# ---- block 1 ----
<file path="src/rtl/tt_pin_bus_bridge.sv">
// Bridges a core load/store transaction onto a narrow strobe/ack pin bus, LS beat first.
// Define BRIDGE_TIMEOUT_EN to abort a transaction after TIMEOUT_CYC stalled cycles on one beat.
module tt_pin_bus_bridge #(
  parameter int unsigned ADDR_W      = 16,
  parameter int unsigned DATA_W      = 32,
  parameter int unsigned PIN_W       = 8,
  parameter int unsigned TIMEOUT_CYC = 255
) (
  input  logic              clk,
  input  logic              rst,
  input  logic              core_req,
  input  logic              core_we,
  input  logic [ADDR_W-1:0] core_addr,
  input  logic [DATA_W-1:0] core_wdata,
  output logic [DATA_W-1:0] core_rdata,
  output logic              core_done,
  output logic              core_err,
  output logic [PIN_W-1:0]  pin_out,
  output logic              pin_oe,
  input  logic [PIN_W-1:0]  pin_in,
  output logic [1:0]        pin_phase,
  output logic              pin_stb,
  input  logic              pin_ack
);

  localparam int unsigned ABeats   = (ADDR_W + PIN_W - 1) / PIN_W;
  localparam int unsigned DBeats   = (DATA_W + PIN_W - 1) / PIN_W;
  localparam int unsigned AbufW    = ABeats * PIN_W;
  localparam int unsigned DbufW    = DBeats * PIN_W;
  localparam int unsigned MaxBeats = (ABeats > DBeats) ? ABeats : DBeats;
  localparam int unsigned CntW     = $clog2(MaxBeats + 1);

  localparam logic [CntW-1:0] ALast = CntW'(ABeats - 1);
  localparam logic [CntW-1:0] DLast = CntW'(DBeats - 1);

  localparam logic [1:0] PhIdle  = 2'b00;
  localparam logic [1:0] PhAddr  = 2'b01;
  localparam logic [1:0] PhWdata = 2'b10;
  localparam logic [1:0] PhRdata = 2'b11;

  typedef enum logic [2:0] {StIdle, StAddr, StWdata, StRdata, StDone} state_e;

  state_e            state_q;
  logic              we_q;
  logic [CntW-1:0]   beat_q;
  logic [AbufW-1:0]  addr_q;
  logic [DbufW-1:0]  data_q;
  logic [DbufW-1:0]  rbuf_q;

  logic [AbufW-1:0]  addr_pad;
  logic [AbufW-1:0]  addr_shift;
  logic [DbufW-1:0]  wdata_pad;
  logic [DbufW-1:0]  data_shift;
  logic [DbufW-1:0]  rbuf_upd;
  logic              beat_ack;

  // Zero-extension pads short final beats in the MS bits.
  assign addr_pad   = AbufW'(core_addr);
  assign wdata_pad  = DbufW'(core_wdata);
  assign addr_shift = addr_q >> PIN_W;
  assign data_shift = data_q >> PIN_W;
  assign beat_ack   = pin_stb & pin_ack;

  // Read beats enter at the MS slot; after DBeats shifts the first beat sits at the LS end.
  assign rbuf_upd = (rbuf_q >> PIN_W) | (DbufW'(pin_in) << (DbufW - PIN_W));

`ifdef BRIDGE_TIMEOUT_EN
  localparam int unsigned    ScW       = $clog2(TIMEOUT_CYC + 1);
  localparam logic [ScW-1:0] StallLast = ScW'(TIMEOUT_CYC - 1);

  logic [ScW-1:0] stall_q;
  logic           timeout;

  assign timeout = pin_stb & ~pin_ack & (stall_q == StallLast);
`else
  logic unused_timeout_cyc;

  assign unused_timeout_cyc = ^TIMEOUT_CYC;
  assign core_err           = 1'b0;
`endif

  always_ff @(posedge clk) begin
    if (rst) begin
      state_q    <= StIdle;
      we_q       <= 1'b0;
      beat_q     <= '0;
      addr_q     <= '0;
      data_q     <= '0;
      rbuf_q     <= '0;
      core_rdata <= '0;
      core_done  <= 1'b0;
      pin_out    <= '0;
      pin_oe     <= 1'b0;
      pin_phase  <= PhIdle;
      pin_stb    <= 1'b0;
`ifdef BRIDGE_TIMEOUT_EN
      core_err   <= 1'b0;
      stall_q    <= '0;
`endif
    end else begin
      core_done <= 1'b0;
      unique case (state_q)
        StIdle: begin
          if (core_req) begin
            we_q      <= core_we;
            addr_q    <= addr_pad;
            data_q    <= wdata_pad;
            beat_q    <= '0;
            pin_out   <= addr_pad[PIN_W-1:0];
            pin_oe    <= 1'b1;
            pin_stb   <= 1'b1;
            pin_phase <= PhAddr;
            state_q   <= StAddr;
          end
        end
        StAddr: begin
          if (beat_ack) begin
            addr_q <= addr_shift;
            if (beat_q == ALast) begin
              beat_q <= '0;
              if (we_q) begin
                pin_out   <= data_q[PIN_W-1:0];
                pin_phase <= PhWdata;
                state_q   <= StWdata;
              end else begin
                pin_out   <= '0;
                pin_oe    <= 1'b0;
                pin_phase <= PhRdata;
                state_q   <= StRdata;
              end
            end else begin
              beat_q  <= beat_q + CntW'(1);
              pin_out <= addr_shift[PIN_W-1:0];
            end
          end
        end
        StWdata: begin
          if (beat_ack) begin
            data_q <= data_shift;
            if (beat_q == DLast) begin
              beat_q    <= '0;
              pin_out   <= '0;
              pin_oe    <= 1'b0;
              pin_stb   <= 1'b0;
              pin_phase <= PhIdle;
              core_done <= 1'b1;
              state_q   <= StDone;
            end else begin
              beat_q  <= beat_q + CntW'(1);
              pin_out <= data_shift[PIN_W-1:0];
            end
          end
        end
        StRdata: begin
          if (beat_ack) begin
            rbuf_q <= rbuf_upd;
            if (beat_q == DLast) begin
              beat_q     <= '0;
              core_rdata <= rbuf_upd[DATA_W-1:0];
              pin_stb    <= 1'b0;
              pin_phase  <= PhIdle;
              core_done  <= 1'b1;
              state_q    <= StDone;
            end else begin
              beat_q <= beat_q + CntW'(1);
            end
          end
        end
        StDone: begin
          state_q <= StIdle;
        end
        default: begin
          state_q <= StIdle;
        end
      endcase
`ifdef BRIDGE_TIMEOUT_EN
      if (state_q == StDone) begin
        core_err <= 1'b0;
      end
      if (state_q == StIdle || beat_ack) begin
        stall_q <= '0;
      end else if (pin_stb) begin
        stall_q <= stall_q + ScW'(1);
      end
      // Abort overrides whatever the beat states scheduled above.
      if (timeout) begin
        stall_q    <= '0;
        beat_q     <= '0;
        core_rdata <= '0;
        core_err   <= 1'b1;
        core_done  <= 1'b1;
        pin_out    <= '0;
        pin_oe     <= 1'b0;
        pin_stb    <= 1'b0;
        pin_phase  <= PhIdle;
        state_q    <= StDone;
      end
`endif
    end
  end

endmodule

</file>
<file path="config.mk">
export PLATFORM = sky130hd
export DESIGN_NAME = tt_pin_bus_bridge
export DESIGN_NICKNAME = d
export VERILOG_FILES = /design/src/rtl/tt_pin_bus_bridge.sv
export SDC_FILE = /design/constraint.sdc
export NUM_CORES = 1
export LEC_CHECK = 0
export CAP_MARGIN = 20
export CELL_PAD_IN_SITES_DETAIL_PLACEMENT = 2
export CELL_PAD_IN_SITES_GLOBAL_PLACEMENT = 2
export CORE_ASPECT_RATIO = 0.7
export CORE_MARGIN = 4
export CORE_UTILIZATION = 33
export DETAILED_ROUTE_END_ITERATION = 7
export PLACE_DENSITY = 0.81
export SLEW_MARGIN = 20
export SYNTH_ARGS = -nofsm -noshare
export SYNTH_HDL_FRONTEND = slang
export SYNTH_SLANG_ARGS = --single-unit
</file>
<file path="constraint.sdc">
create_clock -name clk -period 3.2 [get_ports clk]
set_clock_uncertainty 0.1 [all_clocks]
set_input_delay 0.96 -clock clk [delete_from_list [all_inputs] [get_ports clk]]
set_output_delay 0.96 -clock clk [all_outputs]
set_load 0.005 [all_outputs]
</file>
# ---- block 2 ----
<file path="src/rtl/sub_pkg.sv">
// Shared types for the pipelined borrow-lookahead subtractor.
// Each bit carries a propagate/generate/transfer triple.
package sub_pkg;

  localparam int DEFAULT_WIDTH = 8;

  typedef struct packed {
    logic p;
    logic g;
    logic t;
  } pgt_t;

endpackage

</file>
<file path="src/rtl/bla_slice.sv">
// Combinational N-bit borrow-lookahead slice.
// Every internal borrow is a flat sum of products of g, t and bin.
module bla_slice
  import sub_pkg::*;
#(
  parameter int N = DEFAULT_WIDTH / 2
) (
  input  logic [N-1:0] a,
  input  logic [N-1:0] b,
  input  logic         bin,
  output logic [N-1:0] dif,
  output logic         bout,
  output logic         msb_bin
);

  pgt_t [N-1:0] pgt;
  logic [N:0]   br;

  always_comb begin
    for (int i = 0; i < N; i++) begin
      pgt[i].p = a[i] ^ b[i];
      pgt[i].g = ~a[i] & b[i];
      pgt[i].t = ~(a[i] ^ b[i]);
    end
  end

  // br[i] = OR over k<i of g_k & t_(k+1..i-1), plus bin & t_(0..i-1)
  always_comb begin
    logic acc;
    logic term;
    acc  = 1'b0;
    term = 1'b0;
    br   = '0;
    for (int i = 0; i <= N; i++) begin
      acc = bin;
      for (int j = 0; j < i; j++) begin
        acc = acc & pgt[j].t;
      end
      for (int k = 0; k < i; k++) begin
        term = pgt[k].g;
        for (int j = k + 1; j < i; j++) begin
          term = term & pgt[j].t;
        end
        acc = acc | term;
      end
      br[i] = acc;
    end
  end

  always_comb begin
    for (int i = 0; i < N; i++) begin
      dif[i] = pgt[i].p ^ br[i];
    end
  end

  assign bout    = br[N];
  assign msb_bin = br[N-1];

endmodule

</file>
<file path="src/rtl/sub8_pipe.sv">
// Two-stage pipelined subtractor d = a - b - bin with valid/ready.
// Stage 1 resolves the low half, stage 2 the high half and flags.
module sub8_pipe
  import sub_pkg::*;
#(
  parameter int WIDTH = DEFAULT_WIDTH
) (
  input  logic             clk,
  input  logic             rst_n,
  input  logic             in_valid,
  output logic             in_ready,
  input  logic [WIDTH-1:0] a,
  input  logic [WIDTH-1:0] b,
  input  logic             bin,
  output logic             out_valid,
  input  logic             out_ready,
  output logic [WIDTH-1:0] d,
  output logic             bout,
  output logic             ovf
);

  localparam int HALF = WIDTH / 2;

  if (WIDTH < 2 || (WIDTH % 2) != 0) begin : g_bad_width
    $error("sub8_pipe: WIDTH must be even and >= 2");
  end

  logic            s1_valid;
  logic [HALF-1:0] s1_dlo;
  logic            s1_br;
  logic [HALF-1:0] s1_ahi;
  logic [HALF-1:0] s1_bhi;
  logic            s1_amsb;
  logic            s1_bmsb;

  logic            s2_ready;
  logic [HALF-1:0] lo_dif;
  logic            lo_bout;
  logic            lo_msb;
  logic [HALF-1:0] hi_dif;
  logic            hi_bout;
  logic            hi_msb;
  logic            hi_ovf;

  assign s2_ready = ~out_valid | out_ready;
  assign in_ready = ~s1_valid | s2_ready;

  bla_slice #(.N(HALF)) u_lo (
    .a       (a[HALF-1:0]),
    .b       (b[HALF-1:0]),
    .bin     (bin),
    .dif     (lo_dif),
    .bout    (lo_bout),
    .msb_bin (lo_msb)
  );

  bla_slice #(.N(HALF)) u_hi (
    .a       (s1_ahi),
    .b       (s1_bhi),
    .bin     (s1_br),
    .dif     (hi_dif),
    .bout    (hi_bout),
    .msb_bin (hi_msb)
  );

  assign hi_ovf = (s1_amsb ^ s1_bmsb) & (hi_dif[HALF-1] ^ s1_amsb);

  // Sign-rule overflow must agree with borrow-out xor msb borrow-in
  a_ovf_xchk: assert property (@(posedge clk) disable iff (!rst_n)
    hi_ovf == (hi_bout ^ hi_msb));
  a_lo_xchk: assert property (@(posedge clk) disable iff (!rst_n)
    lo_dif[HALF-1] == (a[HALF-1] ^ b[HALF-1] ^ lo_msb));

  always_ff @(posedge clk or negedge rst_n) begin
    if (!rst_n) begin
      s1_valid <= 1'b0;
      s1_dlo   <= '0;
      s1_br    <= 1'b0;
      s1_ahi   <= '0;
      s1_bhi   <= '0;
      s1_amsb  <= 1'b0;
      s1_bmsb  <= 1'b0;
    end else if (in_ready) begin
      s1_valid <= in_valid;
      if (in_valid) begin
        s1_dlo  <= lo_dif;
        s1_br   <= lo_bout;
        s1_ahi  <= a[WIDTH-1:HALF];
        s1_bhi  <= b[WIDTH-1:HALF];
        s1_amsb <= a[WIDTH-1];
        s1_bmsb <= b[WIDTH-1];
      end
    end
  end

  always_ff @(posedge clk or negedge rst_n) begin
    if (!rst_n) begin
      out_valid <= 1'b0;
      d         <= '0;
      bout      <= 1'b0;
      ovf       <= 1'b0;
    end else if (s2_ready) begin
      out_valid <= s1_valid;
      if (s1_valid) begin
        d    <= {hi_dif, s1_dlo};
        bout <= hi_bout;
        ovf  <= hi_ovf;
      end
    end
  end

endmodule

</file>
<file path="config.mk">
export PLATFORM = sky130hd
export DESIGN_NAME = sub8_pipe
export DESIGN_NICKNAME = d
export VERILOG_FILES = /design/src/rtl/sub_pkg.sv /design/src/rtl/bla_slice.sv /design/src/rtl/sub8_pipe.sv
export SDC_FILE = /design/constraint.sdc
export NUM_CORES = 1
export LEC_CHECK = 0
export CORE_MARGIN = 2
export CORE_UTILIZATION = 52
export DETAILED_ROUTE_END_ITERATION = 10
export HOLD_SLACK_MARGIN = 0.06
export PLACE_DENSITY = 0.84
export SYNTH_ARGS = -nofsm -noshare
export SYNTH_HDL_FRONTEND = slang
export SYNTH_SLANG_ARGS = --single-unit
</file>
<file path="constraint.sdc">
create_clock -name clk -period 5.1 [get_ports clk]
set_clock_uncertainty 0.2 [all_clocks]
set_input_delay 1.275 -clock clk [delete_from_list [all_inputs] [get_ports clk]]
set_output_delay 1.275 -clock clk [all_outputs]
set_load 0.01 [all_outputs]
</file>
# ---- block 3 ----
`src/rtl/viterbi_control_pkg.sv`:
```
// ============================================================================
//  Module   : viterbi_control_pkg
//  Brief    : Shared widths, phase encodings and derived limits for the
//             Viterbi decoder timing controller.
//  Revision : 1.0 - initial release
// ============================================================================
`default_nettype none

package viterbi_control_pkg;

    // Default widths: segment counter and survivor-memory page counter
    localparam int WD_FSM_DEFAULT   = 6;
    localparam int WD_DEPTH_DEFAULT = 4;

    // Phase counter encodings; a step happens only in PH3
    localparam logic [1:0] PH0 = 2'd0;
    localparam logic [1:0] PH1 = 2'd1;
    localparam logic [1:0] PH2 = 2'd2;
    localparam logic [1:0] PH3 = 2'd3;

    // Largest value representable in a counter of the given width
    function automatic int max_of(input int width);
        return (1 << width) - 1;
    endfunction

    localparam int SEG_MAX  = max_of(WD_FSM_DEFAULT);
    localparam int PAGE_MAX = max_of(WD_DEPTH_DEFAULT);

endpackage

`default_nettype wire

```
`src/rtl/viterbi_phase_gen.sv`:
```
// ============================================================================
//  Module   : viterbi_phase_gen
//  Brief    : 2-bit phase counter producing two registered quadrature phase
//             clocks at CLOCK/4 and a step tick in phase 3.
//  Revision : 1.0 - initial release
// ============================================================================
`default_nettype none

module viterbi_phase_gen
    import viterbi_control_pkg::*;
(
    input  logic CLOCK,
    input  logic Reset,
    input  logic gate,
    output logic clock1,
    output logic clock2,
    output logic step_tick
);

    logic [1:0] r_phase;
    logic       r_clock1;
    logic       r_clock2;

    // Free-running phase counter; the phase clocks are decoded from the
    // current phase and registered, so they trail the phase by one cycle
    always_ff @(posedge CLOCK) begin
        if (Reset) begin
            r_phase  <= PH0;
            r_clock1 <= 1'b0;
            r_clock2 <= 1'b0;
        end else begin
            r_phase  <= r_phase + 2'd1;
            r_clock1 <= gate && ((r_phase == PH0) || (r_phase == PH1));
            r_clock2 <= gate && ((r_phase == PH1) || (r_phase == PH2));
        end
    end

    assign clock1    = r_clock1;
    assign clock2    = r_clock2;
    assign step_tick = (r_phase == PH3);

endmodule

`default_nettype wire

```
`src/rtl/viterbi_control.sv`:
```
// ============================================================================
//  Module   : viterbi_control
//  Brief    : Viterbi decoder timing controller. Derives the phase clocks,
//             steps the ACS segment/page counters and issues the Init, Hold,
//             CompareStart and TB_EN strobes.
//  Options  : CONTROL_CLK_GATE_EN - when defined, Clock1/Clock2 are held low
//             while Active is low (phase counter keeps running).
//  Revision : 1.0 - initial release
// ============================================================================
`default_nettype none

module viterbi_control
    import viterbi_control_pkg::*;
#(
    parameter int WD_FSM   = WD_FSM_DEFAULT,
    parameter int WD_DEPTH = WD_DEPTH_DEFAULT
) (
    input  logic                CLOCK,
    input  logic                Reset,
    input  logic                Active,
    output logic                Clock1,
    output logic                Clock2,
    output logic [WD_DEPTH-1:0] ACSPage,
    output logic [WD_FSM-1:0]   ACSSegment,
    output logic                CompareStart,
    output logic                Hold,
    output logic                Init,
    output logic                TB_EN
);

    localparam logic [WD_FSM-1:0]   c_SEG_MAX  = WD_FSM'(max_of(WD_FSM));
    localparam logic [WD_DEPTH-1:0] c_PAGE_MAX = WD_DEPTH'(max_of(WD_DEPTH));
    localparam logic [WD_FSM-1:0]   c_SEG_ONE  = WD_FSM'(1);
    localparam logic [WD_DEPTH-1:0] c_PAGE_ONE = WD_DEPTH'(1);

    logic                w_gate;
    logic                w_step_tick;
    logic                w_step;
    logic                w_seg_wrap;
    logic                w_page_wrap;
    logic [WD_FSM-1:0]   r_segment;
    logic [WD_DEPTH-1:0] r_page;
    logic                r_compare_start;
    logic                r_tb_en;

`ifdef CONTROL_CLK_GATE_EN
    assign w_gate = Active;
`else
    assign w_gate = 1'b1;
`endif

    viterbi_phase_gen u_phase_gen (
        .CLOCK     (CLOCK),
        .Reset     (Reset),
        .gate      (w_gate),
        .clock1    (Clock1),
        .clock2    (Clock2),
        .step_tick (w_step_tick)
    );

    assign w_step      = w_step_tick && Active;
    assign w_seg_wrap  = (r_segment == c_SEG_MAX);
    assign w_page_wrap = (r_page == c_PAGE_MAX);

    // Segment/page counters advance once per phase cycle; CompareStart latches
    // on the first full pass through survivor memory and holds until reset
    always_ff @(posedge CLOCK) begin
        if (Reset) begin
            r_segment       <= '0;
            r_page          <= '0;
            r_compare_start <= 1'b0;
            r_tb_en         <= 1'b0;
        end else begin
            if (w_step) begin
                r_segment <= r_segment + c_SEG_ONE;
                if (w_seg_wrap) begin
                    r_page <= r_page + c_PAGE_ONE;
                    if (w_page_wrap) begin
                        r_compare_start <= 1'b1;
                    end
                end
            end
            r_tb_en <= r_compare_start && Active;
        end
    end

    assign ACSSegment   = r_segment;
    assign ACSPage      = r_page;
    assign CompareStart = r_compare_start;
    assign TB_EN        = r_tb_en;

    // Page-boundary strobes; masked during reset so every 1-bit output is low
    // while Reset is held even if Active is high
    assign Init = Active && !Reset && (r_segment == '0);
    assign Hold = Active && !Reset && w_seg_wrap;

endmodule

`default_nettype wire

```
`config.mk`:
```
export PLATFORM = sky130hd
export DESIGN_NAME = viterbi_control
export DESIGN_NICKNAME = d
export VERILOG_FILES = /design/src/rtl/viterbi_control_pkg.sv /design/src/rtl/viterbi_phase_gen.sv /design/src/rtl/viterbi_control.sv
export SDC_FILE = /design/constraint.sdc
export NUM_CORES = 1
export LEC_CHECK = 0
export CAP_MARGIN = 5
export CORE_MARGIN = 5
export CORE_UTILIZATION = 48
export CTS_BUF_LIST = sky130_fd_sc_hd__clkbuf_2 sky130_fd_sc_hd__clkbuf_4 sky130_fd_sc_hd__clkbuf_8
export CTS_CLUSTER_SIZE = 8
export DETAILED_ROUTE_END_ITERATION = 8
export PLACE_DENSITY_LB_ADDON = 0.05
export RECOVER_POWER = 50
export SYNTH_ARGS = -nofsm -noshare
export SYNTH_HDL_FRONTEND = slang
export SYNTH_HIERARCHICAL = 1
export SYNTH_SLANG_ARGS = --single-unit
```
`constraint.sdc`:
```
create_clock -name CLOCK -period 3.2 [get_ports CLOCK]
set_input_delay 0.64 -clock CLOCK [delete_from_list [all_inputs] [get_ports CLOCK]]
set_output_delay 0.64 -clock CLOCK [all_outputs]
set_load 0.005 [all_outputs]
```

==> layout pictures side by side <==
Wire density map.
image #1
Scale: 2 px per um. The die is cut into 31 by 22 equal tiles; dark blue is low, red is high, scaled to the fullest tile. Values are wire area over tile area, all layers added.
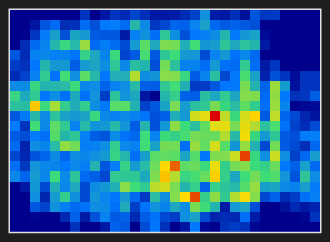
image #2
Scale: 8 px per um. The die is cut into 10 by 10 equal tiles; dark blue is low, red is high, scaled to the fullest tile. Values are wire area over tile area, all layers added.
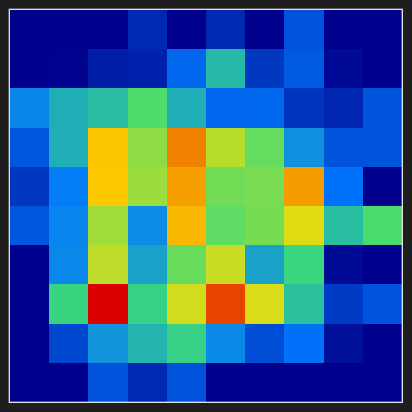
image #3
Scale: 6 px per um. The die is cut into 11 by 11 equal tiles; dark blue is low, red is high, scaled to the fullest tile. Values are wire area over tile area, all layers added.
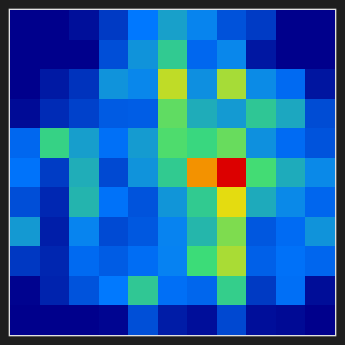
Of these, largest die: image #1
Of these, smallest die: image #2
Image #2 comes from block 3.
Image #3 comes from block 2.
Image #1 comes from block 1.

block_1/layer_met3.png
Scale: 3 px per um.
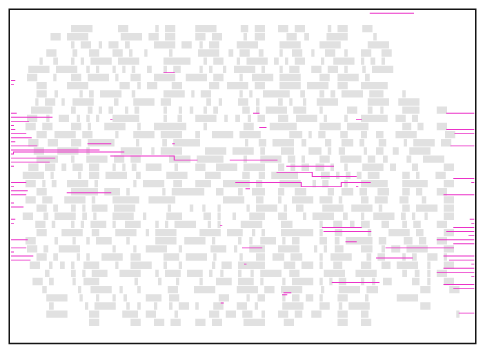
The layer holds 3.6% of the routed length. 64 nets have wire on it. The longest straight run is 36.8 um.
via count: 4404
total routed wirelength: 16900 um
GR Layer Usage met3: 0.0394

==> impl_metrics.json, block 1 <==
{
  "holdWs_ns": 0.356,
  "endpoint": "data_q[24]$_SDFFE_PP0P_",
  "htree_levels": 4,
  "wl_met1_um": 8040,
  "worstHoldEndpoint": "rbuf_q[11]$_SDFFE_PP0P_",
  "status": "finished clean",
  "cts_setup_buffers": 0,
  "ys_sh_adder": 0.0100,
  "clk_pin_slew_ns": 0.06,
  "rsz0062_at_grt": "no",
  "r2r_cells": 4,
  "firstDrtPassIters": 5,
  "tritoncts": "done",
  "gp_congestion": 0.786,
  "cp-end-kind": "flop",
  "largest_area_cell": "dfxtp_1",
  "dominant_cells": "logic gates",
  "seqPwrFrac": 0.399,
  "final-instance-count-excl-fill": 856,
  "dpl.hpwl_um": 11400,
  "start_kind": "primary input",
  "postCtsHoldBufs": 0,
  "met1_usage": 0.264,
  "area_growth_pct": 35.8,
  "root_buffer": "clkbuf_16",
  "timing.final.ws_setup_ns": 0.640,
  "setup-violations-final": 0,
  "buf_share": 0.172,
  "nWellTaps": 195,
  "p_leak_nw": 2.35
}
[block 1: flip-flops by register name, summed over array words and instances (netlist names)]
signal	flops
pin_stb	1
rbuf_q	24
state_q	3
pin_out	8
we_q	1
data_q	32
beat_q	3
addr_q	8
core_done	1
core_rdata	32
pin_oe	1
pin_phase	2
[block 1: worst max-delay path: cells and delay by family]
family	cells	cell delay (ns)
buffers and inverters	1	0.51
AOI/OAI and AO/OA	2	0.83
and+or+nand+nor	2	0.49
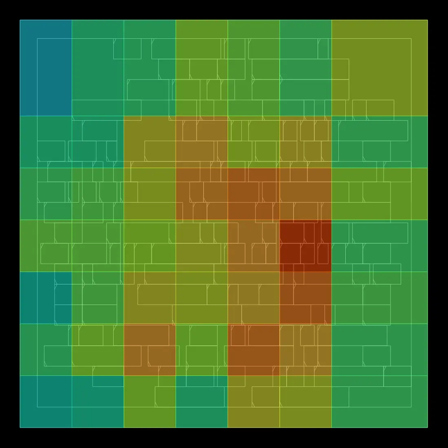
block_2/congestion.png
routing usage on met2: 0.325
routed len/inst: 13.6 um
Overall Global Routing Usage: 0.194
GR peak layer: met2
met1 usage: 0.231

==> impl_metrics.json, block 2 <==
{
  "dpl.hpwl_um": 1900,
  "grt_overflow_total": 0,
  "slew_headroom": 0.280,
  "largest_area_cell": "dfrtp_1",
  "antenna_left": 0,
  "drive_gt1_frac": 0.100,
  "holdWs_ns": 0.323,
  "drt-initial-drc-count": 6,
  "syn-cell-area_um2": 1310,
  "place_ws_ns": 1.10,
  "crit_top_cell": "clkdlybuf4s50_1",
  "status": "finished clean",
  "placed_area_um2": 1650,
  "routed_wl_um": 2440,
  "mostFrequentLayoutCells": "32 x clkdlybuf4s50_1, 25 x dfrtp_1, 15 x o21ai_0"
}
-- block 2: registers in the layout (all words and copies together), names as in the netlist --
register	flops
ovf	1
out_valid	1
s1_bhi	4
s1_br	1
d	8
bout	1
s1_ahi	4
s1_valid	1
s1_dlo	4
-- block 2: worst min-delay path, delay by kind of cell, from the launching register on --
family	cells	cell delay, ns
DFF	1	0.36
AOI/OAI and AO/OA	2	0.14
-- block 2: area by class of cell --
type                    count  area (um2)
repair buffers             32         320
well taps                  30        37.5
multi-input cells          78         626
clock buffers               4        26.3
fillers                   215         756
inverters                  11        41.3
flip-flops and latches     25         626
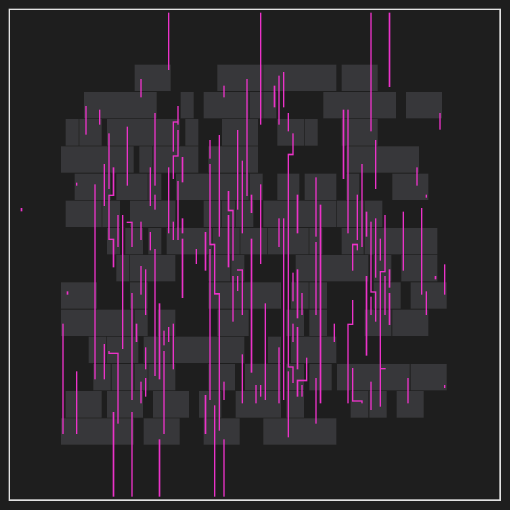
block_3/layer_met2.png
Scale: 10 px per um.
94 nets have wire on it. The wires run mostly vertical. The layer carries 712 um of wire. The layer holds 49% of the routed length. The longest straight run is 21.2 um.
routing usage on met2: 0.230
total routed wirelength: 1440 um
via count: 628

==> impl_metrics.json, block 3 <==
{
  "avgRoutedWirePerCell_um": 12.1,
  "seqPwrFrac": 0.560,
  "final-hold-violation-count": 0,
  "grt_max_degree": 19,
  "r2r_cells": 4,
  "fin_crit_sh": 0.957,
  "setup-violations-final": 0,
  "postCtsHoldBufs": 0,
  "tightest_slew_ns": 0.742,
  "status": "finished clean",
  "rsz0062_at_grt": "no",
  "grt_pass1_wl_um": 2650,
  "powerClk_w": 0.000135,
  "syn_inst": 79,
  "hp-class": "flop to flop",
  "htree_levels": 1,
  "ir_worst_vdd_v": 0.000220,
  "holdWs_ns": 0.496,
  "grt_pass1_vias": 594,
  "yosys_warnings": 6,
  "slew_violations": 0,
  "timing.rr.start": "u_phase_gen/r_phase[0]$_SDFF_PP0_",
  "yosys-top-cells-count": "16 x dfxtp_1, 7 x a21oi_1, 6 x ha_1, 6 x nand3_1",
  "nFillCells": 143,
  "power.share.combinational": 0.072,
  "p_int_w": 0.000286,
  "drc": 0,
  "p_sw_frac": 0.221,
  "antenna_left": 0,
  "dp_cells": 115,
  "clockBufferDepth": 2,
  "ys_seq_share": 0.440
}
==> block 3: cells by family (layout without fill, tap and decap cells) <==
kind of cell / after synthesis / in the layout / share of synthesized area
fa+ha+maj: 6 / 6 / 0.103
mux: 1 / 1 / 0.0155
other cells: 1 / 2 / 0.00515
flops: 16 / 16 / 0.440
simple gates: 33 / 33 / 0.275
buf+inv: 6 / 29 / 0.0326
xor+xnor: 2 / 2 / 0.0241
compound gates: 14 / 14 / 0.105
==> block 3: critical path, stage by stage <==
cell and delay (ns):
clkdlybuf4s50_1 0.44, or4bb_2 0.62, nor4_1 0.18, clkdlybuf4s50_1 0.54

# ---- block 4 ----
$ cat src/rtl/mux_scan_nx1_pkg.sv
// Shared types and constants for the scanning N-to-1 channel multiplexer.
package mux_scan_pkg;

    // Output-stage state: no beat, beat presented, beat stalled by the consumer.
    typedef enum logic [1:0] {
        ST_IDLE = 2'd0,
        ST_RUN  = 2'd1,
        ST_HOLD = 2'd2
    } state_e;

    localparam logic MODE_FIXED = 1'b0;
    localparam logic MODE_SCAN  = 1'b1;

endpackage

$ cat src/rtl/mux_scan_nx1_rr_next_ch.sv
// Wrap-around next-set-bit finder: first set bit of mask strictly after ptr,
// searching upward and wrapping; ptr itself is the last position examined.
module rr_next_ch #(
    parameter  int N_CH  = 16,
    localparam int SEL_W = $clog2(N_CH)
) (
    input  logic [SEL_W-1:0] ptr,
    input  logic [N_CH-1:0]  mask,
    output logic [SEL_W-1:0] nxt,
    output logic             found,
    output logic             wrapped
);

    // Walk offsets 1..N_CH from ptr; the first hit wins. wrapped flags a hit at or below ptr.
    always_comb begin
        int idx;
        logic [SEL_W-1:0] idx_s;
        nxt     = '0;
        found   = 1'b0;
        wrapped = 1'b0;
        for (int k = 1; k <= N_CH; k++) begin
            idx = int'(ptr) + k;
            if (idx >= N_CH) begin
                idx = idx - N_CH;
            end
            idx_s = SEL_W'(idx);
            if (!found && mask[idx_s]) begin
                nxt     = idx_s;
                found   = 1'b1;
                wrapped = (idx <= int'(ptr));
            end
        end
    end

endmodule

$ cat src/rtl/mux_scan_nx1.sv
// Registered N-to-1 channel multiplexer with fixed-select and round-robin scan
// modes and a valid/ready output stage that never drops an accepted beat.
//
// state   | meaning
// IDLE    | no beat on the output; every cycle is a load opportunity
// RUN     | beat presented; consumer may take it this cycle
// HOLD    | beat presented but stalled; outputs frozen, inputs ignored
module mux_scan_nx1
    import mux_scan_pkg::*;
#(
    parameter  int N_CH   = 16,
    parameter  int DATA_W = 8,
    localparam int SEL_W  = $clog2(N_CH)
) (
    input  logic                   clk_i,
    input  logic                   rst_i,
    input  logic                   en_i,
    input  logic                   mode_i,
    input  logic [SEL_W-1:0]       sel_in_i,
    input  logic [N_CH-1:0]        ch_en_i,
    input  logic [N_CH*DATA_W-1:0] data_in_i,
    output logic [DATA_W-1:0]      out_data_o,
    output logic [SEL_W-1:0]       out_ch_o,
    output logic                   out_wrap_o,
    output logic                   out_valid_o,
    input  logic                   out_ready_i,
    output logic                   sel_err_o
);

    localparam int MASK_EXT_W = 2 ** SEL_W;

    state_e                state_q, state_d;
    logic [DATA_W-1:0]     out_data_q, out_data_d;
    logic [SEL_W-1:0]      out_ch_q, out_ch_d;
    logic                  out_wrap_q, out_wrap_d;
    logic                  sel_err_q, sel_err_d;
    logic [SEL_W-1:0]      last_ch_q, last_ch_d;

    logic [DATA_W-1:0]     ch_data [N_CH];
    logic [MASK_EXT_W-1:0] mask_ext;
    logic [SEL_W-1:0]      rr_nxt;
    logic                  rr_found;
    logic                  rr_wrapped;
    logic [SEL_W-1:0]      cand;
    logic                  cand_good;
    logic                  load;

    for (genvar g = 0; g < N_CH; g++) begin : g_unpack
        assign ch_data[g] = data_in_i[g*DATA_W +: DATA_W];
    end

    rr_next_ch #(.N_CH(N_CH)) u_rr_next_ch (
        .ptr     (last_ch_q),
        .mask    (ch_en_i),
        .nxt     (rr_nxt),
        .found   (rr_found),
        .wrapped (rr_wrapped)
    );

    // Mask padded to the full select range so out-of-range fixed selects read as disabled.
    always_comb begin
        mask_ext             = '0;
        mask_ext[N_CH-1:0]   = ch_en_i;
    end

    // Candidate channel for the next load, from either the fixed select or the scan pointer.
    always_comb begin
        cand      = '0;
        cand_good = 1'b0;
        if (mode_i == MODE_SCAN) begin
            cand      = rr_nxt;
            cand_good = rr_found;
        end else begin
            cand      = sel_in_i;
            cand_good = mask_ext[sel_in_i];
        end
    end

    // Next-state and output-register logic; nothing moves unless the output slot is free.
    always_comb begin
        state_d    = state_q;
        out_data_d = out_data_q;
        out_ch_d   = out_ch_q;
        out_wrap_d = out_wrap_q;
        last_ch_d  = last_ch_q;
        sel_err_d  = 1'b0;
        load       = (state_q == ST_IDLE) || out_ready_i;
        if (load) begin
            if (en_i && cand_good) begin
                state_d    = ST_RUN;
                out_data_d = ch_data[cand];
                out_ch_d   = cand;
                if (mode_i == MODE_SCAN) begin
                    out_wrap_d = rr_wrapped;
                    last_ch_d  = cand;
                end else begin
                    out_wrap_d = 1'b0;
                end
            end else begin
                state_d    = ST_IDLE;
                out_wrap_d = 1'b0;
            end
            sel_err_d = en_i && (mode_i == MODE_FIXED) && !cand_good;
        end else begin
            state_d = ST_HOLD;
        end
    end

    // State and output registers; reset points the scan pointer at the top channel so channel 0 comes first.
    always_ff @(posedge clk_i or posedge rst_i) begin
        if (rst_i) begin
            state_q    <= ST_IDLE;
            out_data_q <= '0;
            out_ch_q   <= '0;
            out_wrap_q <= 1'b0;
            sel_err_q  <= 1'b0;
            last_ch_q  <= SEL_W'(N_CH - 1);
        end else begin
            state_q    <= state_d;
            out_data_q <= out_data_d;
            out_ch_q   <= out_ch_d;
            out_wrap_q <= out_wrap_d;
            sel_err_q  <= sel_err_d;
            last_ch_q  <= last_ch_d;
        end
    end

    assign out_data_o  = out_data_q;
    assign out_ch_o    = out_ch_q;
    assign out_wrap_o  = out_wrap_q;
    assign out_valid_o = (state_q != ST_IDLE);
    assign sel_err_o   = sel_err_q;

endmodule
$ cat config.mk
export PLATFORM = sky130hd
export DESIGN_NAME = mux_scan_nx1
export DESIGN_NICKNAME = d
export VERILOG_FILES = /design/src/rtl/mux_scan_nx1_pkg.sv /design/src/rtl/mux_scan_nx1_rr_next_ch.sv /design/src/rtl/mux_scan_nx1.sv
export SDC_FILE = /design/constraint.sdc
export NUM_CORES = 1
export LEC_CHECK = 0
export CAP_MARGIN = 5
export CORE_ASPECT_RATIO = 2
export CORE_MARGIN = 3
export CORE_UTILIZATION = 49
export CTS_BUF_LIST = sky130_fd_sc_hd__clkbuf_8
export CTS_CLUSTER_DIAMETER = 50
export DETAILED_ROUTE_END_ITERATION = 8
export PLACE_DENSITY = 0.84
export SKIP_LAST_GASP = 1
export SYNTH_ARGS = -nofsm -noshare
export SYNTH_HDL_FRONTEND = slang
export SYNTH_SLANG_ARGS = --single-unit
$ cat constraint.sdc
create_clock -name clk_i -period 6.65 [get_ports clk_i]
set_clock_uncertainty 0.2 [all_clocks]
set_input_delay 1.6625 -clock clk_i [delete_from_list [all_inputs] [get_ports clk_i]]
set_output_delay 1.6625 -clock clk_i [all_outputs]
set_load 0.02 [all_outputs]
# ---- block 5 ----
### config.mk
export PLATFORM = sky130hd
export DESIGN_NAME = axil_cmd_master_flat
export DESIGN_NICKNAME = d
export VERILOG_FILES = /design/src/rtl/axil_cmd_pkg.sv /design/src/rtl/amba_axi4_lite_if.sv /design/src/rtl/axil_cmd_fifo.sv /design/src/rtl/axil_cmd_master.sv /design/src/flat_wrapper.sv
export SDC_FILE = /design/constraint.sdc
export NUM_CORES = 1
export LEC_CHECK = 0
export ABC_CLOCK_PERIOD_IN_PS = 10050
export CAP_MARGIN = 20
export CORE_UTILIZATION = 50
export CTS_BUF_LIST = sky130_fd_sc_hd__clkbuf_8
export DETAILED_ROUTE_END_ITERATION = 6
export GPL_TIMING_DRIVEN = 0
export PLACE_DENSITY = 0.73
export SYNTH_ARGS = -nofsm -noshare
export SYNTH_HDL_FRONTEND = slang
export SYNTH_SLANG_ARGS = --single-unit
### constraint.sdc
create_clock -name ACLK -period 10.05 [get_ports ACLK]
set_input_delay 1.005 -clock ACLK [delete_from_list [all_inputs] [get_ports ACLK]]
set_output_delay 1.005 -clock ACLK [all_outputs]
set_load 0.05 [all_outputs]
### src/rtl/axil_cmd_pkg.sv
// axil_cmd_pkg: shared types for the AXI4-Lite command master
// Contents: FSM state enum, AXI response codes, queued command record.
package axil_cmd_pkg;
  typedef enum logic [2:0] {IDLE, WR_REQ, WR_RESP, RD_REQ, RD_RESP, RSP} state_t;
  localparam logic [1:0] RESP_OKAY   = 2'b00;
  localparam logic [1:0] RESP_EXOKAY = 2'b01;
  localparam logic [1:0] RESP_SLVERR = 2'b10;
  localparam logic [1:0] RESP_DECERR = 2'b11;
  typedef struct packed {
    logic        write;
    logic [31:0] addr;
    logic [31:0] data;
    logic [3:0]  strb;
    logic [2:0]  prot;
  } cmd_t;
endpackage

### src/rtl/amba_axi4_lite_if.sv
// amba_axi4_lite_if: AXI4-Lite signal bundle
// Modports: master drives AW/W/AR VALID+payload and B/R READY; slave is the mirror.
interface amba_axi4_lite_if;
  logic [31:0] awaddr;
  logic [2:0]  awprot;
  logic        awvalid;
  logic        awready;
  logic [31:0] wdata;
  logic [3:0]  wstrb;
  logic        wvalid;
  logic        wready;
  logic [1:0]  bresp;
  logic        bvalid;
  logic        bready;
  logic [31:0] araddr;
  logic [2:0]  arprot;
  logic        arvalid;
  logic        arready;
  logic [31:0] rdata;
  logic [1:0]  rresp;
  logic        rvalid;
  logic        rready;
  modport master (
    output awaddr, awprot, awvalid, wdata, wstrb, wvalid, bready, araddr, arprot, arvalid, rready,
    input  awready, wready, bresp, bvalid, arready, rdata, rresp, rvalid
  );
  modport slave (
    input  awaddr, awprot, awvalid, wdata, wstrb, wvalid, bready, araddr, arprot, arvalid, rready,
    output awready, wready, bresp, bvalid, arready, rdata, rresp, rvalid
  );
endinterface

### src/rtl/axil_cmd_fifo.sv
// axil_cmd_fifo: command FIFO of CMD_DEPTH cmd_t entries
// Ports: ACLK, ARSTn (async active-low), push/din, pop/dout (first-word fall-through), full, empty.
module axil_cmd_fifo
  import axil_cmd_pkg::*;
#(
  parameter int CMD_DEPTH = 4
) (
  input  logic ACLK,
  input  logic ARSTn,
  input  logic push,
  input  cmd_t din,
  input  logic pop,
  output cmd_t dout,
  output logic full,
  output logic empty
);
  localparam int AW = $clog2(CMD_DEPTH);
  localparam logic [AW:0] ONE = {{AW{1'b0}}, 1'b1};
  if (CMD_DEPTH < 2 || (CMD_DEPTH & (CMD_DEPTH - 1)) != 0) begin : g_bad_depth
    $error("CMD_DEPTH must be a power of two >= 2");
  end
  cmd_t mem [CMD_DEPTH];
  // Extra MSB on each pointer separates full from empty when the indices match.
  logic [AW:0] wp, rp;
  assign empty = wp == rp;
  assign full  = (wp[AW] != rp[AW]) && (wp[AW-1:0] == rp[AW-1:0]);
  assign dout  = mem[rp[AW-1:0]];
  always_ff @(posedge ACLK or negedge ARSTn)
    if (!ARSTn) begin
      wp <= '0;
      rp <= '0;
    end else begin
      if (push) wp <= wp + ONE;
      if (pop) rp <= rp + ONE;
    end
  always_ff @(posedge ACLK)
    if (push) mem[wp[AW-1:0]] <= din;
endmodule

### src/rtl/axil_cmd_master.sv
// axil_cmd_master: queued AXI4-Lite master, one transaction outstanding, responses returned in order
// Ports: ACLK, ARSTn (async active-low); amba (AXI4-Lite master modport);
//   command port i_cmd_valid/o_cmd_ready + write/addr/data/strb/prot;
//   response port o_rsp_valid/i_rsp_ready + write/data/resp/timeout; o_busy.
// Build option: define AXIL_TIMEOUT_EN to abort a stalled handshake after TIMEOUT_CYC cycles.
module axil_cmd_master
  import axil_cmd_pkg::*;
#(
  parameter int CMD_DEPTH   = 4,
  parameter int TIMEOUT_CYC = 256
) (
  input  logic                    ACLK,
  input  logic                    ARSTn,
  amba_axi4_lite_if.master        amba,
  input  logic                    i_cmd_valid,
  output logic                    o_cmd_ready,
  input  logic                    i_cmd_write,
  input  logic [31:0]             i_cmd_addr,
  input  logic [31:0]             i_cmd_data,
  input  logic [3:0]              i_cmd_strb,
  input  logic [2:0]              i_cmd_prot,
  output logic                    o_rsp_valid,
  input  logic                    i_rsp_ready,
  output logic                    o_rsp_write,
  output logic [31:0]             o_rsp_data,
  output logic [1:0]              o_rsp_resp,
  output logic                    o_rsp_timeout,
  output logic                    o_busy
);
  if (TIMEOUT_CYC < 1 || TIMEOUT_CYC > 65535) begin : g_bad_timeout
    $error("TIMEOUT_CYC must fit the 16-bit watchdog");
  end
  state_t      state, state_n;
  cmd_t        cur, cur_n, head;
  logic        aw_v, aw_n, w_v, w_n, b_r, b_n, ar_v, ar_n, r_r, r_n;
  logic        rsp_v, rsp_n;
  logic [31:0] rd, rd_n;
  logic [1:0]  rr, rr_n;
  logic        full, empty, pop;
`ifdef AXIL_TIMEOUT_EN
  logic [15:0] cnt;
  logic        expired, tf;
`endif
  axil_cmd_fifo #(.CMD_DEPTH(CMD_DEPTH)) u_fifo (
    .ACLK (ACLK),
    .ARSTn(ARSTn),
    .push (i_cmd_valid && !full),
    .din  ('{i_cmd_write, i_cmd_addr, i_cmd_data, i_cmd_strb, i_cmd_prot}),
    .pop  (pop),
    .dout (head),
    .full (full),
    .empty(empty)
  );
  assign o_cmd_ready  = !full;
  assign o_busy       = (state != IDLE) || !empty;
  assign o_rsp_valid  = rsp_v;
  assign o_rsp_write  = cur.write;
  assign o_rsp_data   = rd;
  assign o_rsp_resp   = rr;
  // Payload comes from the held command, so it is stable for as long as any VALID is high.
  assign amba.awaddr  = cur.addr;
  assign amba.awprot  = cur.prot;
  assign amba.araddr  = cur.addr;
  assign amba.arprot  = cur.prot;
  assign amba.wdata   = cur.data;
  assign amba.wstrb   = cur.strb;
  assign amba.awvalid = aw_v;
  assign amba.wvalid  = w_v;
  assign amba.bready  = b_r;
  assign amba.arvalid = ar_v;
  assign amba.rready  = r_r;
`ifdef AXIL_TIMEOUT_EN
  assign expired = (state inside {WR_REQ, WR_RESP, RD_REQ, RD_RESP}) && cnt >= 16'(TIMEOUT_CYC);
  always_ff @(posedge ACLK or negedge ARSTn)
    if (!ARSTn) begin
      cnt <= '0;
      tf  <= 1'b0;
    end else begin
      cnt <= (state_n != state) ? '0 : cnt + 16'd1;
      tf  <= expired ? 1'b1 : pop ? 1'b0 : tf;
    end
  assign o_rsp_timeout = tf;
`else
  assign o_rsp_timeout = 1'b0;
`endif
  always_comb begin
    state_n = state;
    cur_n   = cur;
    aw_n    = aw_v;
    w_n     = w_v;
    b_n     = b_r;
    ar_n    = ar_v;
    r_n     = r_r;
    rsp_n   = rsp_v;
    rd_n    = rd;
    rr_n    = rr;
    pop     = 1'b0;
    case (state)
      IDLE: if (!empty && !rsp_v) begin
        pop     = 1'b1;
        cur_n   = head;
        state_n = head.write ? WR_REQ : RD_REQ;
        aw_n    = head.write;
        w_n     = head.write;
        ar_n    = !head.write;
        rd_n    = '0;
        rr_n    = RESP_OKAY;
      end
      // AW and W retire independently; whichever finishes first drops its VALID alone.
      WR_REQ: begin
        aw_n = aw_v && !amba.awready;
        w_n  = w_v && !amba.wready;
        if (!aw_n && !w_n) begin
          state_n = WR_RESP;
          b_n     = 1'b1;
        end
      end
      WR_RESP: if (amba.bvalid) begin
        rr_n    = amba.bresp;
        b_n     = 1'b0;
        rsp_n   = 1'b1;
        state_n = RSP;
      end
      RD_REQ: if (amba.arready) begin
        ar_n    = 1'b0;
        r_n     = 1'b1;
        state_n = RD_RESP;
      end
      RD_RESP: if (amba.rvalid) begin
        rd_n    = amba.rdata;
        rr_n    = amba.rresp;
        r_n     = 1'b0;
        rsp_n   = 1'b1;
        state_n = RSP;
      end
      RSP: if (i_rsp_ready) begin
        rsp_n   = 1'b0;
        state_n = IDLE;
      end
      default: state_n = IDLE;
    endcase
`ifdef AXIL_TIMEOUT_EN
    if (expired) begin
      aw_n    = 1'b0;
      w_n     = 1'b0;
      b_n     = 1'b0;
      ar_n    = 1'b0;
      r_n     = 1'b0;
      rsp_n   = 1'b1;
      rd_n    = '0;
      rr_n    = RESP_SLVERR;
      state_n = RSP;
    end
`endif
  end
  always_ff @(posedge ACLK or negedge ARSTn)
    if (!ARSTn) begin
      state <= IDLE;
      cur   <= '0;
      aw_v  <= 1'b0;
      w_v   <= 1'b0;
      b_r   <= 1'b0;
      ar_v  <= 1'b0;
      r_r   <= 1'b0;
      rsp_v <= 1'b0;
      rd    <= '0;
      rr    <= RESP_OKAY;
    end else begin
      state <= state_n;
      cur   <= cur_n;
      aw_v  <= aw_n;
      w_v   <= w_n;
      b_r   <= b_n;
      ar_v  <= ar_n;
      r_r   <= r_n;
      rsp_v <= rsp_n;
      rd    <= rd_n;
      rr    <= rr_n;
    end
endmodule

### src/flat_wrapper.sv
// flat-port wrapper written by rule: the top's interface ports become plain ports
module axil_cmd_master_flat import axil_cmd_pkg::*;
#(
  parameter int CMD_DEPTH   = 4,
  parameter int TIMEOUT_CYC = 256
)
  (ACLK, ARSTn, i_cmd_valid, o_cmd_ready, i_cmd_write, i_cmd_addr, i_cmd_data, i_cmd_strb, i_cmd_prot, o_rsp_valid, i_rsp_ready, o_rsp_write, o_rsp_data, o_rsp_resp, o_rsp_timeout, o_busy, amba_awaddr, amba_awprot, amba_awvalid, amba_wdata, amba_wstrb, amba_wvalid, amba_bready, amba_araddr, amba_arprot, amba_arvalid, amba_rready, amba_awready, amba_wready, amba_bresp, amba_bvalid, amba_arready, amba_rdata, amba_rresp, amba_rvalid);
  amba_axi4_lite_if amba_i ();
  input  logic ACLK;
  input  logic ARSTn;
  input  logic i_cmd_valid;
  output logic o_cmd_ready;
  input  logic i_cmd_write;
  input  logic [31:0] i_cmd_addr;
  input  logic [31:0] i_cmd_data;
  input  logic [3:0] i_cmd_strb;
  input  logic [2:0] i_cmd_prot;
  output logic o_rsp_valid;
  input  logic i_rsp_ready;
  output logic o_rsp_write;
  output logic [31:0] o_rsp_data;
  output logic [1:0] o_rsp_resp;
  output logic o_rsp_timeout;
  output logic o_busy;
  output wire logic [$bits(amba_i.awaddr)-1:0] amba_awaddr;
  output wire logic [$bits(amba_i.awprot)-1:0] amba_awprot;
  output wire logic [$bits(amba_i.awvalid)-1:0] amba_awvalid;
  output wire logic [$bits(amba_i.wdata)-1:0] amba_wdata;
  output wire logic [$bits(amba_i.wstrb)-1:0] amba_wstrb;
  output wire logic [$bits(amba_i.wvalid)-1:0] amba_wvalid;
  output wire logic [$bits(amba_i.bready)-1:0] amba_bready;
  output wire logic [$bits(amba_i.araddr)-1:0] amba_araddr;
  output wire logic [$bits(amba_i.arprot)-1:0] amba_arprot;
  output wire logic [$bits(amba_i.arvalid)-1:0] amba_arvalid;
  output wire logic [$bits(amba_i.rready)-1:0] amba_rready;
  input wire logic [$bits(amba_i.awready)-1:0] amba_awready;
  input wire logic [$bits(amba_i.wready)-1:0] amba_wready;
  input wire logic [$bits(amba_i.bresp)-1:0] amba_bresp;
  input wire logic [$bits(amba_i.bvalid)-1:0] amba_bvalid;
  input wire logic [$bits(amba_i.arready)-1:0] amba_arready;
  input wire logic [$bits(amba_i.rdata)-1:0] amba_rdata;
  input wire logic [$bits(amba_i.rresp)-1:0] amba_rresp;
  input wire logic [$bits(amba_i.rvalid)-1:0] amba_rvalid;
  assign amba_awaddr = amba_i.awaddr;
  assign amba_awprot = amba_i.awprot;
  assign amba_awvalid = amba_i.awvalid;
  assign amba_wdata = amba_i.wdata;
  assign amba_wstrb = amba_i.wstrb;
  assign amba_wvalid = amba_i.wvalid;
  assign amba_bready = amba_i.bready;
  assign amba_araddr = amba_i.araddr;
  assign amba_arprot = amba_i.arprot;
  assign amba_arvalid = amba_i.arvalid;
  assign amba_rready = amba_i.rready;
  assign amba_i.awready = amba_awready;
  assign amba_i.wready = amba_wready;
  assign amba_i.bresp = amba_bresp;
  assign amba_i.bvalid = amba_bvalid;
  assign amba_i.arready = amba_arready;
  assign amba_i.rdata = amba_rdata;
  assign amba_i.rresp = amba_rresp;
  assign amba_i.rvalid = amba_rvalid;
  axil_cmd_master #(.CMD_DEPTH(CMD_DEPTH), .TIMEOUT_CYC(TIMEOUT_CYC)) u_core (.ACLK(ACLK), .ARSTn(ARSTn), .amba(amba_i), .i_cmd_valid(i_cmd_valid), .o_cmd_ready(o_cmd_ready), .i_cmd_write(i_cmd_write), .i_cmd_addr(i_cmd_addr), .i_cmd_data(i_cmd_data), .i_cmd_strb(i_cmd_strb), .i_cmd_prot(i_cmd_prot), .o_rsp_valid(o_rsp_valid), .i_rsp_ready(i_rsp_ready), .o_rsp_write(o_rsp_write), .o_rsp_data(o_rsp_data), .o_rsp_resp(o_rsp_resp), .o_rsp_timeout(o_rsp_timeout), .o_busy(o_busy));
endmodule
# ---- block 6 ----
## src/rtl/ripple_acc_pkg.sv

```systemverilog
// Shared types, default widths and helpers for the ripple accumulator.
package ripple_acc_pkg;

  // ACCUM: summing words of the current frame.
  // OUTPUT: presenting the finished frame sum on the output port.
  typedef enum logic {
    ACCUM  = 1'b0,
    OUTPUT = 1'b1
  } acc_state_e;

  localparam int DEF_DATA_WIDTH = 4;
  localparam int DEF_ACC_WIDTH  = 8;
  localparam int DEF_CNT_WIDTH  = 4;

  // Increment that sticks at max_v instead of wrapping.
  function automatic int unsigned sat_inc(input int unsigned v, input int unsigned max_v);
    return (v >= max_v) ? max_v : v + 32'd1;
  endfunction

endpackage

```

## src/rtl/ripple_adder_n.sv

```systemverilog
// Parametrised ripple-carry adder: a chain of W full-adder cells, purely combinational.
module ripple_adder_n #(
  parameter int W = 8
) (
  input  logic [W-1:0] a,
  input  logic [W-1:0] b,
  input  logic         ci,
  output logic         co,
  output logic [W-1:0] s
);

  logic [W:0] c;

  assign c[0] = ci;

  // One full-adder cell per bit; carry ripples from bit 0 upward.
  for (genvar i = 0; i < W; i++) begin : g_fa
    assign s[i]   = a[i] ^ b[i] ^ c[i];
    assign c[i+1] = (a[i] & b[i]) | (a[i] & c[i]) | (b[i] & c[i]);
  end

  assign co = c[W];

endmodule

```

## src/rtl/ripple_accumulator.sv

```systemverilog
// Frame accumulator: sums a framed stream of words with a ripple adder and
// emits sum, word count and sticky overflow per frame.
//
// Handshake: a transfer happens on a rising clk edge where valid and ready
// are both high. A producer holds data stable while valid is high and ready
// is low; valid does not depend on ready. Here din_rd may combinationally
// follow dout_rd (OUTPUT state) so that frames can run back to back.
module ripple_accumulator
  import ripple_acc_pkg::*;
#(
  parameter int DATA_WIDTH = DEF_DATA_WIDTH,
  parameter int ACC_WIDTH  = DEF_ACC_WIDTH,
  parameter int CNT_WIDTH  = DEF_CNT_WIDTH
) (
  input  logic                  clk,
  input  logic                  rst_n,
  input  logic [DATA_WIDTH-1:0] din_data,
  input  logic                  din_last,
  input  logic                  din_vld,
  output logic                  din_rd,
  output logic [ACC_WIDTH-1:0]  dout_data,
  output logic [CNT_WIDTH-1:0]  dout_cnt,
  output logic                  dout_ovf,
  output logic                  dout_vld,
  input  logic                  dout_rd,
  output acc_state_e            dbg_state_o
);

  localparam int unsigned CNT_MAX = (CNT_WIDTH >= 32) ? 32'hFFFF_FFFF
                                                      : ((32'd1 << CNT_WIDTH) - 32'd1);

  acc_state_e           state_q, state_d;
  logic [ACC_WIDTH-1:0] acc_q, acc_d;
  logic [CNT_WIDTH-1:0] cnt_q, cnt_d;
  logic                 ovf_q, ovf_d;

  logic [ACC_WIDTH-1:0] add_a;
  logic [ACC_WIDTH-1:0] add_b;
  logic [ACC_WIDTH-1:0] add_s;
  logic                 add_co;

  // In OUTPUT any accepted word is the first of a new frame, so the adder
  // starts from zero instead of the finished sum.
  assign add_a = (state_q == OUTPUT) ? '0 : acc_q;
  assign add_b = ACC_WIDTH'(din_data);

  ripple_adder_n #(
    .W (ACC_WIDTH)
  ) u_adder (
    .a  (add_a),
    .b  (add_b),
    .ci (1'b0),
    .co (add_co),
    .s  (add_s)
  );

  // State register.
  always_ff @(posedge clk or negedge rst_n) begin
    if (!rst_n) state_q <= ACCUM;
    else        state_q <= state_d;
  end

  // Next-state logic.
  always_comb begin
    state_d = state_q;
    case (state_q)
      ACCUM: begin
        if (din_vld && din_last) state_d = OUTPUT;
      end
      OUTPUT: begin
        if (dout_rd) state_d = (din_vld && din_last) ? OUTPUT : ACCUM;
      end
      default: state_d = ACCUM;
    endcase
  end

  // FSM outputs: handshake strobes decoded from state.
  always_comb begin
    din_rd   = 1'b1;
    dout_vld = 1'b0;
    case (state_q)
      ACCUM: begin
        din_rd   = 1'b1;
        dout_vld = 1'b0;
      end
      OUTPUT: begin
        din_rd   = dout_rd;
        dout_vld = 1'b1;
      end
      default: begin
        din_rd   = 1'b1;
        dout_vld = 1'b0;
      end
    endcase
  end

  // Datapath next values; registers only move on an accepted word or a drained output.
  always_comb begin
    acc_d = acc_q;
    cnt_d = cnt_q;
    ovf_d = ovf_q;
    case (state_q)
      ACCUM: begin
        if (din_vld) begin
          acc_d = add_s;
          ovf_d = ovf_q | add_co;
          cnt_d = CNT_WIDTH'(sat_inc(32'(cnt_q), CNT_MAX));
        end
      end
      OUTPUT: begin
        if (dout_rd) begin
          if (din_vld) begin
            acc_d = add_s;
            cnt_d = CNT_WIDTH'(1);
            ovf_d = 1'b0;
          end else begin
            acc_d = '0;
            cnt_d = '0;
            ovf_d = 1'b0;
          end
        end
      end
      default: begin
        acc_d = acc_q;
        cnt_d = cnt_q;
        ovf_d = ovf_q;
      end
    endcase
  end

  // Datapath registers; a reset discards any partial frame.
  always_ff @(posedge clk or negedge rst_n) begin
    if (!rst_n) begin
      acc_q <= '0;
      cnt_q <= '0;
      ovf_q <= 1'b0;
    end else begin
      acc_q <= acc_d;
      cnt_q <= cnt_d;
      ovf_q <= ovf_d;
    end
  end

  assign dout_data   = acc_q;
  assign dout_cnt    = cnt_q;
  assign dout_ovf    = ovf_q;
  assign dbg_state_o = state_q;

endmodule

```

## config.mk

```make
export PLATFORM = sky130hd
export DESIGN_NAME = ripple_accumulator
export DESIGN_NICKNAME = d
export VERILOG_FILES = /design/src/rtl/ripple_acc_pkg.sv /design/src/rtl/ripple_adder_n.sv /design/src/rtl/ripple_accumulator.sv
export SDC_FILE = /design/constraint.sdc
export NUM_CORES = 1
export LEC_CHECK = 0
export CAP_MARGIN = 15
export CORE_AREA = 3 3 63 65
export DETAILED_ROUTE_END_ITERATION = 10
export DIE_AREA = 0 0 66 68
export PLACE_DENSITY_LB_ADDON = 0.25
export RECOVER_POWER = 100
export SYNTH_ARGS = -nofsm -noshare
export SYNTH_HDL_FRONTEND = slang
export SYNTH_HIERARCHICAL = 1
export SYNTH_SLANG_ARGS = --single-unit
```

## constraint.sdc

```tcl
create_clock -name clk -period 8.5 [get_ports clk]
set_input_delay 1.275 -clock clk [delete_from_list [all_inputs] [get_ports clk]]
set_output_delay 1.275 -clock clk [all_outputs]
set_load 0.05 [all_outputs]
```

# ---- block 7 ----
<file path="config.mk">
export PLATFORM = sky130hd
export DESIGN_NAME = mux_rr_arbiter
export DESIGN_NICKNAME = d
export VERILOG_FILES = /design/src/rtl/mux_rr_arbiter.sv
export SDC_FILE = /design/constraint.sdc
export NUM_CORES = 1
export LEC_CHECK = 0
export CAP_MARGIN = 20
export CORE_AREA = 2 2 52 54
export CTS_BUF_LIST = sky130_fd_sc_hd__clkbuf_4 sky130_fd_sc_hd__clkbuf_8 sky130_fd_sc_hd__clkbuf_16
export CTS_CLUSTER_SIZE = 8
export DETAILED_ROUTE_END_ITERATION = 10
export DIE_AREA = 0 0 54 56
export HOLD_SLACK_MARGIN = 0.12
export PLACE_DENSITY_LB_ADDON = 0.3
export SYNTH_ARGS = -nofsm -noshare
export SYNTH_HDL_FRONTEND = slang
export SYNTH_SLANG_ARGS = --single-unit
</file>
<file path="constraint.sdc">
create_clock -name clk -period 2.02 [get_ports clk]
set_input_delay 0.202 -clock clk [delete_from_list [all_inputs] [get_ports clk]]
set_output_delay 0.202 -clock clk [all_outputs]
set_load 0.02 [all_outputs]
</file>
<file path="src/rtl/mux_rr_arbiter.sv">
// rtl/mux_rr_arbiter.sv - round-robin arbiter and registered 4:1 select datapath with per-grant hold limit
// Optional MUX_ARB_LOCK_EN adds a lock input that suspends hold-limit expiry for the current owner.
module mux_rr_arbiter #(
  parameter int DATA_W   = 1,
  parameter int MAX_HOLD = 4
) (
  input  logic                  clk,
  input  logic                  rst_n,
  input  logic [3:0]            req,
  input  logic [4*DATA_W-1:0]   din,
`ifdef MUX_ARB_LOCK_EN
  input  logic                  lock,
`endif
  output logic [3:0]            gnt,
  output logic [1:0]            sel,
  output logic [DATA_W-1:0]     y,
  output logic                  valid
);

  typedef enum logic {IDLE, HOLD} state_e;

  state_e              state_q, state_d;
  logic [3:0]          gnt_q, gnt_d;
  logic [1:0]          sel_q, sel_d;
  logic [1:0]          ptr_q, ptr_d;
  logic [7:0]          hold_cnt_q, hold_cnt_d;
  logic [DATA_W-1:0]   y_q;
  logic                valid_q;

  logic [1:0]          win;
  logic                grant;
  logic                others;
  logic                at_max;
  logic                locked;

  // First requester at or after the search pointer, wrapping mod 4.
  function automatic logic [1:0] arb(input logic [3:0] r, input logic [1:0] p);
    logic [1:0] idx;
    logic [1:0] res;
    res = 2'd0;
    for (int k = 3; k >= 0; k--) begin
      idx = p + 2'(k);
      if (r[idx]) res = idx;
    end
    return res;
  endfunction

  always_comb begin
    state_d    = state_q;
    gnt_d      = gnt_q;
    sel_d      = sel_q;
    ptr_d      = ptr_q;
    hold_cnt_d = hold_cnt_q;
    grant      = 1'b0;
    win        = arb(req, ptr_q);
    others     = |(req & ~(4'b0001 << sel_q));
    at_max     = (hold_cnt_q == 8'(MAX_HOLD));
`ifdef MUX_ARB_LOCK_EN
    locked     = lock & req[sel_q];
`else
    locked     = 1'b0;
`endif

    case (state_q)
      IDLE: begin
        if (|req) grant = 1'b1;
        else      gnt_d = 4'b0000;
      end
      HOLD: begin
        if (!req[sel_q] || (at_max && others && !locked)) begin
          if (|req) begin
            grant = 1'b1;
          end else begin
            state_d = IDLE;
            gnt_d   = 4'b0000;
          end
        end else if (at_max) begin
          // Sole requester reloads; a locked owner saturates at the limit.
          if (!locked) hold_cnt_d = 8'd1;
        end else begin
          hold_cnt_d = hold_cnt_q + 8'd1;
        end
      end
      default: state_d = IDLE;
    endcase

    if (grant) begin
      state_d    = HOLD;
      gnt_d      = 4'b0001 << win;
      sel_d      = win;
      ptr_d      = win + 2'd1;
      hold_cnt_d = 8'd1;
    end
  end

  always_ff @(posedge clk) begin
    if (!rst_n) begin
      state_q    <= IDLE;
      gnt_q      <= 4'b0000;
      sel_q      <= 2'd0;
      ptr_q      <= 2'd0;
      hold_cnt_q <= 8'd0;
      y_q        <= '0;
      valid_q    <= 1'b0;
    end else begin
      state_q    <= state_d;
      gnt_q      <= gnt_d;
      sel_q      <= sel_d;
      ptr_q      <= ptr_d;
      hold_cnt_q <= hold_cnt_d;
      y_q        <= din[sel_q*DATA_W +: DATA_W];
      valid_q    <= (state_q == HOLD);
    end
  end

  assign gnt   = gnt_q;
  assign sel   = sel_q;
  assign y     = y_q;
  assign valid = valid_q;

endmodule
</file>
block_7/metal_density.png
Scale: 6 px per um. The die is cut into 11 by 11 equal tiles; dark blue is low, red is high, scaled to the fullest tile. Values are wire area over tile area, all layers added.
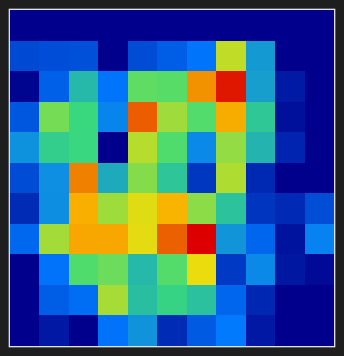
24% of the tiles are nearly empty. The fullest tile reaches 0.36. The densest ninth of the die: middle.
Overall Global Routing Usage: 0.162
total routed wirelength: 2140 um
via count: 928

==> impl_metrics.json, block 7 <==
{
  "rsz0062_at_grt": "no",
  "ys_sh_adder": 0.0698,
  "required_ns": 2.27,
  "buffers_excl_clock": 31,
  "nWellTaps": 30,
  "ys_types": 37,
  "nFillCells": 226,
  "cts_resized": 0,
  "final-hold-violation-count": 0,
  "place_ws_ns": -0.236,
  "numCtsBuffers": 3,
  "flop_cell": "dfxtp_1",
  "status": "finished clean",
  "firstDrtPassIters": 4,
  "worstPathMaxFanout": 10,
  "clk_share": 0.0198,
  "top_register": "hold_cnt_q",
  "layout_top_cell": "dfxtp_1",
  "top_area_frac": 0.353,
  "final.setup.tns_ns": 0,
  "slew_headroom": 0.824,
  "buf_share": 0.198,
  "grt_use_met3": 0.0242,
  "syn_avg_cell_area_um2": 9.36,
  "initial_utilization": 0.442,
  "yosysCellCount": 115,
  "ys_top_logic_family": "simple AND/OR/NAND/NOR gates",
  "die_h_um": 56,
  "core-area_um2": 2430,
  "edf_count": 0,
  "largest_reg_flops": 8,
  "synthXorXnorAreaFrac": 0.0488,
  "rows": 18,
  "tool_warnings": 30,
  "grt_max_degree": 16,
  "simple_gate_share": 0.245,
  "combGateArea_um2": 643,
  "clkbuf_count": 3,
  "avgRoutedWirePerCell_um": 12.2
}
[block 7: path summary, 6_finish.rpt]
path | from | to | slack (ns) | depth (start not counted)
min reg2reg | gnt[2]$_SDFFE_PN0P_ | gnt[2]$_SDFFE_PN0P_ | 0.46 | 2
max | req[0] | gnt[1]$_SDFFE_PN0P_ | 0.16 | 7
min | gnt[2]$_SDFFE_PN0P_ | gnt[2]$_SDFFE_PN0P_ | 0.46 | 2
max reg2reg | hold_cnt_q[0]$_SDFFE_PN0P_ | gnt[1]$_SDFFE_PN0P_ | 0.16 | 7
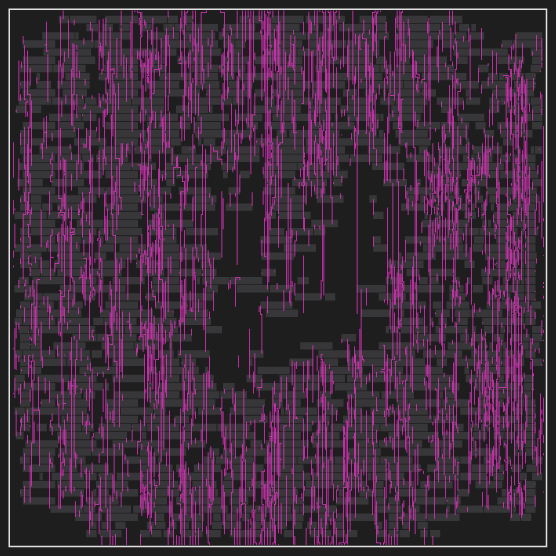
block_5/layer_met2.png
Scale: 3 px per um.
1145 nets have wire on it. The longest straight run is 80.6 um. The wires run mostly vertical. The layer carries 16100 um of wire.
via count: 8357
total routed wirelength: 31700 um
routing usage on met2: 0.351

==> impl_metrics.json, block 5 <==
{
  "status": "finished clean",
  "grt.total_usage": 0.204,
  "initial_utilization": 0.508,
  "diodes": 1,
  "fin_nets": 1270,
  "die_h_um": 179,
  "tritoncts": "done",
  "clock.latency.late_pin_ns": 0.56,
  "wl_met2_um": 16100,
  "final.setup.tns_ns": 0,
  "grt-busiest-layer": "met2",
  "start_kind": "flop",
  "synth.most_common_cell": "edfxtp_1",
  "highest_layer": "met5"
}
-- block 5: metrics by stage --
stage | cell area [um2] | setup slack [ns] | hold slack, ns | cells | util
2_1_floorplan | 15600 | 6.47 | 0.498 | 809 | -
3_3_place_gp | 18700 | 2.40 | 0.467 | 1470 | 0.611
3_5_place_dp | 18900 | 6.75 | 0.474 | 1475 | 0.616
4_1_cts | 20200 | 6.50 | 0.385 | 1596 | 0.658
5_1_grt | 20200 | 6.42 | 0.400 | 1597 | 0.658
6_report | 20200 | 6.55 | 0.402 | 1597 | 0.658
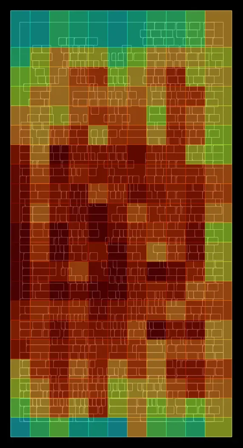
block_4/congestion.png
routing usage on met2: 0.763
routed len/inst: 29.2 um

==> impl_metrics.json, block 4 <==
{
  "drt-initial-drc-count": 476,
  "status": "finished clean",
  "dominant_cells": "logic gates",
  "period_minus_slack_ns": 6.39,
  "gp_congestion": 1.13,
  "tool_warnings": 35,
  "drc": 0,
  "edf_count": 0,
  "root_buffer": "clkbuf_8",
  "final_util": 0.711,
  "routed_wl_um": 26400,
  "postCtsHoldBufs": 0,
  "syn_nets": 758,
  "clkbuf_count": 3,
  "seqCellArea_um2": 505,
  "grt-busiest-layer": "met2"
}
-- block 4: layer usage --
metal	vias up	wire, um	part of all wire
met4	0	3250	0.12
met1	2999	7610	0.29
met3	207	3070	0.12
met2	556	12500	0.47
li1	2688	-	-
met5	-	0	0
-- block 4: worst max-delay path: stages --
cell and delay (ns):
clkdlybuf4s50_1 0.54, mux4_2 0.60, mux2_4 0.35, a211oi_4 0.41, nand4_4 0.13, or3_4 0.43, nor4_1 0.26, o32a_2 0.22
a31oi_4 0.04, o31ai_4 0.47, buf_4 0.25, mux4_1 0.57, o2111ai_1 0.25, o311ai_1 0.16
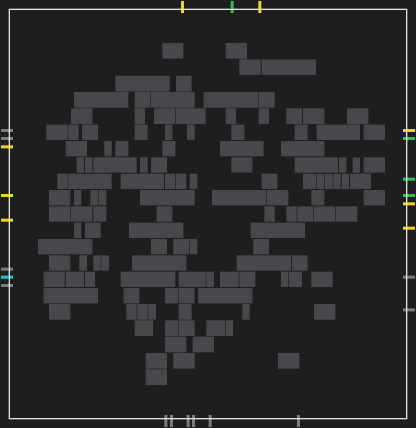
block_6/io_placement.png
Scale: 6 px per um. Pins as bars across the die edge, other pins in grey.
Key: green = `din_data` [pins 4, direction input, edge 3 right, 1 top]; cyan = `dout_ovf` [pins 1, direction output, edge left]; yellow = `dout_data` [pins 8, direction output, edge 3 right, 3 left, 2 top]
All pins by edge: 8 left, 8 right, 6 bottom, 3 top.

==> impl_metrics.json, block 6 <==
{
  "buf_share": 0.189,
  "cts_setup_buffers": 0,
  "holdWs_ns": 0.512,
  "status": "finished clean",
  "slew_headroom": 0.416,
  "hp-class": "flop to flop",
  "gp_congestion": 0.719,
  "period_minus_slack_ns": 5.01,
  "postCtsHoldBufs": 0,
  "grt.total_usage": 0.112,
  "drc": 0,
  "yosys-top-cells-count": "14 x dfrtp_1, 13 x inv_1, 9 x o21ai_0",
  "timing.rr.start": "dout_data[0]$_DFFE_PN0P_",
  "syn_inst": 101,
  "clk_share": 0.0278,
  "crit_top_cell": "fa_1",
  "max_cap_violations": 0,
  "root_buffer": "clkbuf_4",
  "sh_comb_area": 0.433,
  "crit_slowest_cell": "dlygate4sd3_1",
  "timing.final.ws_setup_ns": 3.49
}
## block 6: critical path, delay by kind of cell
kind                       cells  cell delay [ns]
adders and majority gates      8             2.88
muxes                          1             0.07
buffers and inverters          5             0.81
AOI/OAI and AO/OA              1             0.19
## block 6: flip-flops by register name, indices dropped and copies added (netlist names)
register     cells
dout_data        8
dbg_state_o      1
dout_ovf         1
dout_cnt         4


==> gallery <==
Metal 2.
(a)
Scale: 8 px per um.
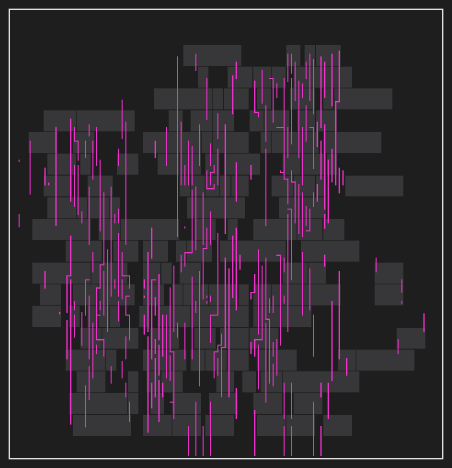
(b)
Scale: 8 px per um.
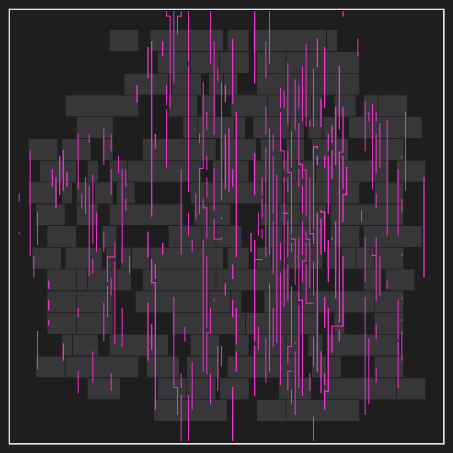
(c)
Scale: 4 px per um.
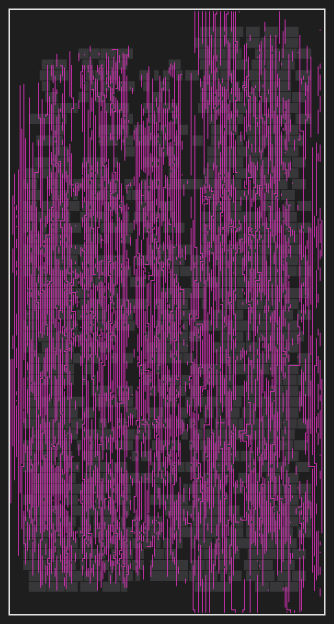
(d)
Scale: 6 px per um.
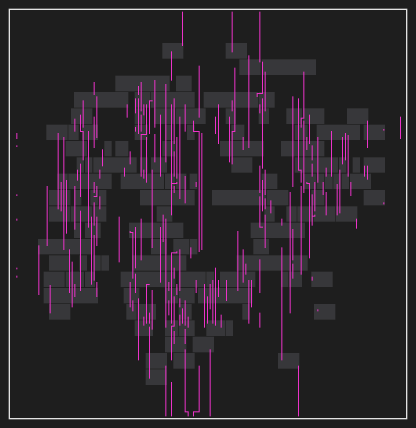
(e)
Scale: 3 px per um.
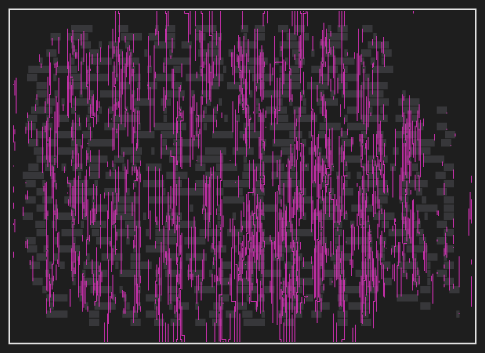
For block 6, see (d).
For block 2, see (b).
For block 7, see (a).
For block 1, see (e).
For block 4, see (c).
- largest die: (e)

Key to (b):
162 nets have wire on it. The layer holds 50% of the routed length. The layer carries 1220 um of wire. The longest straight run is 21.8 um. The wires run mostly vertical.


==> layout pictures side by side <==
Metal 3.
picture 1
Scale: 6 px per um.
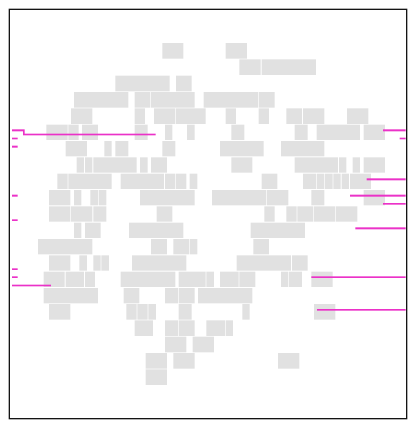
picture 2
Scale: 10 px per um.
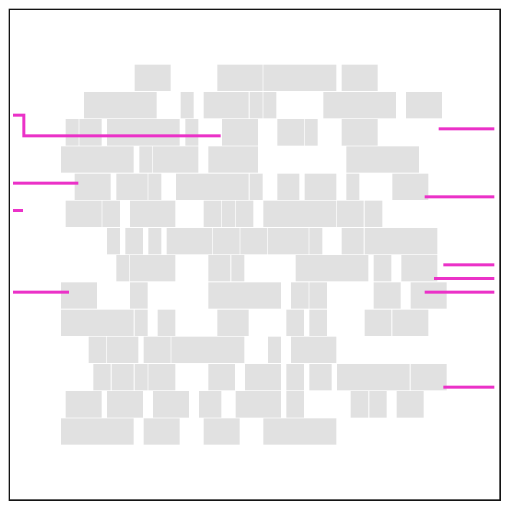
picture 3
Scale: 8 px per um.
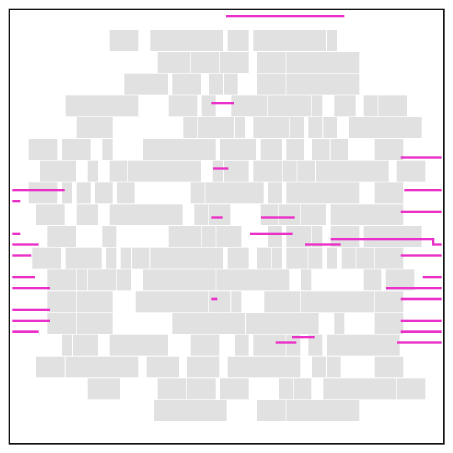
picture 4
Scale: 4 px per um.
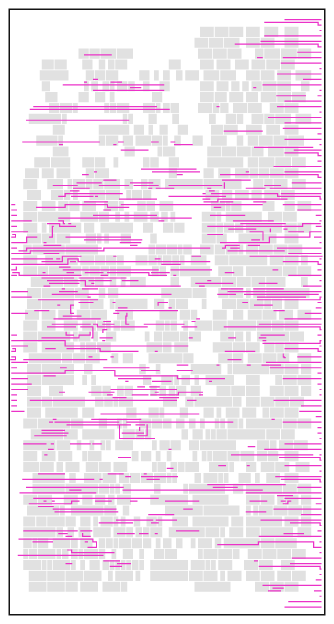
picture 5
Scale: 3 px per um.
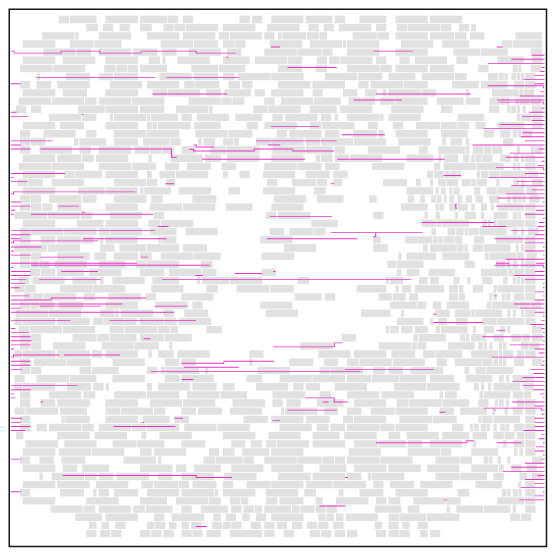
picture 6
Scale: 8 px per um.
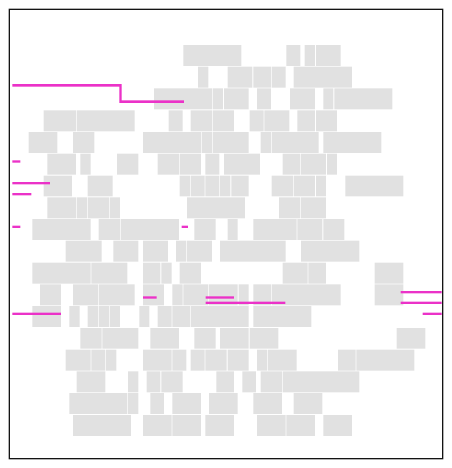
block 3 -> picture 2
block 5 -> picture 5
block 2 -> picture 3
block 4 -> picture 4
block 6 -> picture 1
block 7 -> picture 6
- largest die: picture 5
- smallest die: picture 2

Power and IR drop assume default switching activity.
